# axis_elastic_buffer

<file path="config.mk">
export PLATFORM = sky130hd
export DESIGN_NAME = axis_elastic_buffer
export DESIGN_NICKNAME = d
export VERILOG_FILES = /design/src/rtl/axis_pkg.sv /design/src/rtl/axis_eb_ram.sv /design/src/rtl/axis_elastic_buffer.sv
export SDC_FILE = /design/constraint.sdc
export NUM_CORES = 1
export LEC_CHECK = 0
export CAP_MARGIN = 40
export CELL_PAD_IN_SITES_DETAIL_PLACEMENT = 0
export CELL_PAD_IN_SITES_GLOBAL_PLACEMENT = 2
export CORE_ASPECT_RATIO = 1.4
export CORE_MARGIN = 3
export CORE_UTILIZATION = 42
export CTS_CLUSTER_DIAMETER = 30
export DETAILED_ROUTE_END_ITERATION = 8
export GPL_ROUTABILITY_DRIVEN = 1
export GPL_TIMING_DRIVEN = 0
export PLACE_DENSITY_LB_ADDON = 0.25
export SKIP_LAST_GASP = 1
export SYNTH_ARGS = -nofsm -noshare
export SYNTH_HDL_FRONTEND = slang
export SYNTH_SLANG_ARGS = --single-unit
</file>
<file path="constraint.sdc">
create_clock -name clk -period 7.55 [get_ports clk]
set_input_delay 1.1325 -clock clk [delete_from_list [all_inputs] [get_ports clk]]
set_output_delay 1.1325 -clock clk [all_outputs]
set_load 0.02 [all_outputs]
</file>
<file path="src/rtl/axis_pkg.sv">
`default_nettype none
// ----------------------------------------------------------------------------
// axis_pkg: shared beat type, sizing helper and limits for the elastic buffer.
// Rev 1.0
// ----------------------------------------------------------------------------
package axis_pkg;

  localparam int AXIS_DATA_WIDTH   = 64;
  localparam int AXIS_USER_WIDTH   = 1;
  localparam int AXIS_EB_MIN_DEPTH = 2;

  typedef struct packed {
    logic [AXIS_DATA_WIDTH-1:0] data;
    logic                       last;
    logic [AXIS_USER_WIDTH-1:0] user;
  } axis_beat_t;

  // One extra MSB distinguishes full from empty when the index bits match.
  function automatic int axis_ptr_width(input int depth);
    return $clog2(depth) + 1;
  endfunction

endpackage
`default_nettype wire

</file>
<file path="src/rtl/axis_eb_ram.sv">
`default_nettype none
// ----------------------------------------------------------------------------
// axis_eb_ram: 1W1R register array with a registered read-ahead output.
// Rev 1.0
// ----------------------------------------------------------------------------
module axis_eb_ram
  import axis_pkg::*;
#(
  parameter int WIDTH = 66,
  parameter int DEPTH = 8
) (
  input  logic                     clk,
  input  logic                     rst_n,
  input  logic                     we_i,
  input  logic [$clog2(DEPTH)-1:0] waddr_i,
  input  logic [WIDTH-1:0]         wdata_i,
  input  logic [$clog2(DEPTH)-1:0] raddr_i,
  output logic [WIDTH-1:0]         rdata_o
);

  logic [WIDTH-1:0] mem_q [DEPTH];
  logic [WIDTH-1:0] rdata_q;

  always_ff @(posedge clk) begin
    if (we_i) begin
      mem_q[waddr_i] <= wdata_i;
    end
  end

  // raddr_i is the head pointer after this edge; bypass the write so an
  // empty buffer presents its first beat one cycle after the write.
  always_ff @(posedge clk or negedge rst_n) begin
    if (!rst_n) begin
      rdata_q <= '0;
    end else if (we_i && (waddr_i == raddr_i)) begin
      rdata_q <= wdata_i;
    end else begin
      rdata_q <= mem_q[raddr_i];
    end
  end

  assign rdata_o = rdata_q;

endmodule
`default_nettype wire

</file>
<file path="src/rtl/axis_elastic_buffer.sv">
`default_nettype none
// ----------------------------------------------------------------------------
// axis_elastic_buffer: N-deep AXI4-Stream FIFO, registered ready/valid/afull.
// Option: AXIS_EB_PKT_MODE_EN enables store-and-forward packet mode. Rev 1.0
// ----------------------------------------------------------------------------
module axis_elastic_buffer
  import axis_pkg::*;
#(
  parameter int DATA_WIDTH   = 64,
  parameter int USER_WIDTH   = 1,
  parameter int DEPTH        = 8,
  parameter int AFULL_THRESH = 6
) (
  input  logic                     clk,
  input  logic                     rst_n,
  input  logic [DATA_WIDTH-1:0]    s_tdata,
  input  logic                     s_tvalid,
  output logic                     s_tready,
  input  logic                     s_tlast,
  input  logic [USER_WIDTH-1:0]    s_tuser,
  output logic [DATA_WIDTH-1:0]    m_tdata,
  output logic                     m_tvalid,
  input  logic                     m_tready,
  output logic                     m_tlast,
  output logic [USER_WIDTH-1:0]    m_tuser,
  output logic [$clog2(DEPTH):0]   count,
  output logic                     s_afull
);

  localparam int AW = $clog2(DEPTH);
  localparam int PW = axis_ptr_width(DEPTH);
  localparam int BW = DATA_WIDTH + 1 + USER_WIDTH;

  logic [PW-1:0] wr_ptr_q, wr_ptr_d;
  logic [PW-1:0] rd_ptr_q, rd_ptr_d;
  logic [PW-1:0] count_q, count_d;
  logic          s_tready_q, m_tvalid_q, s_afull_q;
  logic          m_tvalid_d, full_d, empty_d, afull_d;
  logic          wr_fire, rd_fire;
  logic [BW-1:0] wbeat, rbeat;

  assign wr_fire = s_tvalid && s_tready_q;
  assign rd_fire = m_tvalid_q && m_tready;

  assign wr_ptr_d = wr_ptr_q + PW'(wr_fire);
  assign rd_ptr_d = rd_ptr_q + PW'(rd_fire);
  assign count_d  = wr_ptr_d - rd_ptr_d;
  assign empty_d  = (wr_ptr_d == rd_ptr_d);
  assign full_d   = (wr_ptr_d[PW-1] != rd_ptr_d[PW-1]) &&
                    (wr_ptr_d[AW-1:0] == rd_ptr_d[AW-1:0]);
  assign afull_d  = (count_d >= PW'(AFULL_THRESH));

  assign wbeat = {s_tdata, s_tlast, s_tuser};

  axis_eb_ram #(
    .WIDTH (BW),
    .DEPTH (DEPTH)
  ) u_ram (
    .clk     (clk),
    .rst_n   (rst_n),
    .we_i    (wr_fire),
    .waddr_i (wr_ptr_q[AW-1:0]),
    .wdata_i (wbeat),
    .raddr_i (rd_ptr_d[AW-1:0]),
    .rdata_o (rbeat)
  );

  assign m_tdata = rbeat[BW-1 -: DATA_WIDTH];
  assign m_tlast = rbeat[USER_WIDTH];
  assign m_tuser = rbeat[USER_WIDTH-1:0];

`ifdef AXIS_EB_PKT_MODE_EN
  logic [PW-1:0] pkt_cnt_q, pkt_cnt_d;
  logic          ovf_q, ovf_d;

  // ovf lets a frame larger than the buffer stream through instead of deadlocking.
  always_comb begin
    pkt_cnt_d = pkt_cnt_q;
    if (wr_fire && s_tlast) pkt_cnt_d = pkt_cnt_d + PW'(1);
    if (rd_fire && m_tlast) pkt_cnt_d = pkt_cnt_d - PW'(1);
    ovf_d = ovf_q && !(rd_fire && m_tlast);
    if (full_d && (pkt_cnt_d == '0)) ovf_d = 1'b1;
    m_tvalid_d = !empty_d && ((pkt_cnt_d != '0) || ovf_d);
  end

  always_ff @(posedge clk or negedge rst_n) begin
    if (!rst_n) begin
      pkt_cnt_q <= '0;
      ovf_q     <= 1'b0;
    end else begin
      pkt_cnt_q <= pkt_cnt_d;
      ovf_q     <= ovf_d;
    end
  end
`else
  assign m_tvalid_d = !empty_d;
`endif

  always_ff @(posedge clk or negedge rst_n) begin
    if (!rst_n) begin
      wr_ptr_q   <= '0;
      rd_ptr_q   <= '0;
      count_q    <= '0;
      s_tready_q <= 1'b1;
      m_tvalid_q <= 1'b0;
      s_afull_q  <= 1'b0;
    end else begin
      wr_ptr_q   <= wr_ptr_d;
      rd_ptr_q   <= rd_ptr_d;
      count_q    <= count_d;
      s_tready_q <= !full_d;
      m_tvalid_q <= m_tvalid_d;
      s_afull_q  <= afull_d;
    end
  end

  assign s_tready = s_tready_q;
  assign m_tvalid = m_tvalid_q;
  assign count    = count_q;
  assign s_afull  = s_afull_q;

`ifndef SYNTHESIS
  a_hold: assert property (@(posedge clk) disable iff (!rst_n)
    (m_tvalid && !m_tready) |=>
      (m_tvalid && $stable(m_tdata) && $stable(m_tlast) && $stable(m_tuser)));

  a_count: assert property (@(posedge clk) disable iff (!rst_n)
    count <= PW'(DEPTH));

  a_depth: assert property (@(posedge clk)
    (((DEPTH & (DEPTH - 1)) == 0) && (DEPTH >= AXIS_EB_MIN_DEPTH)));
`endif

endmodule
`default_nettype wire

</file>
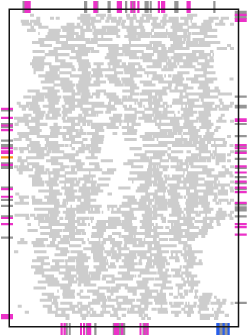
axis_elastic_buffer: ports around the boundary
Pins as bars across the die edge, other pins in gray.
[orange] m_tuser | pins: 1 | direction: output | edge: left
[blue] count | pins: 4 | direction: output | edge: bottom
[magenta] s_tdata | pins: 64 | direction: input | edge: 19 top, 17 right, 15 left, 13 bottom
all pins by edge: 39 right, 38 bottom, 36 top, 30 left

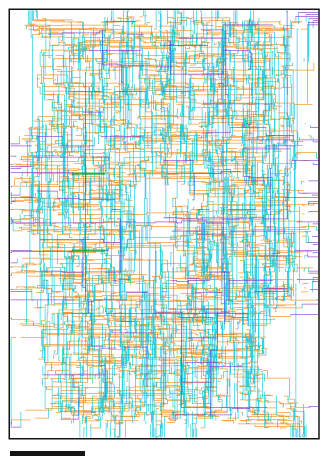
axis_elastic_buffer: signal wires by layer
Bar = 50 um.
[green] met5 | wire length: 40.5 um
[blue] met4 | wire length: 1,020 um
[cyan] met2 | wire length: 26.6 mm
[orange] met1 | wire length: 21.6 mm
[purple] met3 | wire length: 2,560 um

==> reports/metrics.json <==
{
  "postSynthNetCount": {"value": 1123},
  "worstPathRequired": {"value": 8.08, "unit": "ns"},
  "busiest_layer": {"value": "met2"},
  "met1Wirelength": {"value": 21600, "unit": "um"},
  "post-synth-top-area-fraction": {"value": 68.6, "unit": "%"},
  "synth_cell_types": {"value": 31},
  "met2_wirelength": {"value": 26600, "unit": "um"},
  "finalCoreUtilization": {"value": 54.9, "unit": "%"},
  "worst-endpoint-arrival": {"value": 4.46, "unit": "ns"},
  "synth-xor-area-share": {"value": 0.525, "unit": "%"},
  "ctsLongestPathBuffers": {"value": 3},
  "power_leakage": {"value": 10.3, "unit": "nW"},
  "wl": {"value": 51900, "unit": "um"},
  "die_h": {"value": 283, "unit": "um"},
  "timing.hold.worst.class": {"value": "primary input to async pin"},
  "ctsHtreeMaxLevel": {"value": 3},
  "tritoncts": {"value": "done"},
  "netlist_top_cells_count": {"value": "sky130_fd_sc_hd__edfxtp_1 (528), sky130_fd_sc_hd__mux4_2 (132), sky130_fd_sc_hd__dfrtp_1 (80)"},
  "gp_congestion": {"value": 0.699},
  "timing.reg2reg.setup_slack": {"value": 4.10, "unit": "ns"},
  "outcome": {"value": "completed"},
  "power": {"value": 14.2, "unit": "mW"}
}
## kinds of logic (layout without fill, tap and decap cells)
group	after synthesis	after routing
mux	198	198
buf+inv	62	454
compound gates	67	67
fa+ha+maj	8	8
simple gates	90	90
flops	609	609
xor+xnor	13	13
## cell type report
| cell class | instances | area share (%) |
|---|---|---|
| flip-flops and latches | 609 | 60.0 |
| multi-input cells | 376 | 16.6 |
| clock buffers | 115 | 8.90 |
| repair buffers | 199 | 7.10 |
| clock inverters | 78 | 3.31 |
| well taps | 721 | 3.03 |
| plain buffers | 54 | 1.02 |
| inverters | 8 | 0.101 |
## power breakdown
group / total [mW] / switching [mW] / internal (mW)
logic: 4.87 / 2.62 / 2.25
clock network: 4.81 / 1.66 / 3.15
registers: 4.51 / 0.148 / 4.36
## flip-flops by register name, indices dropped and copies added, names as in the netlist
name,count
u_ram.mem_q,528
s_afull,1
m_tvalid,1
s_tready,1
wr_ptr_q,4
count,4
u_ram.rdata_o,66
rd_ptr_q,4
## critical path, delay by kind of cell
kind            cells  cell delay (ns)
buf+inv             4             1.81
mux                 2             0.73
fa+ha+maj           2             0.51
simple gates        1             0.15
compound gates      1             0.09

# pipe_mem_arbiter

`config.mk`:
```
export PLATFORM = sky130hd
export DESIGN_NAME = pipe_mem_arbiter
export DESIGN_NICKNAME = d
export VERILOG_FILES = /design/src/rtl/pipe_mem_arbiter.sv
export SDC_FILE = /design/constraint.sdc
export NUM_CORES = 1
export LEC_CHECK = 0
export CORE_AREA = 2 2 215 217
export DETAILED_ROUTE_END_ITERATION = 10
export DIE_AREA = 0 0 217 219
export HOLD_SLACK_MARGIN = 0.08
export PLACE_DENSITY = 0.59
export SLEW_MARGIN = 20
export SYNTH_ARGS = -nofsm -noshare
export SYNTH_HDL_FRONTEND = slang
export SYNTH_SLANG_ARGS = --single-unit
```
`constraint.sdc`:
```
create_clock -name clk -period 2.3 [get_ports clk]
set_clock_uncertainty 0.05 [all_clocks]
set_input_delay 0.46 -clock clk [delete_from_list [all_inputs] [get_ports clk]]
set_output_delay 0.46 -clock clk [all_outputs]
set_load 0.05 [all_outputs]
```
`src/rtl/pipe_mem_arbiter.sv`:
```
// pipe_mem_arbiter: shares the single-ported unified memory between the Fetch
// stage (instruction read) and the Memory stage (data read/write).
//
// Ports:
//   clk, rst_n                    clock, async active-low reset
//   f_req/f_addr/f_flush          fetch request, PC, mispredict flush
//   f_done/f_rdata/f_err          fetch completion pulse, line, error
//   f_stall_req                   fetch waiting
//   m_req/m_we/m_addr/m_wdata     data request
//   m_done/m_rdata/m_err          data completion pulse, read data, error
//   m_stall_req                   data access waiting
//   mem_en/mem_we/mem_addr/mem_wdata  memory access (level handshake)
//   mem_rdata/mem_ready/mem_err   memory response
module pipe_mem_arbiter #(
    parameter int unsigned ADDR_W  = 64,
    parameter int unsigned DATA_W  = 64,
    parameter int unsigned INSTR_W = 80,
    parameter int unsigned TIMEOUT = 15
) (
    input  logic               clk,
    input  logic               rst_n,
    input  logic               f_req,
    input  logic [ADDR_W-1:0]  f_addr,
    input  logic               f_flush,
    output logic               f_done,
    output logic [INSTR_W-1:0] f_rdata,
    output logic               f_err,
    output logic               f_stall_req,
    input  logic               m_req,
    input  logic               m_we,
    input  logic [ADDR_W-1:0]  m_addr,
    input  logic [DATA_W-1:0]  m_wdata,
    output logic               m_done,
    output logic [DATA_W-1:0]  m_rdata,
    output logic               m_err,
    output logic               m_stall_req,
    output logic               mem_en,
    output logic               mem_we,
    output logic [ADDR_W-1:0]  mem_addr,
    output logic [DATA_W-1:0]  mem_wdata,
    input  logic [INSTR_W-1:0] mem_rdata,
    input  logic               mem_ready,
    input  logic               mem_err
);

    typedef enum logic [1:0] {StIdle, StAcc, StResp} state_e;
    typedef enum logic {OwnF, OwnM} owner_e;

    localparam logic [7:0] TimeoutLast = 8'(TIMEOUT - 1);

    state_e              state_q, state_d;
    owner_e              owner_q, owner_d;
    owner_e              last_grant_q, last_grant_d;
    logic                we_q, we_d;
    logic [ADDR_W-1:0]   addr_q, addr_d;
    logic [DATA_W-1:0]   wdata_q, wdata_d;
    logic [7:0]          cnt_q, cnt_d;
    logic                kill_q, kill_d;
    logic                f_done_q, f_done_d;
    logic                m_done_q, m_done_d;
    logic [INSTR_W-1:0]  f_rdata_q, f_rdata_d;
    logic                f_err_q, f_err_d;
    logic [DATA_W-1:0]   m_rdata_q, m_rdata_d;
    logic                m_err_q, m_err_d;

    logic                f_elig;
    logic                grant_m;
    logic                finish;
    logic                kill_eff;
    logic [INSTR_W-1:0]  resp_rdata;
    logic                resp_err;

    always_comb begin
        state_d      = state_q;
        owner_d      = owner_q;
        last_grant_d = last_grant_q;
        we_d         = we_q;
        addr_d       = addr_q;
        wdata_d      = wdata_q;
        cnt_d        = cnt_q;
        kill_d       = kill_q;
        f_done_d     = 1'b0;
        m_done_d     = 1'b0;
        f_rdata_d    = f_rdata_q;
        f_err_d      = f_err_q;
        m_rdata_d    = m_rdata_q;
        m_err_d      = m_err_q;
        f_elig       = f_req & ~f_flush;
        // On contention the fetch wins only if data had the previous grant.
        grant_m      = m_req & ~(f_elig & (last_grant_q == OwnM));
        finish       = 1'b0;
        kill_eff     = kill_q | ((owner_q == OwnF) & f_flush);
        resp_rdata   = '0;
        resp_err     = 1'b0;

        unique case (state_q)
            StIdle: begin
                cnt_d  = '0;
                kill_d = 1'b0;
                if (grant_m) begin
                    owner_d      = OwnM;
                    last_grant_d = OwnM;
                    we_d         = m_we;
                    addr_d       = m_addr;
                    wdata_d      = m_wdata;
                    state_d      = StAcc;
                end else if (f_elig) begin
                    owner_d      = OwnF;
                    last_grant_d = OwnF;
                    we_d         = 1'b0;
                    addr_d       = f_addr;
                    wdata_d      = '0;
                    state_d      = StAcc;
                end
            end
            StAcc: begin
                kill_d = kill_eff;
                if (mem_ready) begin
                    resp_rdata = mem_rdata;
                    resp_err   = mem_err;
                    finish     = 1'b1;
                end else if (cnt_q == TimeoutLast) begin
                    resp_rdata = '0;
                    resp_err   = 1'b1;
                    finish     = 1'b1;
                end else if (cnt_q != 8'hFF) begin
                    cnt_d = cnt_q + 8'd1;
                end
                if (finish) begin
                    state_d = StResp;
                    cnt_d   = '0;
                    if (owner_q == OwnF) begin
                        // A flushed fetch completes silently.
                        if (!kill_eff) begin
                            f_done_d  = 1'b1;
                            f_rdata_d = resp_rdata;
                            f_err_d   = resp_err;
                        end
                    end else begin
                        m_done_d = 1'b1;
                        m_err_d  = resp_err;
                        if (!we_q) begin
                            m_rdata_d = resp_rdata[DATA_W-1:0];
                        end
                    end
                end
            end
            StResp: begin
                kill_d  = 1'b0;
                state_d = StIdle;
            end
            default: state_d = StIdle;
        endcase
    end

    always_ff @(posedge clk or negedge rst_n) begin
        if (!rst_n) begin
            state_q      <= StIdle;
            owner_q      <= OwnF;
            last_grant_q <= OwnF;
            we_q         <= 1'b0;
            addr_q       <= '0;
            wdata_q      <= '0;
            cnt_q        <= '0;
            kill_q       <= 1'b0;
            f_done_q     <= 1'b0;
            m_done_q     <= 1'b0;
            f_rdata_q    <= '0;
            f_err_q      <= 1'b0;
            m_rdata_q    <= '0;
            m_err_q      <= 1'b0;
        end else begin
            state_q      <= state_d;
            owner_q      <= owner_d;
            last_grant_q <= last_grant_d;
            we_q         <= we_d;
            addr_q       <= addr_d;
            wdata_q      <= wdata_d;
            cnt_q        <= cnt_d;
            kill_q       <= kill_d;
            f_done_q     <= f_done_d;
            m_done_q     <= m_done_d;
            f_rdata_q    <= f_rdata_d;
            f_err_q      <= f_err_d;
            m_rdata_q    <= m_rdata_d;
            m_err_q      <= m_err_d;
        end
    end

    assign mem_en      = (state_q == StAcc);
    assign mem_we      = mem_en & we_q;
    assign mem_addr    = addr_q;
    assign mem_wdata   = wdata_q;
    assign f_done      = f_done_q;
    assign f_rdata     = f_rdata_q;
    assign f_err       = f_err_q;
    assign m_done      = m_done_q;
    assign m_rdata     = m_rdata_q;
    assign m_err       = m_err_q;
    assign f_stall_req = f_req & ~f_done_q;
    assign m_stall_req = m_req & ~m_done_q;

endmodule

```
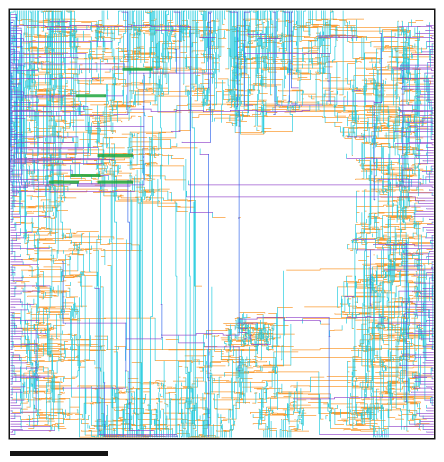
pipe_mem_arbiter: signal wires by layer
Bar = 50 um.
[orange] met1 | wire length: 15,600 um
[cyan] met2 | wire length: 21.5 mm
[purple] met3 | wire length: 4,370 um
[green] met5 | wire length: 88.3 um
[blue] met4 | wire length: 1,790 um

state kept, by name, summed over array words and instances, names as in the netlist:
register	count
cnt_q	8
f_done	1
f_err	1
f_rdata	80
kill_q	1
last_grant_q	1
m_done	1
m_err	1
m_rdata	64
mem_addr	64
mem_wdata	64
state_q	2
we_q	1
final timing paths:
path                                          start                        to  slack [ns]  cells after the start
max in group asynchronous                     rst_n   m_rdata[18]$_DFFE_PN0P_        1.07                      3
min                                       mem_ready    state_q[1]$_DFFE_PN0P_        0.33                      3
max                          f_rdata[0]$_DFFE_PN0P_                f_rdata[0]        0.05                      1
min in group asynchronous                     rst_n   f_rdata[35]$_DFFE_PN0P_        0.38                      2
min reg2reg                mem_addr[11]$_DFFE_PN0P_  mem_addr[11]$_DFFE_PN0P_        0.42                      2
max reg2reg                    cnt_q[0]$_DFFE_PN0P_   m_rdata[52]$_DFFE_PN0P_        0.31                      7
kinds of logic (layout without fill, tap and decap cells):
group	count (synthesis)	count (layout)	synth area share [%]
flip-flops	289	289	63.4
adder cells (fa/ha/maj)	2	2	0.219
AND/OR/NAND/NOR	97	97	3.90
AND-OR/OR-AND	300	300	21.9
other	0	3	0
buffers and inverters	91	674	4.95
multiplexers	64	64	5.62
==> reports/metrics.json <==
{
  "die_x_extent": {"value": 217, "unit": "um"},
  "die_h": {"value": 219, "unit": "um"},
  "timing_worst_setup_path_type": {"value": "flip-flop to output pin"},
  "path_cells": {"value": "clkdlybuf4s50_1"},
  "worst_ir_drop_vdd": {"value": 0.000881, "unit": "V"},
  "drv.max_cap_violation_count": {"value": 0},
  "outcome": {"value": "completed"},
  "delay_contributed_by_the_slowest_stage_of_the_critical_path": {"value": 0.82, "unit": "ns"},
  "comb_area": {"value": 0.00364, "unit": "sq mm"},
  "post_drt_wl_per_cell": {"value": 21.4, "unit": "um"},
  "grt_antenna_before_repair": {"value": 8},
  "final.clkbuf_count": {"value": 49},
  "path_clk_slew": {"value": 0.06, "unit": "ns"},
  "setup_viol_count_final": {"value": 0},
  "power_leakage": {"value": 8.24, "unit": "nW"},
  "worstSetupEndpointType": {"value": "output pin"},
  "n_multi_input_combinational_cell": {"value": 463},
  "chipArea": {"value": 0.0475, "unit": "sq mm"},
  "power": {"value": 31.9, "unit": "mW"},
  "post_cts.resized_instances": {"value": 13},
  "seq-cell-share": {"value": 38.3, "unit": "%"},
  "worstSkewPairLatency": {"value": 0.52, "unit": "ns"},
  "synth.top_cells.by_area": {"value": "sky130_fd_sc_hd__dfrtp_1 (63%), sky130_fd_sc_hd__a32o_1 (11%), sky130_fd_sc_hd__a22o_1 (6.2%), sky130_fd_sc_hd__mux2i_1 (5.6%), sky130_fd_sc_hd__o21ai_0 (3.0%)"},
  "met2_wirelength": {"value": 21500, "unit": "um"},
  "cp_slowest_cell": {"value": "sky130_fd_sc_hd__clkdlybuf4s50_1"},
  "grt_setup_unrepaired": {"value": "no"},
  "layout-drive-gt1-share": {"value": 10.7, "unit": "%"},
  "timing.hold.worst.class": {"value": "primary input to flip-flop"},
  "crit_family": {"value": "buffers and inverters"},
  "wire_length_of_the_first_global_routing_pass": {"value": 63700, "unit": "um"},
  "area_growth_syn_to_layout": {"value": 65.7, "unit": "%"},
  "rows": {"value": 78},
  "switching_share": {"value": 47.4, "unit": "%"}
}

# booth_multiplier

booth_multiplier, clock wiring as the flow saved it:
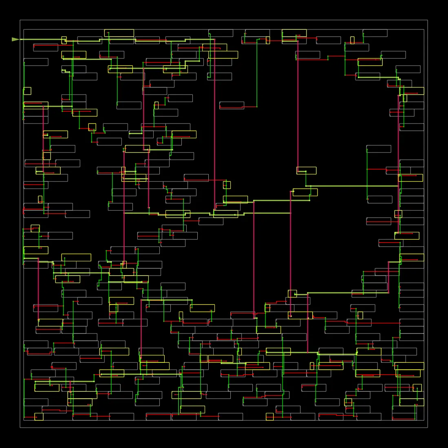
booth_multiplier, sequential cells colored by netlist name:
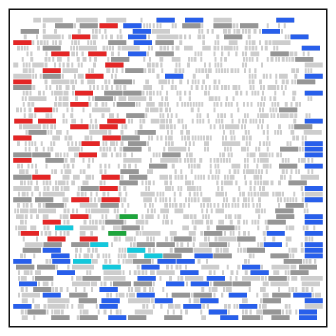
File: src/rtl/booth_multiplier.sv
// Multi-cycle signed WIDTHxWIDTH multiplier using radix-2 Booth recoding.
// start/busy/done handshake; product holds until the next completion.
module booth_multiplier #(
    parameter int WIDTH = 32,
    parameter int CNT_W = 6
) (
    input  logic                 clk,
    input  logic                 rst,
    input  logic                 start,
    input  logic [WIDTH-1:0]     A,
    input  logic [WIDTH-1:0]     B,
    output logic [2*WIDTH-1:0]   product,
    output logic                 busy,
    output logic                 done
);

    typedef enum logic [1:0] {
        IDLE,
        RUN,
        DONE
    } state_t;

    state_t state, state_next;

    logic [WIDTH:0]       acc;
    logic [WIDTH:0]       mcand;
    logic [WIDTH:0]       neg_mcand;
    logic [WIDTH:0]       sum;
    logic [WIDTH-1:0]     q;
    logic                 q_1;
    logic [CNT_W-1:0]     cnt;
    logic [2*WIDTH+1:0]   shifted;
    logic [WIDTH:0]       acc_next;
    logic [WIDTH-1:0]     q_next;
    logic                 q_1_next;
    logic                 accept;
    logic                 last_step;

    assign accept    = start && (state != RUN);
    assign last_step = (state == RUN) && (cnt == CNT_W'(WIDTH - 1));

    always_comb begin
        sum = acc;
        unique case ({q[0], q_1})
            2'b01:   sum = acc + mcand;
            2'b10:   sum = acc + neg_mcand;
            default: sum = acc;
        endcase
    end

    // Arithmetic right shift of {acc, q, q_1}, replicating the acc sign bit
    assign shifted  = {sum[WIDTH], sum, q};
    assign acc_next = shifted[2*WIDTH+1:WIDTH+1];
    assign q_next   = shifted[WIDTH:1];
    assign q_1_next = shifted[0];

    always_ff @(posedge clk or posedge rst) begin
        if (rst) begin
            state <= IDLE;
        end else begin
            state <= state_next;
        end
    end

    always_comb begin
        state_next = state;
        busy       = 1'b0;
        done       = 1'b0;
        unique case (state)
            IDLE: begin
                if (accept) state_next = RUN;
            end
            RUN: begin
                busy = 1'b1;
                if (last_step) state_next = DONE;
            end
            DONE: begin
                done       = 1'b1;
                state_next = start ? RUN : IDLE;
            end
            default: state_next = IDLE;
        endcase
    end

    always_ff @(posedge clk or posedge rst) begin
        if (rst) begin
            acc       <= '0;
            q         <= '0;
            q_1       <= 1'b0;
            mcand     <= '0;
            neg_mcand <= '0;
            cnt       <= '0;
            product   <= '0;
        end else if (accept) begin
            // acc is one bit wider so -(most negative A) still fits
            mcand     <= {A[WIDTH-1], A};
            neg_mcand <= ~{A[WIDTH-1], A} + 1'b1;
            q         <= B;
            acc       <= '0;
            q_1       <= 1'b0;
            cnt       <= '0;
        end else if (state == RUN) begin
            acc <= acc_next;
            q   <= q_next;
            q_1 <= q_1_next;
            cnt <= cnt + 1'b1;
            if (last_step) begin
                product <= {acc_next[WIDTH-1:0], q_next};
            end
        end
    end

endmodule
File: config.mk
export PLATFORM = sky130hd
export DESIGN_NAME = booth_multiplier
export DESIGN_NICKNAME = d
export VERILOG_FILES = /design/src/rtl/booth_multiplier.sv
export SDC_FILE = /design/constraint.sdc
export NUM_CORES = 1
export LEC_CHECK = 0
export ABC_AREA = 1
export CAP_MARGIN = 20
export CORE_MARGIN = 1
export CORE_UTILIZATION = 50
export CTS_BUF_LIST = sky130_fd_sc_hd__clkbuf_16
export CTS_CLUSTER_DIAMETER = 30
export DETAILED_ROUTE_END_ITERATION = 10
export DONT_BUFFER_PORTS = 1
export GPL_TIMING_DRIVEN = 0
export SLEW_MARGIN = 10
export SYNTH_ARGS = -nofsm -noshare
export SYNTH_HDL_FRONTEND = slang
export SYNTH_SLANG_ARGS = --single-unit
File: constraint.sdc
create_clock -name clk -period 9.34 [get_ports clk]
set_input_delay 0.934 -clock clk [delete_from_list [all_inputs] [get_ports clk]]
set_output_delay 0.934 -clock clk [all_outputs]
set_load 0.02 [all_outputs]
==> reports/metrics.json <==
{
  "wl": {"value": 32500, "unit": "um"},
  "timing_worst_setup_path_type": {"value": "flip-flop to flip-flop"},
  "synth_instances": {"value": 1563},
  "outcome": {"value": "completed"},
  "fp.coreArea": {"value": 0.0221, "unit": "sq mm"},
  "finalCoreUtilization": {"value": 60.3, "unit": "%"},
  "crit_buf_inv": {"value": 4},
  "wire_length_of_the_first_global_routing_pass": {"value": 52200, "unit": "um"},
  "core_density_at_floorplan": {"value": 51.7, "unit": "%"},
  "fin_nets": {"value": 1713},
  "syn_area_per_cell": {"value": 7.31, "unit": "sq um"},
  "groute.usage.overall": {"value": 28.5, "unit": "%"},
  "ctsLongestPathBuffers": {"value": 3},
  "power": {"value": 4.80, "unit": "mW"},
  "comb_area_share": {"value": 40.0, "unit": "%"},
  "power_per_cell_area": {"value": 360, "unit": "mW/mm^2"},
  "setup_viol_count_final": {"value": 0},
  "critPathMaxFanout": {"value": 10},
  "synthDominantAreaCellType": {"value": "sky130_fd_sc_hd__dfrtp_1"},
  "remaining_global_route_overflow": {"value": 0},
  "drv.max_cap_violation_count": {"value": 0},
  "path_cells": {"value": "inv_1, ha_1, clkbuf_1, clkbuf_1, nand2_1, o21ai_0, ha_1, nand2_1, inv_1, a21oi_1, nand2_1, a21oi_1, nand2_1, nand2_1, nand3_1, nand3_1, nand2_1"},
  "wl_met3": {"value": 2120, "unit": "um"},
  "yosys.cell_count.top_type": {"value": "sky130_fd_sc_hd__nand2_1"},
  "netlist_top_cells_count": {"value": "sky130_fd_sc_hd__nand2_1 (582), sky130_fd_sc_hd__inv_1 (214), sky130_fd_sc_hd__dfrtp_1 (201)"},
  "timing_max_transition_violations_final": {"value": 0},
  "ctsHtreeMaxLevel": {"value": 2},
  "rows": {"value": 54},
  "postSynthNetCount": {"value": 1666},
  "post_dp_cell_area": {"value": 0.0118, "unit": "sq mm"}
}
## Picture notes: 'clock wiring as the flow saved it' of booth_multiplier
clock insertion delay at the later pin of the skew report: 0.53 ns
number of sequential cells: 201
Max Clock Skew: 0.0214 ns
Clk power: 1.56 mW
number of sinks driven by the clock tree: 201

## Picture notes: 'sequential cells colored by netlist name' of booth_multiplier
[green] state | flops: 2
[red] neg_mcand | flops: 32
[cyan] cnt | flops: 6
[blue] product | flops: 64 | where: widely spread

-- report_power, final --
group / internal, mW / total, mW / switching [mW]
clock network: 1.06 / 1.56 / 0.502
registers: 1.15 / 1.43 / 0.277
logic: 0.626 / 1.81 / 1.19
total: 2.84 / 4.80 / 1.97
-- cell families (layout without fill, tap and decap cells) --
| kind of cell | Yosys count | in the layout | share of synthesized area [%] |
|---|---|---|---|
| DFF | 201 | 201 | 44.0 |
| other | 0 | 1 | 0 |
| and+or+nand+nor | 790 | 790 | 28.8 |
| muxes | 5 | 5 | 0.460 |
| AOI/OAI and AO/OA | 238 | 238 | 12.1 |
| xor gates and xnor gates | 17 | 17 | 1.30 |
| adders and majority gates | 36 | 36 | 4.01 |
| buffers and inverters | 276 | 356 | 9.29 |
-- sequential cells by signal (all words and copies together) (netlist names) --
signal	flops
acc	32
cnt	6
mcand	32
neg_mcand	32
product	64
q	32
q_1	1
state	2

# multicycle_controller

`src/rtl/mc_ctrl_pkg.sv`:
```
// rtl/mc_ctrl_pkg.sv - state codes, opcodes, control encodings and next-state helper for multicycle_controller
package mc_ctrl_pkg;

  typedef enum logic [3:0] {
    S_INIT    = 4'd0,
    S_FETCH   = 4'd1,
    S_DECODE  = 4'd2,
    S_MEMADDR = 4'd3,
    S_MEMRD   = 4'd4,
    S_MEMWB   = 4'd5,
    S_MEMWR   = 4'd6,
    S_EXEC    = 4'd7,
    S_ALUWB   = 4'd8,
    S_BRANCH  = 4'd9,
    S_JUMP    = 4'd10,
    S_IEXEC   = 4'd11,
    S_IWB     = 4'd12
  } state_t;

  localparam logic [5:0] OP_RTYPE = 6'b000000;
  localparam logic [5:0] OP_J     = 6'b000010;
  localparam logic [5:0] OP_JAL   = 6'b000011;
  localparam logic [5:0] OP_BEQ   = 6'b000100;
  localparam logic [5:0] OP_BNE   = 6'b000101;
  localparam logic [5:0] OP_ADDI  = 6'b001000;
  localparam logic [5:0] OP_ORI   = 6'b001101;
  localparam logic [5:0] OP_LW    = 6'b100011;
  localparam logic [5:0] OP_SW    = 6'b101011;

  localparam logic [1:0] ALUOP_FUNCT = 2'b00;
  localparam logic [1:0] ALUOP_OR    = 2'b01;
  localparam logic [1:0] ALUOP_ADD   = 2'b10;
  localparam logic [1:0] ALUOP_SUB   = 2'b11;

  localparam logic [1:0] PCSRC_ALU    = 2'b00;
  localparam logic [1:0] PCSRC_TARGET = 2'b01;
  localparam logic [1:0] PCSRC_JUMP   = 2'b10;

  localparam logic [1:0] SRCB_REG    = 2'b00;
  localparam logic [1:0] SRCB_FOUR   = 2'b01;
  localparam logic [1:0] SRCB_IMM    = 2'b10;
  localparam logic [1:0] SRCB_BRANCH = 2'b11;

  // Zero-wait successor; op_in is only looked at in DECODE, later states use the held copy.
  function automatic state_t next_state(state_t s, logic [5:0] op_held, logic [5:0] op_in);
    state_t n;
    n = S_INIT;
    case (s)
      S_INIT:    n = S_FETCH;
      S_FETCH:   n = S_DECODE;
      S_DECODE: begin
        case (op_in)
          OP_LW, OP_SW:    n = S_MEMADDR;
          OP_RTYPE:        n = S_EXEC;
          OP_BEQ, OP_BNE:  n = S_BRANCH;
          OP_J, OP_JAL:    n = S_JUMP;
          OP_ADDI, OP_ORI: n = S_IEXEC;
          default:         n = S_FETCH;
        endcase
      end
      S_MEMADDR: n = (op_held == OP_SW) ? S_MEMWR : S_MEMRD;
      S_MEMRD:   n = S_MEMWB;
      S_EXEC:    n = S_ALUWB;
      S_IEXEC:   n = S_IWB;
      S_MEMWB, S_MEMWR, S_ALUWB, S_BRANCH, S_JUMP, S_IWB: n = S_FETCH;
      default:   n = S_INIT;
    endcase
    return n;
  endfunction

endpackage

```
`src/rtl/mc_output_decode.sv`:
```
// rtl/mc_output_decode.sv - Moore output decode from registered state and held opcode
module mc_output_decode
  import mc_ctrl_pkg::*;
(
  input  logic [3:0] state,
  input  logic [5:0] op,
  output logic       pc_write,
  output logic       pc_write_cond,
  output logic       i_or_d,
  output logic       mem_read,
  output logic       mem_write,
  output logic       ir_write,
  output logic       mem_to_reg,
  output logic       reg_dst,
  output logic       reg_write,
  output logic       alu_src_a,
  output logic       se_control,
  output logic       comp_control,
  output logic       jal_control,
  output logic [1:0] alu_src_b,
  output logic [1:0] alu_op,
  output logic [1:0] pc_source
);

  always_comb begin
    pc_write      = 1'b0;
    pc_write_cond = 1'b0;
    i_or_d        = 1'b0;
    mem_read      = 1'b0;
    mem_write     = 1'b0;
    ir_write      = 1'b0;
    mem_to_reg    = 1'b0;
    reg_dst       = 1'b0;
    reg_write     = 1'b0;
    alu_src_a     = 1'b0;
    se_control    = 1'b0;
    comp_control  = 1'b0;
    jal_control   = 1'b0;
    alu_src_b     = SRCB_REG;
    alu_op        = ALUOP_FUNCT;
    pc_source     = PCSRC_ALU;
    case (state)
      S_FETCH: begin
        mem_read  = 1'b1;
        ir_write  = 1'b1;
        alu_src_b = SRCB_FOUR;
        alu_op    = ALUOP_ADD;
        pc_write  = 1'b1;
      end
      S_DECODE: begin
        alu_src_b  = SRCB_BRANCH;
        alu_op     = ALUOP_ADD;
        se_control = 1'b1;
      end
      S_MEMADDR: begin
        alu_src_a  = 1'b1;
        alu_src_b  = SRCB_IMM;
        alu_op     = ALUOP_ADD;
        se_control = 1'b1;
      end
      S_MEMRD: begin
        i_or_d   = 1'b1;
        mem_read = 1'b1;
      end
      S_MEMWB: reg_write = 1'b1;
      S_MEMWR: begin
        i_or_d    = 1'b1;
        mem_write = 1'b1;
      end
      S_EXEC: alu_src_a = 1'b1;
      S_ALUWB: begin
        reg_write  = 1'b1;
        reg_dst    = 1'b1;
        mem_to_reg = 1'b1;
      end
      S_BRANCH: begin
        alu_src_a     = 1'b1;
        alu_op        = ALUOP_SUB;
        pc_write_cond = 1'b1;
        pc_source     = PCSRC_TARGET;
        comp_control  = (op == OP_BNE);
      end
      S_JUMP: begin
        pc_write    = 1'b1;
        pc_source   = PCSRC_JUMP;
        reg_write   = (op == OP_JAL);
        jal_control = (op == OP_JAL);
        mem_to_reg  = (op == OP_JAL);
      end
      S_IEXEC: begin
        alu_src_a  = 1'b1;
        alu_src_b  = SRCB_IMM;
        alu_op     = (op == OP_ORI) ? ALUOP_OR : ALUOP_ADD;
        se_control = (op != OP_ORI);
      end
      S_IWB: begin
        reg_write  = 1'b1;
        mem_to_reg = 1'b1;
      end
      default: ;
    endcase
  end

endmodule

```
`src/rtl/multicycle_controller.sv`:
```
// rtl/multicycle_controller.sv - multicycle CPU control FSM; define MC_WAIT_EN for memory wait states and timeout
module multicycle_controller
  import mc_ctrl_pkg::*;
#(
  parameter int WAIT_MAX = 15
) (
  input  logic       Clk,
  input  logic       Rst,
  input  logic [5:0] Opcode,
  input  logic       MemReady,
  output logic       PCWrite,
  output logic       PCWriteCond,
  output logic       IorD,
  output logic       MemRead,
  output logic       MemWrite,
  output logic       IRWrite,
  output logic       MemtoReg,
  output logic       RegDst,
  output logic       RegWrite,
  output logic       ALUSrcA,
  output logic       SEControl,
  output logic       Comp_Control,
  output logic       jal_Control,
  output logic [1:0] ALUSrcB,
  output logic [1:0] ALUOp,
  output logic [1:0] PCSource,
  output logic       MemErr,
  output logic [3:0] State
);

  state_t     state;
  logic [5:0] op_q;
  logic       dec_pc_write;

  assign State = state;

  mc_output_decode u_decode (
    .state         (state),
    .op            (op_q),
    .pc_write      (dec_pc_write),
    .pc_write_cond (PCWriteCond),
    .i_or_d        (IorD),
    .mem_read      (MemRead),
    .mem_write     (MemWrite),
    .ir_write      (IRWrite),
    .mem_to_reg    (MemtoReg),
    .reg_dst       (RegDst),
    .reg_write     (RegWrite),
    .alu_src_a     (ALUSrcA),
    .se_control    (SEControl),
    .comp_control  (Comp_Control),
    .jal_control   (jal_Control),
    .alu_src_b     (ALUSrcB),
    .alu_op        (ALUOp),
    .pc_source     (PCSource)
  );

`ifdef MC_WAIT_EN
  localparam int CW = (WAIT_MAX < 2) ? 1 : $clog2(WAIT_MAX);

  logic [CW-1:0] wait_cnt;
  logic          mem_err_q;
  logic          mem_state;
  logic          hold;
  logic          timeout;

  assign mem_state = (state == S_FETCH) || (state == S_MEMRD) || (state == S_MEMWR);
  assign hold      = mem_state && !MemReady;
  // The held cycle that would bring the count to WAIT_MAX is the timeout cycle itself.
  assign timeout   = hold && (wait_cnt == CW'(WAIT_MAX - 1));
  assign MemErr    = mem_err_q;
  // The FETCH re-entered after a timeout must not advance the PC a second time.
  assign PCWrite   = dec_pc_write && !mem_err_q;
`else
  logic unused_inputs;
  assign unused_inputs = MemReady | (WAIT_MAX < 1);
  assign MemErr        = 1'b0;
  assign PCWrite       = dec_pc_write;
`endif

  always_ff @(posedge Clk) begin
    if (Rst) begin
      state <= S_INIT;
      op_q  <= '0;
`ifdef MC_WAIT_EN
      wait_cnt  <= '0;
      mem_err_q <= 1'b0;
`endif
    end else begin
`ifdef MC_WAIT_EN
      mem_err_q <= 1'b0;
      if (timeout) begin
        state     <= S_FETCH;
        wait_cnt  <= '0;
        mem_err_q <= 1'b1;
      end else if (hold) begin
        wait_cnt <= wait_cnt + CW'(1);
      end else begin
        wait_cnt <= '0;
        state    <= next_state(state, op_q, Opcode);
      end
`else
      state <= next_state(state, op_q, Opcode);
`endif
      if (state == S_DECODE) op_q <= Opcode;
    end
  end

endmodule

```
`config.mk`:
```
export PLATFORM = sky130hd
export DESIGN_NAME = multicycle_controller
export DESIGN_NICKNAME = d
export VERILOG_FILES = /design/src/rtl/mc_ctrl_pkg.sv /design/src/rtl/mc_output_decode.sv /design/src/rtl/multicycle_controller.sv
export SDC_FILE = /design/constraint.sdc
export NUM_CORES = 1
export LEC_CHECK = 0
export ABC_AREA = 1
export CAP_MARGIN = 10
export CORE_UTILIZATION = 40
export DETAILED_ROUTE_END_ITERATION = 10
export HOLD_SLACK_MARGIN = 0.03
export PLACE_DENSITY_LB_ADDON = 0.12
export SLEW_MARGIN = 10
export SYNTH_ARGS = -nofsm -noshare
export SYNTH_HDL_FRONTEND = slang
export SYNTH_SLANG_ARGS = --single-unit
```
`constraint.sdc`:
```
create_clock -name Clk -period 1.6 [get_ports Clk]
set_input_delay 0.32 -clock Clk [delete_from_list [all_inputs] [get_ports Clk]]
set_output_delay 0.32 -clock Clk [all_outputs]
set_load 0.02 [all_outputs]
```
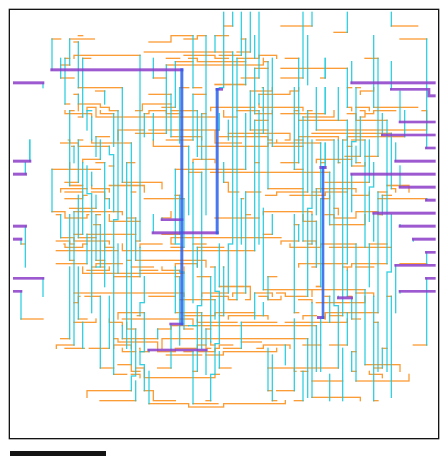
multicycle_controller: signal wires by layer
Bar = 10 um.
[orange] met1 | wire length: 950 um
[cyan] met2 | wire length: 1,200 um
[blue] met4 | wire length: 57.1 um
[purple] met3 | wire length: 105 um

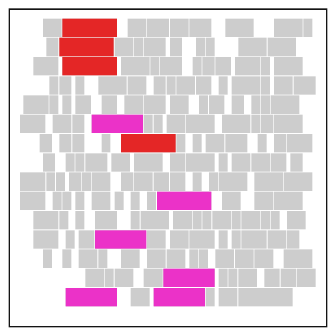
multicycle_controller: sequential cells colored by netlist name
[red] State | flops: 4 | where: top left
[magenta] op_q | flops: 6

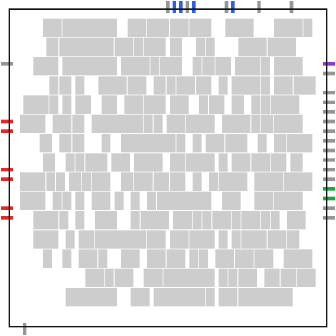
multicycle_controller: ports around the boundary
Pins as bars across the die edge, other pins in gray.
[red] Opcode | pins: 6 | direction: input | edge: left
[green] PCSource | pins: 2 | direction: output | edge: right
[blue] State | pins: 4 | direction: output | edge: top
[purple] ALUSrcA | pins: 1 | direction: output | edge: right
all pins by edge: 16 right, 9 top, 7 left, 1 bottom

==> reports/metrics.json <==
{
  "post_cts.resized_instances": {"value": 115},
  "violations": {"value": "setup timing"},
  "grt_setup_unrepaired": {"value": "yes"},
  "met1Wirelength": {"value": 950, "unit": "um"},
  "seq-cell-share": {"value": 15.2, "unit": "%"},
  "timing_max_transition_violations_final": {"value": 0},
  "top_area_cell_class": {"value": "combinational gates"},
  "comb_area_share": {"value": 38.3, "unit": "%"},
  "ys.warnings.count": {"value": 0},
  "setup_ws": {"value": -0.138, "unit": "ns"},
  "route.detailed.vias_per_inst": {"value": 4.80},
  "post_drt_wl_per_cell": {"value": 11.3, "unit": "um"},
  "setup_viol_count_final": {"value": 9},
  "netlist_top_cells_count": {"value": "sky130_fd_sc_hd__nand2_1 (26), sky130_fd_sc_hd__nor2_1 (25), sky130_fd_sc_hd__inv_1 (17)"},
  "core_density_at_floorplan": {"value": 42.6, "unit": "%"},
  "postSynthNetCount": {"value": 129},
  "outcome": {"value": "complete, but fails checks"},
  "path_cells": {"value": "inv_2, or2_4, nor2_4, nand3_2, o211ai_1, buf_4"},
  "groute.usage.overall": {"value": 24.7, "unit": "%"},
  "final.clkbuf_count": {"value": 3},
  "synth-area-yosys": {"value": 728, "unit": "sq um"},
  "floorplan.io_pins": {"value": 33},
  "ant_nets": {"value": 0}
}
-- worst paths after layout --
| path | from | end | cells after the start |
|---|---|---|---|
| hold reg to reg | op_q[1]$_SDFFE_PP0P_ | op_q[1]$_SDFFE_PP0P_ | 2 |
| hold / removal | op_q[1]$_SDFFE_PP0P_ | op_q[1]$_SDFFE_PP0P_ | 2 |
| setup / recovery | State[3]$_SDFF_PP0_ | RegWrite | 6 |
| setup reg to reg | State[2]$_SDFF_PP0_ | op_q[5]$_SDFFE_PP0P_ | 8 |
-- power groups by stage --
stage / sequential, mW / clock, mW / combinational, mW
4_1_cts: 0.302 / 0.169 / 0.468
5_1_grt: 0.310 / 0.191 / 0.558
2_1_floorplan: 0.317 / 0 / 0.208
3_5_place_dp: 0.302 / 0 / 0.469
6_report: 0.306 / 0.172 / 0.519
3_3_place_gp: 0.300 / 0 / 0.459
-- flip-flops by register name, indices dropped and copies added, names as in the netlist --
signal / count
op_q: 6
State: 4
-- worst max-delay path: cells and delay by family, from the launching register on --
kind                   cells  cell delay (ns)
buffers and inverters      2             0.21
DFF                        1             0.33
and+or+nand+nor            3             0.51
AOI/OAI and AO/OA          1             0.11

# call_cache_responder

call_cache_responder, sequential cells colored by netlist name:
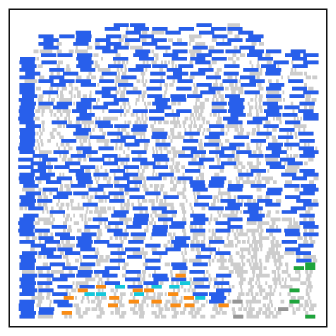
call_cache_responder, signal wires by layer:
Bar = 50 um.
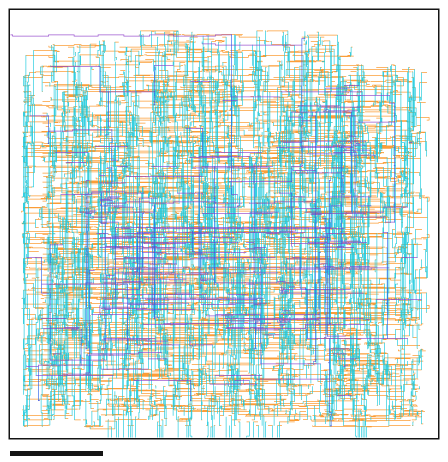
call_cache_responder, ports around the boundary:
Pins as bars across the die edge, other pins in gray.
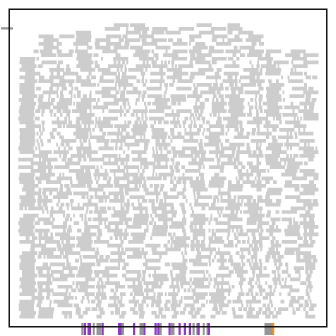
==> config.mk <==
export PLATFORM = sky130hd
export DESIGN_NAME = call_cache_responder
export DESIGN_NICKNAME = d
export VERILOG_FILES = /design/src/rtl/call_cache_responder_pkg.sv /design/src/rtl/call_cache_responder_ram.sv /design/src/rtl/call_cache_responder.sv
export SDC_FILE = /design/constraint.sdc
export NUM_CORES = 1
export LEC_CHECK = 0
export CELL_PAD_IN_SITES_DETAIL_PLACEMENT = 1
export CELL_PAD_IN_SITES_GLOBAL_PLACEMENT = 2
export CORE_MARGIN = 5
export CORE_UTILIZATION = 46
export CTS_CLUSTER_SIZE = 28
export DETAILED_ROUTE_END_ITERATION = 7
export PLACE_DENSITY_LB_ADDON = 0.1
export REMOVE_ABC_BUFFERS = 1
export SETUP_SLACK_MARGIN = 0.2
export SYNTH_ARGS = -nofsm -noshare
export SYNTH_HDL_FRONTEND = slang
export SYNTH_SLANG_ARGS = --single-unit
==> constraint.sdc <==
create_clock -name clk -period 4.8 [get_ports clk]
set_clock_uncertainty 0.1 [all_clocks]
set_input_delay 1.2 -clock clk [delete_from_list [all_inputs] [get_ports clk]]
set_output_delay 1.2 -clock clk [all_outputs]
set_load 0.02 [all_outputs]
==> src/rtl/call_cache_responder_pkg.sv <==
// Shared types and defaults for the call-cache responder.
package definitions;

  localparam int unsigned CALL_CACHE_DEPTH = 32;

  typedef enum logic {
    CACHE_PUSH = 1'b0,
    CACHE_POP  = 1'b1
  } cache_op_e;

  typedef enum logic [1:0] {
    CC_IDLE,
    CC_PUSH_HI,
    CC_POP_LO,
    CC_DONE
  } cc_state_e;

endpackage

==> src/rtl/call_cache_responder_ram.sv <==
// Byte-wide single-port call-cache RAM: asynchronous read, synchronous write.
module call_cache_ram #(
  parameter int unsigned ENTRIES = 64,
  parameter int unsigned AW      = $clog2(ENTRIES)
) (
  input  logic          clk,
  input  logic          we,
  input  logic [AW-1:0] addr,
  input  logic [7:0]    wdata,
  output logic [7:0]    rdata
);

  logic [7:0] mem [ENTRIES];

  always_ff @(posedge clk) begin
    if (we) mem[addr] <= wdata;
  end

  assign rdata = mem[addr];

endmodule

==> src/rtl/call_cache_responder.sv <==
// Two-cycle call-cache responder: saves/restores 16-bit PCs as byte pairs.
// Optional peak-occupancy tracking enabled by defining CALL_CACHE_STATS_EN.
module call_cache_responder
  import definitions::*;
#(
  parameter int unsigned PC_W  = 16,
  parameter int unsigned DEPTH = CALL_CACHE_DEPTH
) (
  input  logic                    clk,
  input  logic                    rst_n,
  input  logic                    req_valid,
  input  logic                    req_op,
  input  logic [15:0]             req_pc,
  output logic                    req_ready,
  output logic                    pop_valid,
  output logic [15:0]             pop_pc,
  output logic                    err,
  output logic                    full,
  output logic                    empty
`ifdef CALL_CACHE_STATS_EN
  , output logic [$clog2(DEPTH):0] high_water
`endif
);

  localparam int unsigned AW = $clog2(2 * DEPTH);
  localparam int unsigned PW = AW + 1;

  if (PC_W != 16) begin : g_bad_pc_w
    $error("call_cache_responder: PC_W must be 16");
  end
  if ((DEPTH == 0) || ((DEPTH & (DEPTH - 1)) != 0)) begin : g_bad_depth
    $error("call_cache_responder: DEPTH must be a power of 2");
  end

  cc_state_e      state_q, state_d;
  logic [PW-1:0]  ptr_q, ptr_d;
  logic [7:0]     hi_q, hi_d;
  logic [15:0]    pop_pc_q, pop_pc_d;
  logic           err_q, err_d;

  logic           ram_we;
  logic [AW-1:0]  ram_addr;
  logic [7:0]     ram_wdata;
  logic [7:0]     ram_rdata;
  logic [AW-1:0]  ptr_lo;

  assign ptr_lo = ptr_q[AW-1:0];

  call_cache_ram #(
    .ENTRIES (2 * DEPTH),
    .AW      (AW)
  ) u_ram (
    .clk   (clk),
    .we    (ram_we),
    .addr  (ram_addr),
    .wdata (ram_wdata),
    .rdata (ram_rdata)
  );

  always_comb begin
    state_d   = state_q;
    ptr_d     = ptr_q;
    hi_d      = hi_q;
    pop_pc_d  = pop_pc_q;
    err_d     = 1'b0;
    ram_we    = 1'b0;
    ram_addr  = ptr_lo;
    ram_wdata = hi_q;
    unique case (state_q)
      CC_IDLE: begin
        if (req_valid) begin
          if (cache_op_e'(req_op) == CACHE_PUSH) begin
            if (full) begin
              err_d = 1'b1;
            end else begin
              ram_we    = 1'b1;
              ram_wdata = req_pc[7:0];
              hi_d      = req_pc[15:8];
              state_d   = CC_PUSH_HI;
            end
          end else begin
            if (empty) begin
              err_d = 1'b1;
            end else begin
              ram_addr = ptr_lo - AW'(1);
              hi_d     = ram_rdata;
              state_d  = CC_POP_LO;
            end
          end
        end
      end
      CC_PUSH_HI: begin
        ram_we   = 1'b1;
        ram_addr = ptr_lo + AW'(1);
        ptr_d    = ptr_q + PW'(2);
        state_d  = CC_IDLE;
      end
      CC_POP_LO: begin
        ram_addr = ptr_lo - AW'(2);
        pop_pc_d = {hi_q, ram_rdata};
        ptr_d    = ptr_q - PW'(2);
        state_d  = CC_DONE;
      end
      CC_DONE: begin
        state_d = CC_IDLE;
      end
      default: state_d = CC_IDLE;
    endcase
  end

  // RAM contents survive reset; clearing ptr is what discards any partial entry.
  always_ff @(posedge clk) begin
    if (!rst_n) begin
      state_q  <= CC_IDLE;
      ptr_q    <= '0;
      hi_q     <= '0;
      pop_pc_q <= '0;
      err_q    <= 1'b0;
    end else begin
      state_q  <= state_d;
      ptr_q    <= ptr_d;
      hi_q     <= hi_d;
      pop_pc_q <= pop_pc_d;
      err_q    <= err_d;
    end
  end

  assign req_ready = (state_q == CC_IDLE);
  assign pop_valid = (state_q == CC_DONE);
  assign pop_pc    = pop_pc_q;
  assign err       = err_q;
  assign full      = (ptr_q == PW'(2 * DEPTH));
  assign empty     = (ptr_q == '0);

`ifdef CALL_CACHE_STATS_EN
  logic                   push_done_q;
  logic [$clog2(DEPTH):0] hw_q;
  logic [PW-2:0]          count;

  assign count = ptr_q[PW-1:1];

  // Count never exceeds DEPTH, so the max naturally saturates there.
  always_ff @(posedge clk) begin
    if (!rst_n) begin
      push_done_q <= 1'b0;
      hw_q        <= '0;
    end else begin
      push_done_q <= (state_q == CC_PUSH_HI);
      if (push_done_q && (count > hw_q)) hw_q <= count;
    end
  end

  assign high_water = hw_q;
`endif

endmodule

==> reports/metrics.json <==
{
  "outcome": {"value": "completed"},
  "groute.usage.overall": {"value": 26.0, "unit": "%"},
  "logic_inverters": {"value": 11},
  "layout.cells.non_filler": {"value": 2341},
  "synth_stat.cells": {"value": 1485},
  "wl": {"value": 70200, "unit": "um"},
  "layout_top_cells_excl_fill_tap": {"value": "sky130_fd_sc_hd__edfxtp_1 (512), sky130_fd_sc_hd__nand2_1 (174), sky130_fd_sc_hd__buf_4 (161), sky130_fd_sc_hd__mux2i_1 (114), sky130_fd_sc_hd__a21oi_1 (94)"},
  "syn-cell-area": {"value": 0.0223, "unit": "sq mm"},
  "die_h": {"value": 230, "unit": "um"},
  "fp.coreArea": {"value": 0.0478, "unit": "sq mm"},
  "timing.setup.tns": {"value": 0, "unit": "ns"},
  "seq-cell-share": {"value": 60.7, "unit": "%"},
  "power": {"value": 12.9, "unit": "mW"},
  "rows": {"value": 80},
  "drv.max_cap_violation_count": {"value": 0},
  "post_drt_wl_per_cell": {"value": 30.0, "unit": "um"},
  "antennaDiodeCount": {"value": 0},
  "die_x_extent": {"value": 230, "unit": "um"}
}
## Picture notes: 'sequential cells colored by netlist name' of call_cache_responder
[green] ptr_q | flops: 6 | where: bottom right
[orange] pop_pc | flops: 16
[blue] u_ram.mem | flops: 512 | where: widely spread
[cyan] hi_q | flops: 8 | where: bottom middle

## Picture notes: 'signal wires by layer' of call_cache_responder
[orange] met1 | wire length: 29.8 mm
[cyan] met2 | wire length: 33.4 mm
[blue] met4 | wire length: 2,120 um
[purple] met3 | wire length: 4,830 um

## Picture notes: 'ports around the boundary' of call_cache_responder
[purple] pop_pc | pins: 16 | direction: output | edge: bottom
[orange] empty | pins: 1 | direction: output | edge: bottom
all pins by edge: 40 bottom, 1 left

## cell families after synthesis
family / count (synthesis)
buf+inv: 95
compound gates: 373
flops: 545
simple gates: 327
xor+xnor: 7
fa+ha+maj: 10
mux: 128
## path summary, 6_finish.rpt
check | start | endpoint | depth (start not counted)
worst min-delay path | pop_pc[13]$_SDFFE_PN0P_ | pop_pc[13]$_SDFFE_PN0P_ | 2
worst min register to register | pop_pc[13]$_SDFFE_PN0P_ | pop_pc[13]$_SDFFE_PN0P_ | 2
worst max-delay path | ptr_q[1]$_SDFFE_PN0P_ | pop_pc[2]$_SDFFE_PN0P_ | 14
worst max register to register | ptr_q[1]$_SDFFE_PN0P_ | pop_pc[2]$_SDFFE_PN0P_ | 14
## routing by layer
layer  wire length, um  global-route usage [%]  vias up
met5                 0                       0        -
met2             33400                    42.3      554
li1                  -                       -     6246
met1             29800                    36.2     7461
met4              2120                    8.63        0
met3              4830                    4.24      126
## repair_timing
item                       in CTS  in global routing
setup endpoints to repair       5                  3
gates resized                   2                  1
buffers inserted                2                  0

# apb_master_bridge

apb_master_bridge, sequential cells colored by netlist name:
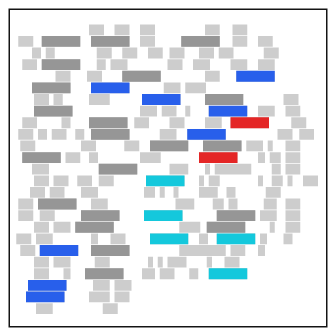
apb_master_bridge, ports around the boundary:
Pins as bars across the die edge, other pins in gray.
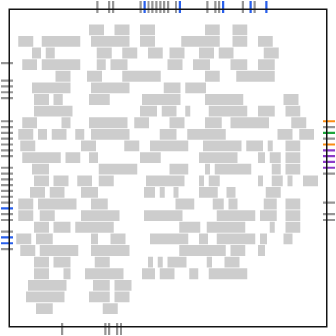
apb_master_bridge, signal wires by layer:
Bar = 20 um.
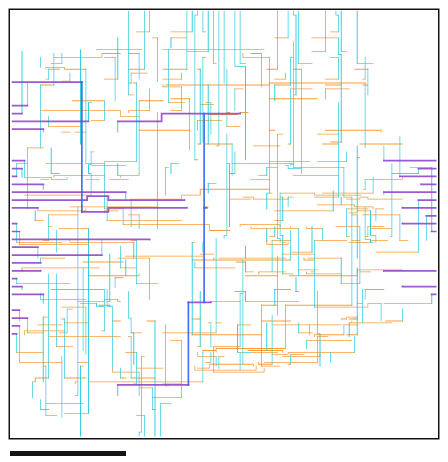
[config.mk]
export PLATFORM = sky130hd
export DESIGN_NAME = apb_master_bridge
export DESIGN_NICKNAME = d
export VERILOG_FILES = /design/src/rtl/apb_master_bridge.sv
export SDC_FILE = /design/constraint.sdc
export NUM_CORES = 1
export LEC_CHECK = 0
export CAP_MARGIN = 25
export CELL_PAD_IN_SITES_DETAIL_PLACEMENT = 1
export CELL_PAD_IN_SITES_GLOBAL_PLACEMENT = 2
export CORE_UTILIZATION = 28
export CTS_CLUSTER_SIZE = 25
export DETAILED_ROUTE_END_ITERATION = 7
export PLACE_DENSITY_LB_ADDON = 0.2
export SYNTH_ARGS = -nofsm -noshare
export SYNTH_HDL_FRONTEND = slang
export SYNTH_SLANG_ARGS = --single-unit
[constraint.sdc]
create_clock -name i_clk -period 5.6 [get_ports i_clk]
set_clock_uncertainty 0.05 [all_clocks]
set_input_delay 0.56 -clock i_clk [delete_from_list [all_inputs] [get_ports i_clk]]
set_output_delay 0.56 -clock i_clk [all_outputs]
set_load 0.05 [all_outputs]
[src/rtl/apb_master_bridge.sv]
// ---------------------------------------------------------------------------
// apb_master_bridge
//   APB requester. Accepts single read/write commands from a host over a
//   valid/ready handshake and runs each one as an APB SETUP/ACCESS transfer.
//   The slave id is decoded into a one-hot select. Wait states are inserted
//   while the slave holds ready low. After TIMEOUT_CYC ACCESS cycles without
//   ready the transfer aborts with an error. Every accepted command produces
//   exactly one single-cycle response pulse.
//
// Ports
//   i_clk, i_reset_n        clock, asynchronous active-low reset
//   i_cmd_valid/o_cmd_ready host command handshake
//   i_cmd_write/id/addr/wdata  command fields
//   o_rsp_valid/rdata/err   single-cycle response (rdata is 0 for writes/errors)
//   o_busy                  bridge is not idle
//   o_sel/o_enable/o_write/o_addr/o_wdata  APB requester outputs
//   i_rdata/i_ready         APB completer inputs, only looked at in ACCESS
// ---------------------------------------------------------------------------
module apb_master_bridge #(
  parameter int ADDR_W      = 8,
  parameter int DATA_W      = 8,
  parameter int NUM_SLAVES  = 4,
  parameter int TIMEOUT_CYC = 16,
  localparam int ID_W  = (NUM_SLAVES > 1) ? $clog2(NUM_SLAVES) : 1,
  localparam int CNT_W = (TIMEOUT_CYC > 0) ? $clog2(TIMEOUT_CYC + 1) : 1
) (
  input  logic                  i_clk,
  input  logic                  i_reset_n,
  input  logic                  i_cmd_valid,
  output logic                  o_cmd_ready,
  input  logic                  i_cmd_write,
  input  logic [ID_W-1:0]       i_cmd_id,
  input  logic [ADDR_W-1:0]     i_cmd_addr,
  input  logic [DATA_W-1:0]     i_cmd_wdata,
  output logic                  o_rsp_valid,
  output logic [DATA_W-1:0]     o_rsp_rdata,
  output logic                  o_rsp_err,
  output logic                  o_busy,
  output logic [NUM_SLAVES-1:0] o_sel,
  output logic                  o_enable,
  output logic                  o_write,
  output logic [ADDR_W-1:0]     o_addr,
  output logic [DATA_W-1:0]     o_wdata,
  input  logic [DATA_W-1:0]     i_rdata,
  input  logic                  i_ready
);

  typedef enum logic [1:0] {
    S_IDLE   = 2'd0,
    S_SETUP  = 2'd1,
    S_ACCESS = 2'd2
  } state_t;

  // Counter value seen during the last allowed ACCESS cycle.
  localparam logic [CNT_W-1:0] CNT_LIMIT =
    (TIMEOUT_CYC > 0) ? CNT_W'(TIMEOUT_CYC - 1) : '0;

  state_t              r_state;
  state_t              w_state_next;
  logic                r_write;
  logic [ID_W-1:0]     r_id;
  logic [ADDR_W-1:0]   r_addr;
  logic [DATA_W-1:0]   r_wdata;
  logic [CNT_W-1:0]    r_cnt;
  logic                r_rsp_valid;
  logic                r_rsp_err;
  logic [DATA_W-1:0]   r_rsp_rdata;

  logic                w_cmd_ready;
  logic                w_accept;
  logic                w_cmd_id_bad;
  logic                w_reg_id_bad;
  logic                w_cnt_limit;
  logic                w_rsp_valid_next;
  logic                w_rsp_err_next;
  logic [DATA_W-1:0]   w_rsp_rdata_next;

  assign w_cmd_id_bad = (32'(i_cmd_id) >= 32'(NUM_SLAVES));
  assign w_reg_id_bad = (32'(r_id) >= 32'(NUM_SLAVES));
  assign w_cnt_limit  = (TIMEOUT_CYC > 0) && (r_cnt == CNT_LIMIT);
  assign w_accept     = i_cmd_valid && w_cmd_ready;

  always_comb begin
    w_state_next     = r_state;
    w_cmd_ready      = 1'b0;
    w_rsp_valid_next = 1'b0;
    w_rsp_err_next   = 1'b0;
    w_rsp_rdata_next = '0;
    case (r_state)
      S_IDLE: begin
        w_cmd_ready = 1'b1;
        if (i_cmd_valid) begin
          if (w_cmd_id_bad) begin
            // Bad id from idle: answer with an error, never touch the bus.
            w_rsp_valid_next = 1'b1;
            w_rsp_err_next   = 1'b1;
          end else begin
            w_state_next = S_SETUP;
          end
        end
      end
      S_SETUP: begin
        // A bad id can only get here when it was accepted back-to-back at an
        // ACCESS completion; its select decodes to zero, so no slave sees it,
        // and its error response follows the previous transfer's response.
        if (w_reg_id_bad) begin
          w_state_next     = S_IDLE;
          w_rsp_valid_next = 1'b1;
          w_rsp_err_next   = 1'b1;
        end else begin
          w_state_next = S_ACCESS;
        end
      end
      S_ACCESS: begin
        if (i_ready) begin
          w_cmd_ready      = 1'b1;
          w_rsp_valid_next = 1'b1;
          w_rsp_rdata_next = r_write ? '0 : i_rdata;
          w_state_next     = i_cmd_valid ? S_SETUP : S_IDLE;
        end else if (w_cnt_limit) begin
          w_state_next     = S_IDLE;
          w_rsp_valid_next = 1'b1;
          w_rsp_err_next   = 1'b1;
        end
      end
      default: w_state_next = S_IDLE;
    endcase
  end

  always_ff @(posedge i_clk or negedge i_reset_n) begin
    if (!i_reset_n) begin
      r_state     <= S_IDLE;
      r_write     <= 1'b0;
      r_id        <= '0;
      r_addr      <= '0;
      r_wdata     <= '0;
      r_cnt       <= '0;
      r_rsp_valid <= 1'b0;
      r_rsp_err   <= 1'b0;
      r_rsp_rdata <= '0;
    end else begin
      r_state <= w_state_next;
      if (w_accept) begin
        r_write <= i_cmd_write;
        r_id    <= i_cmd_id;
        r_addr  <= i_cmd_addr;
        r_wdata <= i_cmd_wdata;
      end
      // Counts ACCESS cycles spent waiting; saturates instead of wrapping.
      if (w_state_next == S_SETUP) begin
        r_cnt <= '0;
      end else if ((r_state == S_ACCESS) && !i_ready && (r_cnt != {CNT_W{1'b1}})) begin
        r_cnt <= r_cnt + CNT_W'(1);
      end
      r_rsp_valid <= w_rsp_valid_next;
      r_rsp_err   <= w_rsp_err_next;
      r_rsp_rdata <= w_rsp_rdata_next;
    end
  end

  // Select is decoded from state so an asynchronous reset drops it at once.
  for (genvar gi = 0; gi < NUM_SLAVES; gi++) begin : g_sel
    assign o_sel[gi] = (r_state != S_IDLE) && (r_id == ID_W'(gi));
  end

  assign o_cmd_ready = w_cmd_ready;
  assign o_busy      = (r_state != S_IDLE);
  assign o_enable    = (r_state == S_ACCESS);
  assign o_write     = r_write;
  assign o_addr      = r_addr;
  assign o_wdata     = r_wdata;
  assign o_rsp_valid = r_rsp_valid;
  assign o_rsp_err   = r_rsp_err;
  assign o_rsp_rdata = r_rsp_rdata;

endmodule

==> reports/metrics.json <==
{
  "synthDominantAreaCellType": {"value": "sky130_fd_sc_hd__dfrtp_1"},
  "worstSetupEndpointType": {"value": "output pin"},
  "post_dp_cell_area": {"value": 0.00215, "unit": "sq mm"},
  "ant_nets": {"value": 0},
  "synth_stat.cells": {"value": 101},
  "cts_root_buf": {"value": "sky130_fd_sc_hd__clkbuf_8"},
  "part_of_the_cycle_the_worst_path_needs": {"value": 50.4, "unit": "%"},
  "grt_start_max_net_pins": {"value": 37},
  "fp.coreArea": {"value": 0.00485, "unit": "sq mm"},
  "critical_path.startpoint_type": {"value": "primary input"},
  "layout-drive-gt1-share": {"value": 17.5, "unit": "%"},
  "cts_buffers": {"value": 5},
  "outcome": {"value": "completed"},
  "dr.pass1.iters": {"value": 2},
  "gp_congestion": {"value": 0.637},
  "layout_min_cycle_time": {"value": 2.82, "unit": "ns"},
  "worst_r2r_startpoint": {"value": "r_cnt[0]$_DFFE_PN0P_"},
  "setup_ws": {"value": 2.78, "unit": "ns"},
  "port-buffer-count": {"value": 64},
  "total_drc_errors_in_the_routed_layout": {"value": 0},
  "floorplan.io_pins": {"value": 65},
  "path_clk_slew": {"value": 0.07, "unit": "ns"}
}
## Picture notes: 'sequential cells colored by netlist name' of apb_master_bridge
[cyan] r_cnt | flops: 5 | where: bottom middle
[blue] o_wdata | flops: 8
[red] r_id | flops: 2
not colored: 21

## Picture notes: 'ports around the boundary' of apb_master_bridge
[purple] o_sel | pins: 4 | direction: output | edge: right
[blue] o_wdata | pins: 8 | direction: output | edge: 5 top, 3 left
[green] o_rsp_err | pins: 1 | direction: output | edge: right
[orange] i_cmd_id | pins: 2 | direction: input | edge: right

## Picture notes: 'signal wires by layer' of apb_master_bridge
[blue] met4 | wire length: 69.4 um
[orange] met1 | wire length: 1,320 um
[cyan] met2 | wire length: 1,540 um
[purple] met3 | wire length: 287 um

-- power breakdown --
part	switching, mW	internal, mW
registers	0.0311	0.306
logic	0.223	0.139
clock network	0.0879	0.132
total	0.342	0.577
-- layout make-up --
class | count | area [sq um]
sequential | 36 | 901
fill | 514 | 2590
tap | 67 | 83.8
clock inverter | 2 | 35.0
timing repair buffer | 64 | 636
inverter | 3 | 11.3
multi-input combinational | 60 | 517
clock buffer | 6 | 72.6
-- per-layer routing --
layer / up-vias / track usage [%]
li1: 480 / -
met1: 488 / 16.1
met2: 44 / 20.8
met3: 7 / 5.83
met4: 0 / 6.41
met5: - / 0
-- critical path, stage by stage --
cell,delay (ns)
sky130_fd_sc_hd__clkdlybuf4s50_1,0.63
sky130_fd_sc_hd__nor2b_2,0.12
sky130_fd_sc_hd__nor2_1,0.10
sky130_fd_sc_hd__clkdlybuf4s50_1,0.80
-- Yosys cell counts (all sizes together) --
cell type	number
nor2	8
nor4b	1
nand2b	3
mux2i	3
o31ai	1
nor3	1
and2	8
o21ai	2
nor2b	1
nand2	1
nand4	1
nor3b	4
xnor2	1
buf	2
inv	3
and3	2
ha	3
dfrtp	36
a211oi	1
mux2	19

# exception_unit_multi

exception_unit_multi, signal wires by layer:
Bar = 50 um.
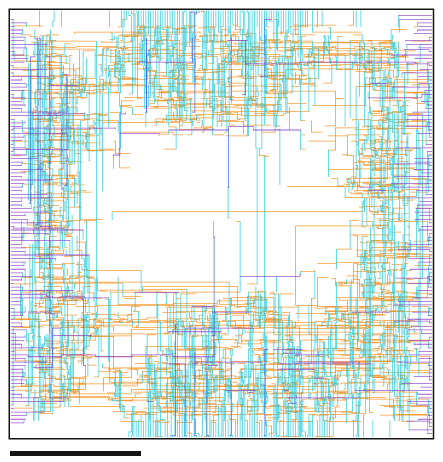
exception_unit_multi, ports around the boundary:
Pins as bars across the die edge, other pins in gray.
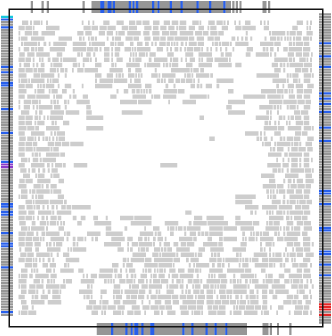
**src/rtl/exception_unit_multi.sv**
```systemverilog
// Exception/IRQ controller for the LEGv8 datapath: one sync source plus NSRC masked level IRQs, saves ELR/ESR/ERR.
// Optional per-cause vector table enabled by defining EXC_VECTORED_EN; otherwise ExcVector is the constant VEC_BASE.
module exception_unit_multi #(
  parameter int            N          = 64,
  parameter int            NSRC       = 4,
  parameter logic [N-1:0]  VEC_BASE   = N'('hD8),
  parameter logic [N-1:0]  VEC_STRIDE = N'('h40)
) (
  input  logic             clk,
  input  logic             reset,
  input  logic [N-1:0]     imem_addr_F,
  input  logic [N-1:0]     NextPC_F,
  input  logic [N-1:0]     PCBranch_EX,
  input  logic             sync_exc,
  input  logic [3:0]       sync_cause,
  input  logic             ERet,
  input  logic [NSRC-1:0]  irq_req,
  input  logic [NSRC-1:0]  irq_mask,
  input  logic [1:0]       mrs_sel,
  output logic             EProc,
  output logic [N-1:0]     ExcVector,
  output logic [N-1:0]     PCBranch_EXP,
  output logic [N-1:0]     readData3_E,
  output logic             ExcAck,
  output logic [NSRC-1:0]  irq_ack,
  output logic             in_handler,
  output logic             double_fault
);

  typedef enum logic {RUN, HANDLER} state_t;

  state_t          state;
  logic [N-1:0]    elr;
  logic [N-1:0]    err;
  logic [3:0]      esr;

  logic [NSRC-1:0] pend;
  logic            pend_any;
  logic [2:0]      pend_idx;
  logic [NSRC-1:0] pend_onehot;
  logic            take_sync;
  logic            take_irq;
  logic            entry;
  logic            dfault;
  logic [3:0]      new_cause;

  // Lowest-index pending line wins: scan downward so the last hit is the smallest index.
  always_comb begin
    pend     = irq_req & irq_mask;
    pend_any = |pend;
    pend_idx = '0;
    for (int i = NSRC - 1; i >= 0; i--) begin
      if (pend[i]) pend_idx = 3'(i);
    end
    pend_onehot = NSRC'(1) << pend_idx;
  end

  always_comb begin
    take_sync = (state == RUN) && (sync_exc || ERet);
    take_irq  = (state == RUN) && !sync_exc && !ERet && pend_any;
    entry     = take_sync || take_irq;
    dfault    = (state == HANDLER) && sync_exc;
    if (sync_exc)  new_cause = sync_cause;
    else if (ERet) new_cause = 4'hF;
    else           new_cause = {1'b1, pend_idx};
  end

  assign EProc        = !reset && (entry || dfault);
  assign PCBranch_EXP = ERet ? elr : PCBranch_EX;
  assign in_handler   = (state == HANDLER);

`ifdef EXC_VECTORED_EN
  logic [3:0] vec_cause;

  // Double-fault redirects reuse the cause already latched in ESR.
  always_comb begin
    vec_cause = entry ? new_cause : esr;
    ExcVector = VEC_BASE + N'(vec_cause) * VEC_STRIDE;
  end
`else
  assign ExcVector = VEC_BASE;
`endif

  always_comb begin
    case (mrs_sel)
      2'd0:    readData3_E = elr;
      2'd1:    readData3_E = {{(N-4){1'b0}}, esr};
      2'd2:    readData3_E = err;
      default: readData3_E = '0;
    endcase
  end

  always_ff @(posedge clk) begin
    if (reset) begin
      state        <= RUN;
      elr          <= '0;
      err          <= '0;
      esr          <= '0;
      ExcAck       <= 1'b0;
      irq_ack      <= '0;
      double_fault <= 1'b0;
    end else begin
      ExcAck  <= entry;
      irq_ack <= take_irq ? pend_onehot : '0;
      case (state)
        RUN: begin
          if (entry) begin
            // An IRQ lets the current instruction retire, so return past it.
            elr   <= take_irq ? NextPC_F : imem_addr_F;
            err   <= imem_addr_F;
            esr   <= new_cause;
            state <= HANDLER;
          end
        end
        HANDLER: begin
          if (sync_exc)  double_fault <= 1'b1;
          else if (ERet) state        <= RUN;
        end
        default: state <= RUN;
      endcase
    end
  end

endmodule
```
**config.mk**
```make
export PLATFORM = sky130hd
export DESIGN_NAME = exception_unit_multi
export DESIGN_NICKNAME = d
export VERILOG_FILES = /design/src/rtl/exception_unit_multi.sv
export SDC_FILE = /design/constraint.sdc
export NUM_CORES = 1
export LEC_CHECK = 0
export CAP_MARGIN = 20
export CORE_AREA = 4 4 157 159
export CTS_BUF_LIST = sky130_fd_sc_hd__clkbuf_16
export DETAILED_ROUTE_END_ITERATION = 7
export DIE_AREA = 0 0 161 163
export PLACE_DENSITY = 0.79
export SYNTH_ARGS = -nofsm -noshare
export SYNTH_HDL_FRONTEND = slang
export SYNTH_SLANG_ARGS = --single-unit
```
**constraint.sdc**
```tcl
create_clock -name clk -period 2.1 [get_ports clk]
set_clock_uncertainty 0.1 [all_clocks]
set_input_delay 0.42 -clock clk [delete_from_list [all_inputs] [get_ports clk]]
set_output_delay 0.42 -clock clk [all_outputs]
set_load 0.01 [all_outputs]
```
==> reports/metrics.json <==
{
  "sequential_cell_area_fraction_in_the_yosys_report": {"value": 37.3, "unit": "%"},
  "path_cells": {"value": "clkdlybuf4s50_1, mux2_2, clkdlybuf4s50_1"},
  "dp.final_hpwl": {"value": 20400, "unit": "um"},
  "timing.hold.worst.class": {"value": "primary input to flip-flop"},
  "critPathCapture": {"value": "PCBranch_EXP[24]"},
  "yosys.cell_count.top_type": {"value": "sky130_fd_sc_hd__nor2_1"},
  "critical_path.startpoint_type": {"value": "primary input"},
  "antennaDiodeCount": {"value": 0},
  "ys.warnings.count": {"value": 0},
  "tool_warnings": {"value": 27},
  "synth.cellmix.simpleShare": {"value": 26.5, "unit": "%"},
  "worst_r2r_startpoint": {"value": "in_handler$_SDFF_PP0_"},
  "crit_family": {"value": "buffers and inverters"},
  "timing.reg2reg.setup_slack": {"value": 0.30, "unit": "ns"},
  "grt_start_max_net_pins": {"value": 88},
  "synth-xor-area-share": {"value": 0, "unit": "%"},
  "area_growth_syn_to_layout": {"value": 62.6, "unit": "%"},
  "rows": {"value": 56},
  "setup_ws": {"value": 0.00745, "unit": "ns"},
  "async_reset_ff_share": {"value": 0, "unit": "%"},
  "tritoncts": {"value": "done"},
  "wl": {"value": 28300, "unit": "um"},
  "fillerInstances": {"value": 2199},
  "power_frac_clock": {"value": 38.1, "unit": "%"},
  "critical_path.startpoint": {"value": "PCBranch_EX[24]"},
  "syn-cell-area": {"value": 0.00745, "unit": "sq mm"},
  "power_leakage": {"value": 5.78, "unit": "nW"},
  "first_global_vias": {"value": 7972},
  "ctsHtreeMaxLevel": {"value": 4},
  "crit_buf_inv": {"value": 2},
  "p_sw": {"value": 2.43, "unit": "mW"},
  "layout_top_cells_excl_fill_tap": {"value": "sky130_fd_sc_hd__nor2_1 (261), sky130_fd_sc_hd__clkdlybuf4s50_1 (225), sky130_fd_sc_hd__dfxtp_1 (137), sky130_fd_sc_hd__nand2_1 (135), sky130_fd_sc_hd__dlygate4sd2_1 (75)"},
  "core_density_at_floorplan": {"value": 32.0, "unit": "%"},
  "synth_cell_types": {"value": 30},
  "post_drt_wl_per_cell": {"value": 17.2, "unit": "um"},
  "outcome": {"value": "completed"},
  "worstSkewPairLatency": {"value": 0.41, "unit": "ns"},
  "synth_stat.cells": {"value": 969},
  "worst_r2r_endpoint": {"value": "elr[30]$_SDFFE_PP0P_"}
}
About 'signal wires by layer' of exception_unit_multi:
[blue] met4 | wire length: 849 um
[orange] met1 | wire length: 11,300 um
[cyan] met2 | wire length: 13,900 um
[purple] met3 | wire length: 2,290 um

About 'ports around the boundary' of exception_unit_multi:
[cyan] ERet | pins: 1 | direction: input | edge: left
[red] irq_req | pins: 4 | direction: input | edge: right
[purple] mrs_sel | pins: 2 | direction: input | edge: left
[blue] NextPC_F | pins: 64 | direction: input | edge: 18 left, 18 right, 15 top, 13 bottom
all pins by edge: 118 right, 114 left, 90 bottom, 88 top

[kinds of logic (layout without fill, tap and decap cells)]
group / Yosys count / count (layout)
buffers and inverters: 140 / 438
AOI/OAI and AO/OA: 85 / 85
muxes: 130 / 130
DFF: 139 / 139
other: 2 / 64
and+or+nand+nor: 473 / 473
[state kept, by name, indices dropped and copies added (netlist names)]
| name | flops |
|---|---|
| elr | 64 |
| err | 64 |
| esr | 4 |
| irq_ack | 4 |
| ExcAck | 1 |
| double_fault | 1 |
| in_handler | 1 |
[metal layers]
| metal | vias to the layer above | global-route usage, % | share of wire [%] |
|---|---|---|---|
| met2 | 358 | 35.3 | 49 |
| met5 | - | 0 | 0 |
| met3 | 49 | 5.67 | 8.1 |
| met4 | 0 | 8.10 | 3.0 |
| li1 | 3808 | - | - |
| met1 | 3673 | 24.6 | 40 |
[final cells by class]
type	instances	share of cell area [%]
well taps	319	3.29
inverters	1	0.0310
clock inverters	14	1.61
flip-flops and latches	139	23.0
repair buffers	406	34.5
clock buffers	17	3.51
multi-input cells	752	34.1
[timing repair]
item                       CTS  global route
gates resized              103            46
pin swaps                    2             1
cloned                       4             0
setup endpoints to repair  118            54
buffers inserted             3             0

# sdram_cmd_scheduler

sdram_cmd_scheduler, clock network drawn from the DEF:
Bar = 20 um.
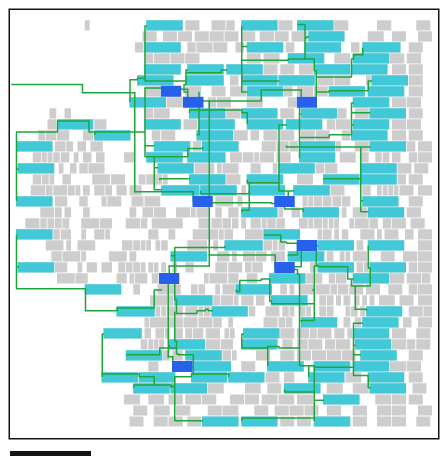
sdram_cmd_scheduler, signal wires by layer:
Bar = 20 um.
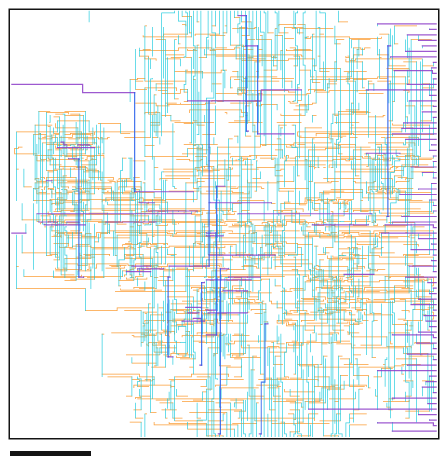
sdram_cmd_scheduler, clock wiring as the flow saved it:
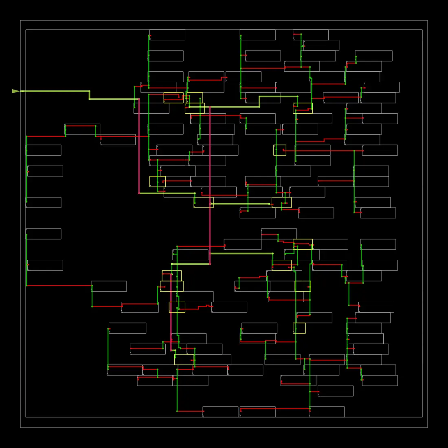
<file path="src/rtl/sdram_cmd_scheduler.sv">
// rtl/sdram_cmd_scheduler.sv - post-init SDRAM command scheduler: refresh plus round-robin read/write
`timescale 1ns/1ps
module sdram_cmd_scheduler #(
    parameter int REF_INTERVAL = 390,
    parameter int T_RCD        = 2,
    parameter int T_RP         = 2,
    parameter int T_WR         = 2,
    parameter int T_RC         = 7,
    parameter int CAS_LAT      = 2,
    parameter int ADDR_W       = 25
) (
    input  logic              iclk,
    input  logic              ctr_reset,
    input  logic              init_fin,
    output logic              init_req,
    output logic              init_enb,
    input  logic              wr_req,
    input  logic [ADDR_W-1:0] wr_addr,
    input  logic [15:0]       wr_data,
    output logic              wr_ack,
    input  logic              rd_req,
    input  logic [ADDR_W-1:0] rd_addr,
    output logic              rd_ack,
    output logic [15:0]       rd_data,
    output logic              rd_valid,
    output logic [3:0]        sd_cmd,
    output logic [12:0]       sd_addr,
    output logic [1:0]        sd_ba,
    output logic [1:0]        sd_dqm,
    output logic [15:0]       sd_dq_out,
    output logic              sd_dq_oe,
    input  logic [15:0]       sd_dq_in,
    output logic              busy,
    output logic              ref_overrun
);

    localparam logic [3:0] S_INIT     = 4'd0;
    localparam logic [3:0] S_IDLE     = 4'd1;
    localparam logic [3:0] S_REF      = 4'd2;
    localparam logic [3:0] S_REF_WAIT = 4'd3;
    localparam logic [3:0] S_ACT      = 4'd4;
    localparam logic [3:0] S_RCD_WAIT = 4'd5;
    localparam logic [3:0] S_WR       = 4'd6;
    localparam logic [3:0] S_RD       = 4'd7;
    localparam logic [3:0] S_RD_DATA  = 4'd8;
    localparam logic [3:0] S_RECOVER  = 4'd9;

    localparam logic [3:0] CMD_NOP   = 4'b0111;
    localparam logic [3:0] CMD_ACT   = 4'b0011;
    localparam logic [3:0] CMD_READ  = 4'b0101;
    localparam logic [3:0] CMD_WRITE = 4'b0100;
    localparam logic [3:0] CMD_REF   = 4'b0001;

    localparam int REF_W = $clog2(REF_INTERVAL);
    localparam logic [REF_W-1:0] REF_RELOAD = REF_W'(REF_INTERVAL - 1);
    localparam logic [REF_W-1:0] REF_ONE    = REF_W'(1);

    localparam logic [7:0] RC_LOAD  = 8'(T_RC - 2);
    localparam logic [7:0] RCD_LOAD = 8'(T_RCD - 2);
    localparam logic [7:0] WR_LOAD  = 8'(T_WR + T_RP - 1);
    localparam logic [7:0] RP_LOAD  = 8'(T_RP - 1);
    localparam logic [7:0] CAS_C    = 8'(CAS_LAT);
    localparam logic [7:0] RD_LAST  = 8'(CAS_LAT + 7);

    logic [3:0]        state, state_d;
    logic [7:0]        wcnt, wcnt_d;
    logic              job_rd, job_rd_d;
    logic [ADDR_W-1:0] job_addr, job_addr_d;
    logic [15:0]       job_data, job_data_d;
    logic              rr_last_rd, rr_last_rd_d;
    logic [REF_W-1:0]  ref_cnt;
    logic              ref_pending;
    logic              ref_go;
    logic              capture;

    logic [1:0]  nxt_bank;
    logic [12:0] nxt_row;
    logic [12:0] nxt_col_wr;
    logic [12:0] nxt_col_rd;

    assign nxt_bank   = job_addr_d[ADDR_W-1 -: 2];
    assign nxt_row    = job_addr_d[ADDR_W-3 -: 13];
    assign nxt_col_wr = {3'b001, job_addr_d[9:0]};
    assign nxt_col_rd = {3'b001, job_addr_d[9:3], 3'b000};

    // Burst words are on the DQ pins from CAS_LAT through CAS_LAT+7 cycles after READ.
    assign capture = (state == S_RD_DATA) && (wcnt >= CAS_C);

    always_comb begin
        state_d      = state;
        wcnt_d       = wcnt;
        job_rd_d     = job_rd;
        job_addr_d   = job_addr;
        job_data_d   = job_data;
        rr_last_rd_d = rr_last_rd;
        ref_go       = 1'b0;
        case (state)
            S_INIT: if (init_fin) state_d = S_IDLE;
            S_IDLE: begin
                // An expiry this very cycle already beats a request.
                if (ref_pending || ref_cnt == '0) begin
                    ref_go  = 1'b1;
                    state_d = S_REF;
                end else if (rd_req && (!wr_req || !rr_last_rd)) begin
                    state_d      = S_ACT;
                    job_rd_d     = 1'b1;
                    job_addr_d   = rd_addr;
                    rr_last_rd_d = 1'b1;
                end else if (wr_req) begin
                    state_d      = S_ACT;
                    job_rd_d     = 1'b0;
                    job_addr_d   = wr_addr;
                    job_data_d   = wr_data;
                    rr_last_rd_d = 1'b0;
                end
            end
            S_REF: begin
                state_d = S_REF_WAIT;
                wcnt_d  = RC_LOAD;
            end
            S_REF_WAIT: if (wcnt == '0) state_d = S_IDLE; else wcnt_d = wcnt - 8'd1;
            S_ACT: begin
                state_d = S_RCD_WAIT;
                wcnt_d  = RCD_LOAD;
            end
            S_RCD_WAIT: if (wcnt == '0) state_d = job_rd ? S_RD : S_WR; else wcnt_d = wcnt - 8'd1;
            S_WR: begin
                state_d = S_RECOVER;
                wcnt_d  = WR_LOAD;
            end
            S_RD: begin
                state_d = S_RD_DATA;
                wcnt_d  = 8'd1;
            end
            S_RD_DATA: begin
                if (wcnt == RD_LAST) begin
                    state_d = S_RECOVER;
                    wcnt_d  = RP_LOAD;
                end else begin
                    wcnt_d = wcnt + 8'd1;
                end
            end
            S_RECOVER: if (wcnt == '0) state_d = S_IDLE; else wcnt_d = wcnt - 8'd1;
            default: state_d = S_INIT;
        endcase
    end

    always_ff @(posedge iclk or posedge ctr_reset) begin
        if (ctr_reset) begin
            state       <= S_INIT;
            wcnt        <= '0;
            job_rd      <= 1'b0;
            job_addr    <= '0;
            job_data    <= '0;
            rr_last_rd  <= 1'b0;
            ref_cnt     <= REF_RELOAD;
            ref_pending <= 1'b0;
            ref_overrun <= 1'b0;
            sd_cmd      <= CMD_NOP;
            sd_addr     <= '0;
            sd_ba       <= '0;
            sd_dqm      <= 2'b11;
            sd_dq_out   <= '0;
            sd_dq_oe    <= 1'b0;
            wr_ack      <= 1'b0;
            rd_ack      <= 1'b0;
            rd_valid    <= 1'b0;
            rd_data     <= '0;
            init_req    <= 1'b0;
            init_enb    <= 1'b1;
            busy        <= 1'b1;
        end else begin
            state      <= state_d;
            wcnt       <= wcnt_d;
            job_rd     <= job_rd_d;
            job_addr   <= job_addr_d;
            job_data   <= job_data_d;
            rr_last_rd <= rr_last_rd_d;

            if (state != S_INIT) begin
                if (ref_cnt == '0) begin
                    ref_cnt <= REF_RELOAD;
                    if (ref_pending) ref_overrun <= 1'b1;
                    ref_pending <= !ref_go;
                end else begin
                    ref_cnt <= ref_cnt - REF_ONE;
                    if (ref_go) ref_pending <= 1'b0;
                end
            end

            // Pin outputs follow the state being entered so they line up with state.
            sd_cmd    <= CMD_NOP;
            sd_addr   <= '0;
            sd_ba     <= '0;
            sd_dq_out <= '0;
            sd_dq_oe  <= 1'b0;
            wr_ack    <= 1'b0;
            rd_ack    <= 1'b0;
            case (state_d)
                S_REF: sd_cmd <= CMD_REF;
                S_ACT: begin
                    sd_cmd  <= CMD_ACT;
                    sd_ba   <= nxt_bank;
                    sd_addr <= nxt_row;
                end
                S_WR: begin
                    sd_cmd    <= CMD_WRITE;
                    sd_ba     <= nxt_bank;
                    sd_addr   <= nxt_col_wr;
                    sd_dq_out <= job_data_d;
                    sd_dq_oe  <= 1'b1;
                    wr_ack    <= 1'b1;
                end
                S_RD: begin
                    sd_cmd  <= CMD_READ;
                    sd_ba   <= nxt_bank;
                    sd_addr <= nxt_col_rd;
                    rd_ack  <= 1'b1;
                end
                default: ;
            endcase
            sd_dqm   <= (state_d == S_INIT) ? 2'b11 : 2'b00;
            init_req <= (state_d == S_INIT);
            init_enb <= (state_d == S_INIT);
            busy     <= (state_d != S_IDLE);
            rd_valid <= capture;
            if (capture) rd_data <= sd_dq_in;
        end
    end

endmodule
</file>
<file path="config.mk">
export PLATFORM = sky130hd
export DESIGN_NAME = sdram_cmd_scheduler
export DESIGN_NICKNAME = d
export VERILOG_FILES = /design/src/rtl/sdram_cmd_scheduler.sv
export SDC_FILE = /design/constraint.sdc
export NUM_CORES = 1
export LEC_CHECK = 0
export ABC_AREA = 0
export CORE_MARGIN = 1
export CORE_UTILIZATION = 48
export DETAILED_ROUTE_END_ITERATION = 16
export PLACE_DENSITY = 0.87
export SLEW_MARGIN = 10
export SYNTH_ARGS = -nofsm -noshare
export SYNTH_HDL_FRONTEND = slang
export SYNTH_SLANG_ARGS = --single-unit
</file>
<file path="constraint.sdc">
create_clock -name iclk -period 4.83 [get_ports iclk]
set_clock_uncertainty 0.15 [all_clocks]
set_input_delay 0.483 -clock iclk [delete_from_list [all_inputs] [get_ports iclk]]
set_output_delay 0.483 -clock iclk [all_outputs]
set_load 0.005 [all_outputs]
</file>
==> reports/metrics.json <==
{
  "outcome": {"value": "completed"},
  "crit_family": {"value": "simple AND/OR/NAND/NOR gates"},
  "numPlacedInstances": {"value": 729},
  "crit_buf_inv": {"value": 1},
  "synth_cell_types": {"value": 71},
  "critPathMaxFanout": {"value": 19},
  "power_per_cell_area": {"value": 571, "unit": "mW/mm^2"},
  "worstSkewPairLatency": {"value": 0.38, "unit": "ns"},
  "busiest_layer": {"value": "met2"},
  "wl": {"value": 13100, "unit": "um"},
  "power_leakage": {"value": 2.86, "unit": "nW"},
  "layout.cells.most_common": {"value": "sky130_fd_sc_hd__clkdlybuf4s50_1"},
  "timing_max_transition_violations_final": {"value": 0},
  "worstPathRequired": {"value": 4.91, "unit": "ns"},
  "seq-cell-share": {"value": 40.7, "unit": "%"},
  "gp_congestion": {"value": 0.851},
  "drv.max_cap_violation_count": {"value": 0},
  "power": {"value": 3.91, "unit": "mW"},
  "critical_path.startpoint": {"value": "state[2]$_DFF_PP0_"},
  "synth.top_cells.by_area": {"value": "sky130_fd_sc_hd__dfrtp_1 (49%), sky130_fd_sc_hd__mux2_2 (7.0%), sky130_fd_sc_hd__dfstp_2 (4.6%), sky130_fd_sc_hd__nor2_1 (3.0%), sky130_fd_sc_hd__a21oi_1 (2.9%)"},
  "clkCellAreaFrac": {"value": 2.96, "unit": "%"},
  "cp_slowest_cell": {"value": "sky130_fd_sc_hd__and3_1"},
  "ctsHtreeMaxLevel": {"value": 3},
  "ant_nets": {"value": 0},
  "hold_path_startpoint": {"value": "ref_overrun$_DFFE_PP0P_"},
  "met1_usage": {"value": 30.1, "unit": "%"},
  "sequential_cell_area_fraction_in_the_yosys_report": {"value": 53.9, "unit": "%"},
  "tritoncts_num_sinks": {"value": 111},
  "layout.cells.non_filler": {"value": 745},
  "path_clk_slew": {"value": 0.11, "unit": "ns"},
  "sequential_cell_area": {"value": 0.00279, "unit": "sq mm"},
  "grtUsageMet3": {"value": 4.70, "unit": "%"},
  "antennaDiodeCount": {"value": 0},
  "fillerInstances": {"value": 771},
  "finalInstanceArea": {"value": 0.00686, "unit": "sq mm"},
  "cts_setup_buffers": {"value": 0},
  "remaining_global_route_overflow": {"value": 0},
  "worstSetupEndpointType": {"value": "flip-flop"}
}
## Picture notes: 'clock network drawn from the DEF' of sdram_cmd_scheduler
[cyan] flip-flops | count: 111
[blue] cells driving clock nets | count: 9
[green] clock wires | length: 1,160 um
routed clock nets: 10

## Picture notes: 'signal wires by layer' of sdram_cmd_scheduler
[blue] met4 | wire length: 333 um
[orange] met1 | wire length: 5,460 um
[purple] met3 | wire length: 789 um
[cyan] met2 | wire length: 6,520 um

## Picture notes: 'clock wiring as the flow saved it' of sdram_cmd_scheduler
number of sequential cells: 111
Clk power: 0.569 mW

==> kinds of logic (layout without fill, tap and decap cells) <==
family / count (synthesis) / count (layout) / synth area share (%)
buffers and inverters: 56 / 191 / 5.25
XOR/XNOR: 7 / 7 / 1.19
multiplexers: 33 / 33 / 7.16
flip-flops: 111 / 111 / 53.9
adder cells (fa/ha/maj): 7 / 7 / 1.69
AND-OR/OR-AND: 119 / 119 / 15.3
AND/OR/NAND/NOR: 140 / 140 / 15.4
other: 1 / 1 / 0.0725
==> power by group <==
group          switching, mW  internal, mW  total [mW]
registers              0.273          1.29        1.56
clock network          0.357         0.212       0.569
logic                  0.904         0.878        1.78
total                   1.53          2.38        3.91
==> final timing paths <==
| path | to | cells after the start |
|---|---|---|
| max | sd_dq_out[5]$_DFF_PP0_ | 6 |
| min reg2reg | ref_overrun$_DFFE_PP0P_ | 1 |
| min in group asynchronous | job_data[6]$_DFF_PP0_ | 2 |
| max in group asynchronous | ref_cnt[0]$_DFFE_PP1N_ | 3 |
| max reg2reg | sd_dq_out[5]$_DFF_PP0_ | 6 |
| min | ref_overrun$_DFFE_PP0P_ | 1 |

# cam_st_capture

===== config.mk =====
export PLATFORM = sky130hd
export DESIGN_NAME = cam_st_capture
export DESIGN_NICKNAME = d
export VERILOG_FILES = /design/src/rtl/cam_cap_pkg.sv /design/src/rtl/cam_cap_fifo.sv /design/src/rtl/cam_st_capture.sv
export SDC_FILE = /design/constraint.sdc
export NUM_CORES = 1
export LEC_CHECK = 0
export ABC_AREA = 1
export CAP_MARGIN = 20
export CORE_UTILIZATION = 65
export CTS_CLUSTER_DIAMETER = 50
export DETAILED_ROUTE_END_ITERATION = 16
export GPL_ROUTABILITY_DRIVEN = 0
export PLACE_DENSITY_LB_ADDON = 0.25
export SLEW_MARGIN = 10
export SYNTH_ARGS = -nofsm -noshare
export SYNTH_HDL_FRONTEND = slang
export SYNTH_SLANG_ARGS = --single-unit

===== constraint.sdc =====
create_clock -name clk -period 7.3 [get_ports clk]
set_input_delay 1.095 -clock clk [delete_from_list [all_inputs] [get_ports clk]]
set_output_delay 1.095 -clock clk [all_outputs]
set_load 0.1 [all_outputs]

===== src/rtl/cam_cap_pkg.sv =====
// cam_cap_pkg: shared FSM state enum, FIFO beat type and Avalon-ST video packet constants.
// Beat data is carried at BEAT_DATA_W bits and narrowed to DATA_W at the stream output.
package cam_cap_pkg;
  localparam int BEAT_DATA_W = 32;
  localparam logic [3:0] PKT_VIDEO = 4'h0;
  localparam logic [3:0] PKT_CTRL = 4'hF;
  localparam logic [3:0] INTERLACE_NIB = 4'h3;
`ifdef CAM_CTRL_PKT_EN
  typedef enum logic [1:0] {S_IDLE, S_CAPTURE, S_DROP, S_CTRL} state_e;
`else
  typedef enum logic [1:0] {S_IDLE, S_CAPTURE, S_DROP} state_e;
`endif
  typedef struct packed {
    logic sop;
    logic eop;
    logic [BEAT_DATA_W-1:0] data;
  } beat_t;
endpackage


===== src/rtl/cam_cap_fifo.sv =====
// cam_cap_fifo: synchronous show-ahead beat FIFO with a one-cycle write staging register.
// Ports: clk, reset, wr_i/wd_i write request, rd_ready_i pops the head when valid_o,
// rd_o head beat (zero when empty), cnt_o occupancy including the staged write.
module cam_cap_fifo
  import cam_cap_pkg::*;
#(
  parameter int DEPTH = 32,
  localparam int AW = $clog2(DEPTH)
) (
  input  logic        clk,
  input  logic        reset,
  input  logic        wr_i,
  input  beat_t       wd_i,
  input  logic        rd_ready_i,
  output logic        valid_o,
  output beat_t       rd_o,
  output logic [AW:0] cnt_o
);
  logic wr_q, push, pop;
  beat_t wd_q;
  beat_t mem [DEPTH];
  logic [AW-1:0] wp_q, rp_q;
  logic [AW:0] used_q;
  assign valid_o = used_q != '0;
  assign pop = valid_o & rd_ready_i;
  assign push = wr_q & ((used_q != (AW+1)'(DEPTH)) | pop);
  assign rd_o = valid_o ? mem[rp_q] : '0;
  // the staged write is already committed, so it counts toward occupancy
  assign cnt_o = used_q + (AW+1)'(wr_q);
  always_ff @(posedge clk) begin
    if (reset) begin
      wr_q <= 1'b0;
      wd_q <= '0;
      wp_q <= '0;
      rp_q <= '0;
      used_q <= '0;
    end else begin
      wr_q <= wr_i;
      wd_q <= wd_i;
      if (push) wp_q <= wp_q + 1'b1;
      if (pop) rp_q <= rp_q + 1'b1;
      used_q <= used_q + (AW+1)'(push) - (AW+1)'(pop);
    end
  end
  always_ff @(posedge clk) begin
    if (push) mem[wp_q] <= wd_q;
  end
endmodule


===== src/rtl/cam_st_capture.sv =====
// cam_st_capture: parallel camera (fval/lval) to Avalon-ST video frame capture with statistics.
// Ports: clk, reset (sync, active-high), cam_d/cam_fval/cam_lval camera pins, capture_en gate,
// st_data/st_valid/st_sop/st_eop/st_ready stream, frame_cnt/ovf_cnt/skip_cnt statistics,
// last_width/last_height of the last completed frame, busy when not IDLE.
// Define CAM_CTRL_PKT_EN to follow each completed frame with a VIP control packet.
module cam_st_capture
  import cam_cap_pkg::*;
#(
  parameter int DATA_W = 12,
  parameter int FIFO_DEPTH = 32,
  parameter int CNT_W = 16
) (
  input  logic              clk,
  input  logic              reset,
  input  logic [DATA_W-1:0] cam_d,
  input  logic              cam_fval,
  input  logic              cam_lval,
  input  logic              capture_en,
  output logic [DATA_W-1:0] st_data,
  output logic              st_valid,
  output logic              st_sop,
  output logic              st_eop,
  input  logic              st_ready,
  output logic [CNT_W-1:0]  frame_cnt,
  output logic [CNT_W-1:0]  ovf_cnt,
  output logic [CNT_W-1:0]  skip_cnt,
  output logic [CNT_W-1:0]  last_width,
  output logic [CNT_W-1:0]  last_height,
  output logic              busy
);
  localparam int AW = $clog2(FIFO_DEPTH);
  function automatic logic [CNT_W-1:0] sat_inc(input logic [CNT_W-1:0] v);
    return &v ? v : v + 1'b1;
  endfunction
  logic [DATA_W-1:0] d_q;
  logic fval_q, fval_p_q, lval_q, lval_p_q;
  logic fval_rise, fval_fall, pixel, lval_rise, ovf, space;
  state_e state_q, state_d;
  beat_t hold_q, hold_d, wbeat, rd_beat;
  logic wr, frame_inc, ovf_inc, dims_upd;
  logic [AW:0] fifo_cnt;
  logic [CNT_W-1:0] frame_q, ovf_q, lw_q, lh_q, cw_q, ch_q;
  assign fval_rise = fval_q & ~fval_p_q;
  assign fval_fall = ~fval_q & fval_p_q;
  assign pixel = fval_q & lval_q;
  assign lval_rise = pixel & ~lval_p_q;
  assign ovf = fifo_cnt >= (AW+1)'(FIFO_DEPTH - 1);
  assign space = fifo_cnt < (AW+1)'(FIFO_DEPTH);
`ifdef CAM_CTRL_PKT_EN
  logic [3:0] idx_q, idx_d, nib;
  logic [15:0] w16, h16;
  logic skip_inc;
  logic [CNT_W-1:0] skip_q;
  assign w16 = 16'(lw_q);
  assign h16 = 16'(lh_q);
  // beats 1..8 walk {width, height} from the top nibble down
  assign nib = idx_q == 4'd0 ? PKT_CTRL : idx_q == 4'd9 ? INTERLACE_NIB :
               4'({w16, h16} >> (6'd32 - {idx_q, 2'b00}));
  assign skip_cnt = skip_q;
`else
  assign skip_cnt = '0;
`endif
  always_comb begin
    state_d = state_q;
    hold_d = hold_q;
    wr = 1'b0;
    wbeat = hold_q;
    frame_inc = 1'b0;
    ovf_inc = 1'b0;
    dims_upd = 1'b0;
`ifdef CAM_CTRL_PKT_EN
    idx_d = idx_q;
    skip_inc = 1'b0;
`endif
    case (state_q)
      S_IDLE: begin
        if (fval_rise && capture_en) begin
          state_d = S_CAPTURE;
          hold_d = '{sop: 1'b1, eop: 1'b0, data: BEAT_DATA_W'(PKT_VIDEO)};
        end
      end
      S_CAPTURE: begin
        if (pixel) begin
          wr = 1'b1;
          if (ovf) begin
            wbeat.eop = 1'b1;
            ovf_inc = 1'b1;
            state_d = S_DROP;
          end else begin
            hold_d = '{sop: 1'b0, eop: 1'b0, data: BEAT_DATA_W'(d_q)};
          end
        end else if (fval_fall) begin
          wr = 1'b1;
          wbeat.eop = 1'b1;
          frame_inc = 1'b1;
          dims_upd = 1'b1;
`ifdef CAM_CTRL_PKT_EN
          state_d = S_CTRL;
          idx_d = '0;
`else
          state_d = S_IDLE;
`endif
        end
      end
      S_DROP: begin
        if (!fval_q) state_d = S_IDLE;
      end
`ifdef CAM_CTRL_PKT_EN
      S_CTRL: begin
        skip_inc = fval_rise;
        if (space) begin
          wr = 1'b1;
          wbeat = '{sop: idx_q == 4'd0, eop: idx_q == 4'd9, data: BEAT_DATA_W'(nib)};
          idx_d = idx_q + 1'b1;
          if (idx_q == 4'd9) state_d = S_IDLE;
        end
      end
`endif
      default: state_d = S_IDLE;
    endcase
  end
  always_ff @(posedge clk) begin
    if (reset) begin
      d_q <= '0;
      // fval history resets high so a frame already running at release never looks like a rise
      fval_q <= 1'b1;
      fval_p_q <= 1'b1;
      lval_q <= 1'b0;
      lval_p_q <= 1'b0;
      state_q <= S_IDLE;
      hold_q <= '0;
      frame_q <= '0;
      ovf_q <= '0;
      lw_q <= '0;
      lh_q <= '0;
      cw_q <= '0;
      ch_q <= '0;
`ifdef CAM_CTRL_PKT_EN
      idx_q <= '0;
      skip_q <= '0;
`endif
    end else begin
      d_q <= cam_d;
      fval_q <= cam_fval;
      fval_p_q <= fval_q;
      lval_q <= cam_lval;
      lval_p_q <= lval_q;
      state_q <= state_d;
      hold_q <= hold_d;
      if (frame_inc) frame_q <= sat_inc(frame_q);
      if (ovf_inc) ovf_q <= sat_inc(ovf_q);
      if (dims_upd) begin
        lw_q <= cw_q;
        lh_q <= ch_q;
      end
      if (state_q == S_IDLE) begin
        cw_q <= '0;
        ch_q <= '0;
      end else if (state_q == S_CAPTURE) begin
        if (lval_rise) ch_q <= sat_inc(ch_q);
        if (pixel) cw_q <= lval_rise ? CNT_W'(1) : sat_inc(cw_q);
      end
`ifdef CAM_CTRL_PKT_EN
      idx_q <= idx_d;
      if (skip_inc) skip_q <= sat_inc(skip_q);
`endif
    end
  end
  cam_cap_fifo #(.DEPTH(FIFO_DEPTH)) u_fifo (
    .clk(clk),
    .reset(reset),
    .wr_i(wr),
    .wd_i(wbeat),
    .rd_ready_i(st_ready),
    .valid_o(st_valid),
    .rd_o(rd_beat),
    .cnt_o(fifo_cnt)
  );
  assign st_data = DATA_W'(rd_beat.data);
  assign st_sop = rd_beat.sop;
  assign st_eop = rd_beat.eop;
  assign frame_cnt = frame_q;
  assign ovf_cnt = ovf_q;
  assign last_width = lw_q;
  assign last_height = lh_q;
  assign busy = state_q != S_IDLE;
endmodule

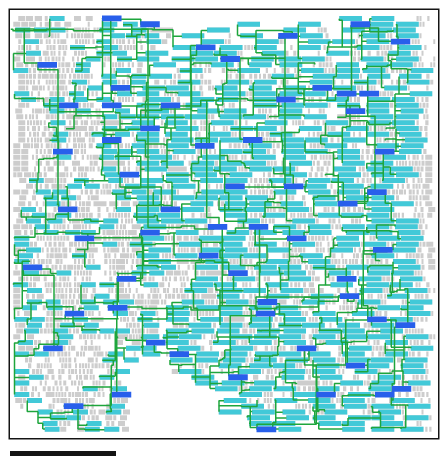
cam_st_capture: clock network drawn from the DEF
Bar = 50 um.
[cyan] flip-flops | count: 611
[blue] cells driving clock nets | count: 60
[green] clock wires | length: 6,560 um
flops lie: widely spread

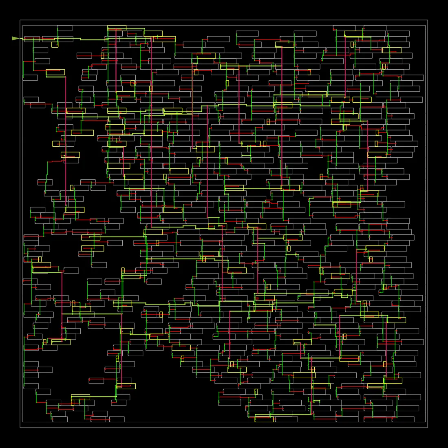
cam_st_capture: clock wiring as the flow saved it
Max Clock Skew: 0.0291 ns
Clk power: 3.02 mW
number of sinks driven by the clock tree: 611

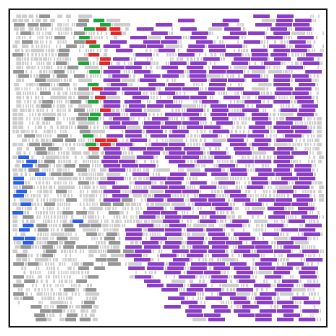
cam_st_capture: sequential cells colored by netlist name
[green] hold_q | flops: 13 | where: top left
[blue] last_width | flops: 16 | where: left middle
[purple] u_fifo.mem | flops: 448
[red] u_fifo.wd_q | flops: 14

## power by group
part	switching, mW	internal (mW)
clock network	1.27	1.75
logic	1.28	0.422
registers	0.0533	3.71
## Yosys cell counts, drive strengths merged
| cell | number |
|---|---|
| a21oi | 113 |
| and2 | 1 |
| buf | 111 |
| clkbuf | 35 |
| clkinv | 1 |
| conb | 1 |
| dfxtp | 163 |
| edfxtp | 448 |
| fa | 1 |
| ha | 22 |
| inv | 137 |
| nand2 | 737 |
| nand3 | 316 |
| nand3b | 5 |
| nand4 | 30 |
| nor2 | 264 |
| nor3 | 23 |
| nor3b | 1 |
| o21ai | 155 |
| o22ai | 12 |
| o31ai | 1 |
| or2 | 2 |
| xnor2 | 4 |
| xor2 | 19 |
## logic make-up (layout without fill, tap and decap cells)
family                     count (synthesis)  after routing  share of synthesized area [%]
DFF                                      611            611                           64.8
other                                      1             16                         0.0145
and+or+nand+nor                         1379           1379                           22.6
xor gates and xnor gates                  23             23                          0.781
buffers and inverters                    284            404                           5.12
adders and majority gates                 23             23                           1.15
AOI/OAI and AO/OA                        281            281                           5.52
==> reports/metrics.json <==
{
  "top_layer": {"value": "met4"},
  "dp.final_hpwl": {"value": 38900, "unit": "um"},
  "tritoncts": {"value": "done"},
  "synth.top_cells.by_area": {"value": "sky130_fd_sc_hd__edfxtp_1 (52%), sky130_fd_sc_hd__dfxtp_1 (13%), sky130_fd_sc_hd__nand2_1 (11%), sky130_fd_sc_hd__nand3_1 (6.1%), sky130_fd_sc_hd__nor2_1 (3.7%)"},
  "synth-area-yosys": {"value": 0.0258, "unit": "sq mm"},
  "gr-usage-met2": {"value": 52.6, "unit": "%"},
  "timing.slew.headroom": {"value": 25.0, "unit": "%"},
  "max_freq": {"value": 0.177, "unit": "GHz"},
  "finalInstanceArea": {"value": 0.0291, "unit": "sq mm"},
  "n_multi_input_combinational_cell": {"value": 1722},
  "total_drc_errors_in_the_routed_layout": {"value": 0},
  "clkCellAreaFrac": {"value": 6.59, "unit": "%"},
  "delay_contributed_by_the_slowest_stage_of_the_critical_path": {"value": 1.17, "unit": "ns"},
  "rows": {"value": 72},
  "grtUsageMet3": {"value": 7.09, "unit": "%"},
  "synth_instances": {"value": 2602},
  "cts_root_buf": {"value": "sky130_fd_sc_hd__clkbuf_16"},
  "route.detailed.vias_per_inst": {"value": 5.99},
  "cts_setup_buffers": {"value": 0},
  "area_growth_syn_to_layout": {"value": 12.9, "unit": "%"},
  "ctsLongestPathBuffers": {"value": 3},
  "wl": {"value": 66200, "unit": "um"},
  "grt_setup_unrepaired": {"value": "no"},
  "grt_antenna_before_repair": {"value": 0},
  "outcome": {"value": "completed"},
  "num-nonclk-buffers": {"value": 155},
  "tool_warnings": {"value": 36},
  "ant_nets": {"value": 0},
  "setup_viol_count_final": {"value": 0},
  "met1_usage": {"value": 42.8, "unit": "%"},
  "timing.reg2reg.setup_slack": {"value": 3.48, "unit": "ns"},
  "chipArea": {"value": 0.0405, "unit": "sq mm"},
  "layout.cells.most_common": {"value": "sky130_fd_sc_hd__nand2_1"},
  "crit_buf_inv": {"value": 3},
  "die_h": {"value": 201, "unit": "um"},
  "logic_inverters": {"value": 138},
  "largest_reg_flops": {"value": 448},
  "core_density_at_floorplan": {"value": 66.3, "unit": "%"},
  "numPlacedInstances": {"value": 3140}
}

# cacheline_adaptor

cacheline_adaptor, clock wiring as the flow saved it:
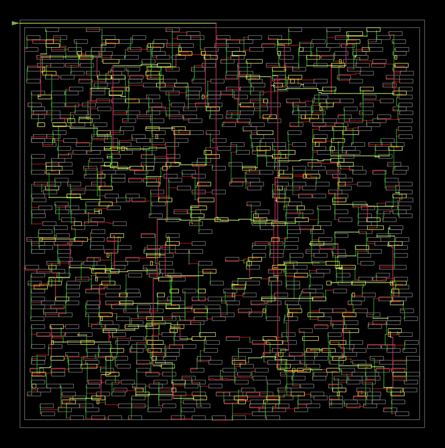
cacheline_adaptor, ports around the boundary:
Pins as bars across the die edge, other pins in gray.
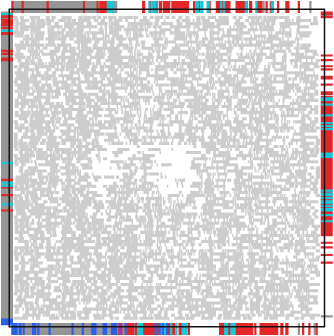
[src/rtl/cacheline_adaptor.sv]
// Cache-line to memory burst adaptor: one line-wide read/write becomes a BURST_LEN-beat burst.
// Optional CLADAPT_PMEM_ERROR_EN aborts a burst on pmem_error and reports it via err_o.
module cacheline_adaptor #(
    parameter int BURST_LEN        = 4,
    parameter int CACHE_LINE_WIDTH = 256,
    parameter int ADDR_WIDTH       = 32
) (
    input  logic                                   clk,
    input  logic                                   rst_n,
    input  logic                                   read_i,
    input  logic                                   write_i,
    input  logic [ADDR_WIDTH-1:0]                  address_i,
    input  logic [CACHE_LINE_WIDTH-1:0]            line_i,
    output logic [CACHE_LINE_WIDTH-1:0]            line_o,
    output logic                                   resp_o,
    output logic                                   err_o,
    output logic                                   pmem_read,
    output logic                                   pmem_write,
    output logic [ADDR_WIDTH-1:0]                  pmem_addr,
    output logic [CACHE_LINE_WIDTH/BURST_LEN-1:0]  pmem_wdata,
    input  logic [CACHE_LINE_WIDTH/BURST_LEN-1:0]  pmem_rdata,
    input  logic                                   pmem_resp,
    input  logic                                   pmem_error
);
    localparam int BURST_WIDTH = CACHE_LINE_WIDTH / BURST_LEN;
    localparam int KW          = (BURST_LEN > 1) ? $clog2(BURST_LEN) : 1;
    localparam int OFFW        = $clog2(CACHE_LINE_WIDTH / 8);
    localparam logic [KW-1:0] LAST_K = KW'(BURST_LEN - 1);

    typedef enum logic [1:0] {IDLE, RD, WR, DONE} state_e;

    state_e                      state_q, state_d;
    logic [KW-1:0]               k_q, k_d;
    logic [CACHE_LINE_WIDTH-1:0] wbuf_q, wbuf_d;
    logic [CACHE_LINE_WIDTH-1:0] rbuf_q, rbuf_d;
    logic [CACHE_LINE_WIDTH-1:0] line_q, line_d;
    logic [ADDR_WIDTH-1:0]       addr_q, addr_d;
    logic                        rd_q, rd_d, wr_q, wr_d;
    logic                        resp_q, resp_d, err_q, err_d;
    logic                        pmem_err_s;

`ifdef CLADAPT_PMEM_ERROR_EN
    assign pmem_err_s = pmem_error;
`else
    logic unused_pmem_error;
    assign pmem_err_s        = 1'b0;
    assign unused_pmem_error = pmem_error;
`endif

    // Line-offset bits never reach memory; the burst is always line aligned.
    logic unused_addr_lsb;
    assign unused_addr_lsb = ^address_i[OFFW-1:0];

    logic [BURST_WIDTH-1:0] wbeat [BURST_LEN];
    genvar gi;
    generate
        for (gi = 0; gi < BURST_LEN; gi++) begin : g_beat
            assign wbeat[gi] = wbuf_q[gi*BURST_WIDTH +: BURST_WIDTH];
        end
    endgenerate

    assign pmem_wdata = wbeat[k_q];
    assign pmem_read  = rd_q;
    assign pmem_write = wr_q;
    assign pmem_addr  = addr_q;
    assign line_o     = line_q;
    assign resp_o     = resp_q;
    assign err_o      = err_q;

    always_comb begin
        state_d = state_q;
        k_d     = k_q;
        wbuf_d  = wbuf_q;
        rbuf_d  = rbuf_q;
        line_d  = line_q;
        addr_d  = addr_q;
        rd_d    = rd_q;
        wr_d    = wr_q;
        resp_d  = 1'b0;
        err_d   = 1'b0;
        unique case (state_q)
            IDLE: begin
                if (write_i || read_i) begin
                    addr_d = {address_i[ADDR_WIDTH-1:OFFW], {OFFW{1'b0}}};
                    k_d    = '0;
                    if (write_i) begin
                        state_d = WR;
                        wr_d    = 1'b1;
                        wbuf_d  = line_i;
                    end else begin
                        state_d = RD;
                        rd_d    = 1'b1;
                    end
                end
            end
            RD, WR: begin
                if (pmem_err_s) begin
                    state_d = DONE;
                    rd_d    = 1'b0;
                    wr_d    = 1'b0;
                    resp_d  = 1'b1;
                    err_d   = 1'b1;
                end else if (pmem_resp) begin
                    k_d = k_q + 1'b1;
                    if (state_q == RD) begin
                        rbuf_d[k_q*BURST_WIDTH +: BURST_WIDTH] = pmem_rdata;
                    end
                    // Completion is registered on the last-beat edge so line_o is valid alongside resp_o.
                    if (k_q == LAST_K) begin
                        state_d = DONE;
                        rd_d    = 1'b0;
                        wr_d    = 1'b0;
                        resp_d  = 1'b1;
                        if (state_q == RD) begin
                            line_d = rbuf_d;
                        end
                    end
                end
            end
            DONE:    state_d = IDLE;
            default: state_d = IDLE;
        endcase
    end

    always_ff @(posedge clk or negedge rst_n) begin
        if (!rst_n) begin
            state_q <= IDLE;
            k_q     <= '0;
            wbuf_q  <= '0;
            rbuf_q  <= '0;
            line_q  <= '0;
            addr_q  <= '0;
            rd_q    <= 1'b0;
            wr_q    <= 1'b0;
            resp_q  <= 1'b0;
            err_q   <= 1'b0;
        end else begin
            state_q <= state_d;
            k_q     <= k_d;
            wbuf_q  <= wbuf_d;
            rbuf_q  <= rbuf_d;
            line_q  <= line_d;
            addr_q  <= addr_d;
            rd_q    <= rd_d;
            wr_q    <= wr_d;
            resp_q  <= resp_d;
            err_q   <= err_d;
        end
    end
endmodule

[config.mk]
export PLATFORM = sky130hd
export DESIGN_NAME = cacheline_adaptor
export DESIGN_NICKNAME = d
export VERILOG_FILES = /design/src/rtl/cacheline_adaptor.sv
export SDC_FILE = /design/constraint.sdc
export NUM_CORES = 1
export LEC_CHECK = 0
export ABC_AREA = 1
export CAP_MARGIN = 20
export CORE_AREA = 3 3 275 277
export CTS_CLUSTER_DIAMETER = 40
export CTS_CLUSTER_SIZE = 10
export DETAILED_ROUTE_END_ITERATION = 8
export DIE_AREA = 0 0 278 280
export GPL_TIMING_DRIVEN = 0
export PLACE_DENSITY_LB_ADDON = 0.05
export SLEW_MARGIN = 20
export SYNTH_ARGS = -nofsm -noshare
export SYNTH_HDL_FRONTEND = slang
export SYNTH_SLANG_ARGS = --single-unit
[constraint.sdc]
create_clock -name clk -period 5.83 [get_ports clk]
set_input_delay 1.166 -clock clk [delete_from_list [all_inputs] [get_ports clk]]
set_output_delay 1.166 -clock clk [all_outputs]
set_load 0.02 [all_outputs]
==> reports/metrics.json <==
{
  "rows": {"value": 99},
  "post_dp_cell_area": {"value": 0.0449, "unit": "sq mm"},
  "cts.hold.buffers_added": {"value": 0},
  "sequential_cell_area_fraction_in_the_yosys_report": {"value": 55.1, "unit": "%"},
  "outcome": {"value": "completed"},
  "part_of_the_cycle_the_worst_path_needs": {"value": 86.0, "unit": "%"},
  "worst_slew_pin_slew": {"value": 1.04, "unit": "ns"},
  "edf_count": {"value": 0},
  "wl_met3": {"value": 11000, "unit": "um"},
  "synth-xor-area-share": {"value": 0, "unit": "%"},
  "met1Wirelength": {"value": 50400, "unit": "um"},
  "synth.top_cells.by_area": {"value": "sky130_fd_sc_hd__dfrtp_1 (55%), sky130_fd_sc_hd__nand2_1 (25%), sky130_fd_sc_hd__mux2_2 (7.9%), sky130_fd_sc_hd__nor2_1 (3.1%), sky130_fd_sc_hd__o21ai_0 (2.2%)"},
  "yosys.cell_count.top_type": {"value": "sky130_fd_sc_hd__nand2_1"},
  "detailroute.via_count": {"value": 32800},
  "dp.final_hpwl": {"value": 95800, "unit": "um"},
  "port-buffer-count": {"value": 701},
  "layout.cells.most_common": {"value": "sky130_fd_sc_hd__nand2_1"},
  "sequential_cell_area": {"value": 0.0201, "unit": "sq mm"}
}
Notes on 'clock wiring as the flow saved it' of cacheline_adaptor above:
number of sinks driven by the clock tree: 802
Clock Buffer Count: 176

Notes on 'ports around the boundary' of cacheline_adaptor above:
[cyan] pmem_rdata | pins: 64 | direction: input | edge: 22 top, 21 right, 15 bottom, 6 left
[purple] pmem_resp | pins: 1 | direction: input | edge: bottom
[blue] address_i | pins: 32 | direction: input | edge: 28 bottom, 4 left
[red] line_o | pins: 256 | direction: output | edge: 86 right, 81 bottom, 72 top, 17 left
all pins by edge: 220 bottom, 204 left, 181 top, 109 right

[worst max-delay path: stages (launching register included)]
cell and delay, ns:
sky130_fd_sc_hd__dfrtp_1 0.42, sky130_fd_sc_hd__buf_2 0.33, sky130_fd_sc_hd__buf_2 0.40, sky130_fd_sc_hd__buf_2 0.49
sky130_fd_sc_hd__buf_2 0.37, sky130_fd_sc_hd__nor2_1 0.08, sky130_fd_sc_hd__o22ai_1 0.23, sky130_fd_sc_hd__clkdlybuf4s50_1 0.80
[flip-flops by register name, indices dropped and copies added, names as in the netlist]
name        cells
state_q         2
pmem_addr      27
pmem_write      1
pmem_read       1
resp_o          1
wbuf_q        256
rbuf_q        256
k_q             2
line_o        256
[layout make-up]
| class | count | share of cell area (%) |
|---|---|---|
| Tap cell | 959 | 2.41 |
| Sequential cell | 802 | 40.4 |
| Inverter | 126 | 0.952 |
| Buffer | 272 | 2.71 |
| Timing Repair Buffer | 707 | 14.5 |
| Clock inverter | 60 | 2.02 |
| Antenna cell | 18 | 0.0906 |
| Multi-Input combinational cell | 3249 | 29.3 |
| Clock buffer | 176 | 7.64 |

# mmcm_ps_responder

mmcm_ps_responder, clock wiring as the flow saved it:
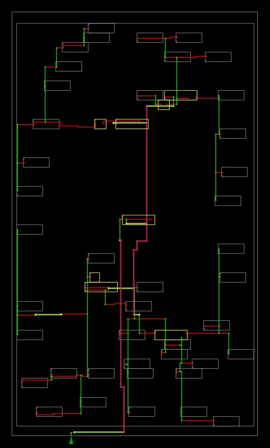
mmcm_ps_responder, sequential cells colored by netlist name:
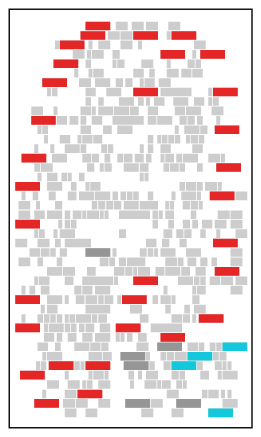
===== src/rtl/mmcm_ps_responder.sv =====
// MMCM dynamic phase-shift port responder: emulates the ps_en -> ps_done
// handshake timing and tracks a saturating signed phase-step count.
module mmcm_ps_responder #(
  parameter int PHASE_WIDTH    = 32,
  parameter int PSDONE_LATENCY = 12,
  parameter int MAX_STEPS      = 280
) (
  input  logic                   clk,
  input  logic                   rst,
  input  logic                   ps_en,
  input  logic                   ps_inc_dec,
  output logic                   ps_done,
  output logic                   ps_busy,
  output logic [PHASE_WIDTH-1:0] phase,
  output logic                   sat_hit,
  output logic                   err_overlap
);

  localparam int CW =
    ($clog2(PSDONE_LATENCY) < 1) ? 1 : $clog2(PSDONE_LATENCY);

  localparam logic [CW-1:0] CNT_LOAD = CW'(PSDONE_LATENCY - 2);

  localparam logic signed [PHASE_WIDTH-1:0] P_MAX =
    PHASE_WIDTH'(MAX_STEPS);
  localparam logic signed [PHASE_WIDTH-1:0] P_MIN =
    -P_MAX;

  typedef enum logic {
    S_IDLE,
    S_WAIT
  } state_t;

  state_t state_q, state_n;

  logic [CW-1:0] cnt_q, cnt_n;
  logic          dir_q, dir_n;
  logic          busy_q, busy_n;
  logic          done_q, done_n;
  logic          sat_q, sat_n;
  logic          err_q, err_n;

  logic signed [PHASE_WIDTH-1:0] phase_q, phase_n;

  always_ff @(posedge clk) begin
    if (rst) begin
      state_q <= S_IDLE;
      cnt_q   <= '0;
      dir_q   <= 1'b0;
      busy_q  <= 1'b0;
      done_q  <= 1'b0;
      sat_q   <= 1'b0;
      err_q   <= 1'b0;
      phase_q <= '0;
    end else begin
      state_q <= state_n;
      cnt_q   <= cnt_n;
      dir_q   <= dir_n;
      busy_q  <= busy_n;
      done_q  <= done_n;
      sat_q   <= sat_n;
      err_q   <= err_n;
      phase_q <= phase_n;
    end
  end

  always_comb begin
    state_n = state_q;
    cnt_n   = cnt_q;
    dir_n   = dir_q;
    busy_n  = busy_q;
    done_n  = 1'b0;
    sat_n   = 1'b0;
    err_n   = err_q;
    phase_n = phase_q;

    unique case (state_q)
      S_IDLE: begin
        if (ps_en) begin
          dir_n   = ps_inc_dec;
          cnt_n   = CNT_LOAD;
          busy_n  = 1'b1;
          state_n = S_WAIT;
        end
      end
      S_WAIT: begin
        // a request while busy is dropped but remembered as an error
        if (ps_en) begin
          err_n = 1'b1;
        end
        if (cnt_q != '0) begin
          cnt_n = cnt_q - CW'(1);
        end else begin
          done_n  = 1'b1;
          busy_n  = 1'b0;
          state_n = S_IDLE;
          if (dir_q) begin
            if (phase_q >= P_MAX) sat_n = 1'b1;
            else phase_n = phase_q + 1'b1;
          end else begin
            if (phase_q <= P_MIN) sat_n = 1'b1;
            else phase_n = phase_q - 1'b1;
          end
        end
      end
      default: begin
        state_n = S_IDLE;
      end
    endcase
  end

  assign ps_done     = done_q;
  assign ps_busy     = busy_q;
  assign phase       = phase_q;
  assign sat_hit     = sat_q;
  assign err_overlap = err_q;

endmodule

===== config.mk =====
export PLATFORM = sky130hd
export DESIGN_NAME = mmcm_ps_responder
export DESIGN_NICKNAME = d
export VERILOG_FILES = /design/src/rtl/mmcm_ps_responder.sv
export SDC_FILE = /design/constraint.sdc
export NUM_CORES = 1
export LEC_CHECK = 0
export CAP_MARGIN = 0
export CORE_ASPECT_RATIO = 1.75
export CORE_UTILIZATION = 40
export CTS_CLUSTER_DIAMETER = 40
export CTS_CLUSTER_SIZE = 20
export DETAILED_ROUTE_END_ITERATION = 10
export SLEW_MARGIN = 30
export SYNTH_ARGS = -nofsm -noshare
export SYNTH_HDL_FRONTEND = slang
export SYNTH_SLANG_ARGS = --single-unit

===== constraint.sdc =====
create_clock -name clk -period 3.95 [get_ports clk]
set_clock_uncertainty 0.2 [all_clocks]
set_input_delay 0.79 -clock clk [delete_from_list [all_inputs] [get_ports clk]]
set_output_delay 0.79 -clock clk [all_outputs]
set_load 0.1 [all_outputs]

==> reports/metrics.json <==
{
  "tapCellCount": {"value": 88},
  "fp.coreArea": {"value": 0.00767, "unit": "sq mm"},
  "max_freq": {"value": 0.283, "unit": "GHz"},
  "sequential_cell_area": {"value": 841, "unit": "sq um"},
  "synthDominantAreaCellType": {"value": "sky130_fd_sc_hd__dfxtp_1"},
  "gp_congestion": {"value": 0.908},
  "synth_flop_count": {"value": 42},
  "synth-area-yosys": {"value": 0.00319, "unit": "sq mm"},
  "crit_family": {"value": "AND-OR/OR-AND gates"},
  "antennaDiodeCount": {"value": 0},
  "dp.final_hpwl": {"value": 6530, "unit": "um"},
  "wl": {"value": 8580, "unit": "um"},
  "wire_length_of_the_first_global_routing_pass": {"value": 13900, "unit": "um"},
  "outcome": {"value": "completed"},
  "layout_top_cells_excl_fill_tap": {"value": "sky130_fd_sc_hd__nor2_1 (51), sky130_fd_sc_hd__a21oi_1 (51), sky130_fd_sc_hd__dfxtp_1 (42), sky130_fd_sc_hd__clkdlybuf4s50_1 (39), sky130_fd_sc_hd__ha_1 (32)"},
  "dr.pass1.iters": {"value": 4},
  "pre_cts_slack": {"value": 0.425, "unit": "ns"},
  "logic_inverters": {"value": 10},
  "wl_met3": {"value": 155, "unit": "um"},
  "die_x_extent": {"value": 69.6, "unit": "um"},
  "post_dp_cell_area": {"value": 0.00369, "unit": "sq mm"},
  "met1_usage": {"value": 23.6, "unit": "%"},
  "met2_wirelength": {"value": 4500, "unit": "um"},
  "top_area_cell_class": {"value": "combinational gates"},
  "top_layer": {"value": "met4"},
  "setup_ws": {"value": 0.417, "unit": "ns"},
  "cts.hold.buffers_added": {"value": 0},
  "worst_ir_drop_vdd": {"value": 0.000280, "unit": "V"}
}
## Picture notes: 'clock wiring as the flow saved it' of mmcm_ps_responder
number of sinks driven by the clock tree: 42
number of sequential cells: 42
TritonCTS Buffers: 5
Clk power: 0.426 mW

## Picture notes: 'sequential cells colored by netlist name' of mmcm_ps_responder
[cyan] cnt_q | flops: 4 | where: bottom right
[red] phase | flops: 32 | where: widely spread
not colored: 6

==> cells by family after synthesis <==
group | count (synthesis) | synth area share [%]
compound gates | 118 | 24.0
xor+xnor | 28 | 7.68
fa+ha+maj | 33 | 13.2
buf+inv | 21 | 2.74
flops | 42 | 26.3
mux | 16 | 5.17
simple gates | 140 | 21.0
==> report_power, final <==
| group | internal, mW | switching [mW] | leakage (nW) | total [mW] |
|---|---|---|---|---|
| Clock | 0.238 | 0.188 | 0.0704 | 0.426 |
| Sequential | 0.473 | 0.0704 | 0.342 | 0.544 |
| Combinational | 0.481 | 0.861 | 1.31 | 1.34 |
==> path summary, 6_finish.rpt <==
path	startpoint	to	slack, ns	cells after the start
setup reg to reg	dir_q$_SDFFE_PP0P_	phase[31]$_SDFFE_PP0P_	0.42	12
hold reg to reg	err_overlap$_SDFFE_PP0P_	err_overlap$_SDFFE_PP0P_	0.28	2
hold / removal	err_overlap$_SDFFE_PP0P_	err_overlap$_SDFFE_PP0P_	0.28	2
setup / recovery	dir_q$_SDFFE_PP0P_	phase[31]$_SDFFE_PP0P_	0.42	12


==> screenshots <==
Clock wiring as the flow saved it.
(a)
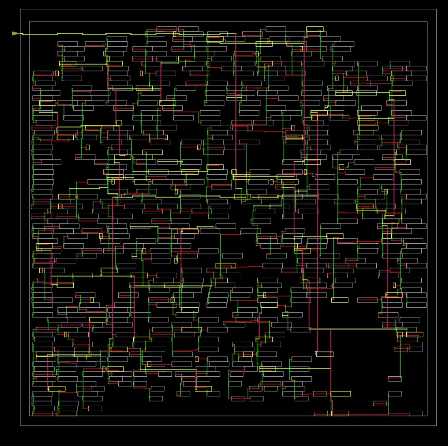
(b)
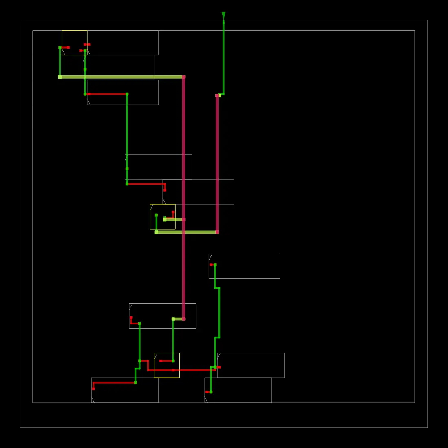
(c)
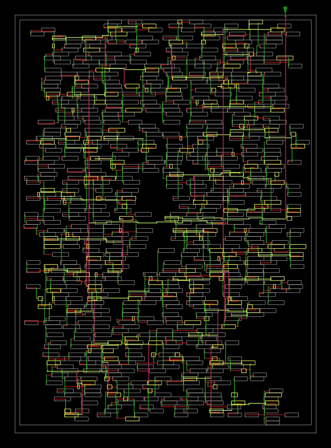
(d)
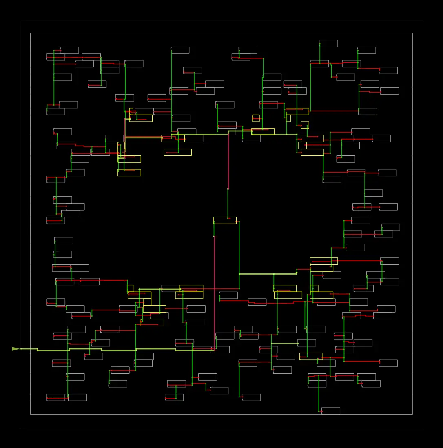
(e)
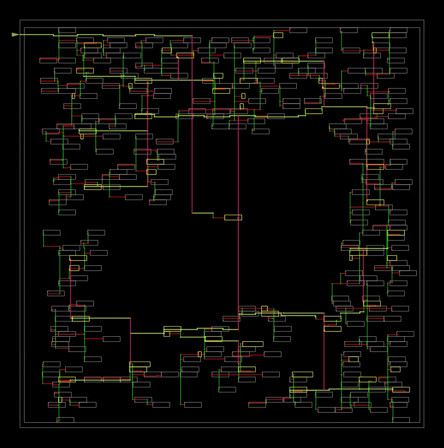
(f)
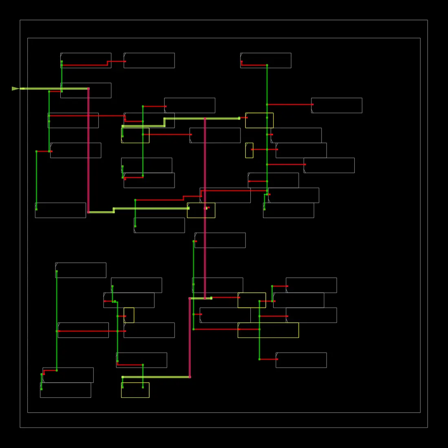
(c) comes from axis_elastic_buffer.
(f) comes from apb_master_bridge.
(d) comes from exception_unit_multi.
(a) comes from call_cache_responder.
(e) comes from pipe_mem_arbiter.
(b) comes from multicycle_controller.
The one with the fewest sequential cells is (b).


## Gallery

Ports around the boundary.
Pins as bars across the die edge, other pins in gray.
Plate I
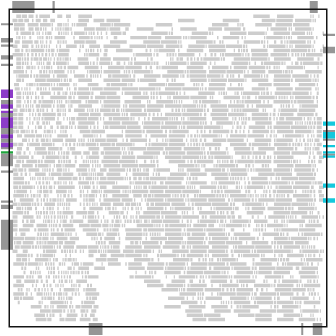
Plate II
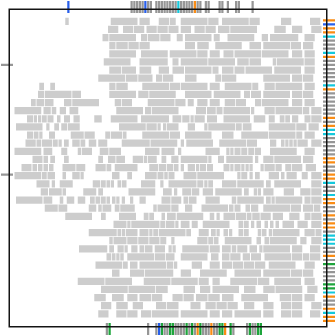
Plate III
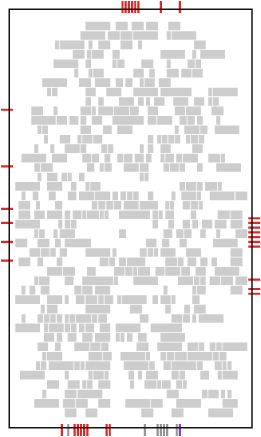
Plate IV
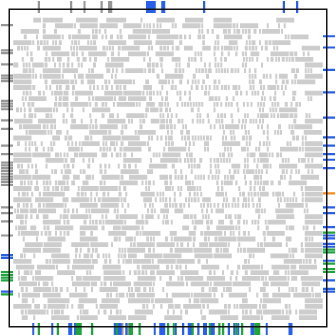
Plate V
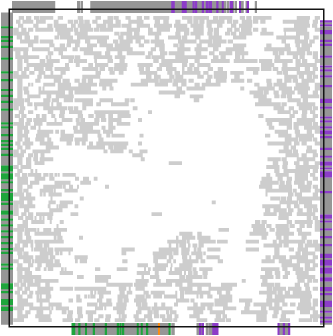
Plate I is cam_st_capture.
Plate II is sdram_cmd_scheduler.
Plate III is mmcm_ps_responder.
Plate V is pipe_mem_arbiter.
Plate IV is booth_multiplier.
- fewest pins: Plate III
- most pins: Plate V

Key to Plate IV:
[orange] busy | pins: 1 | direction: output | edge: right
[green] B | pins: 32 | direction: input | edge: 21 bottom, 6 right, 5 left
[blue] product | pins: 64 | direction: output | edge: 30 bottom, 21 right, 10 top, 3 left

No activity file was given, so power comes from the tool's default toggle rates.
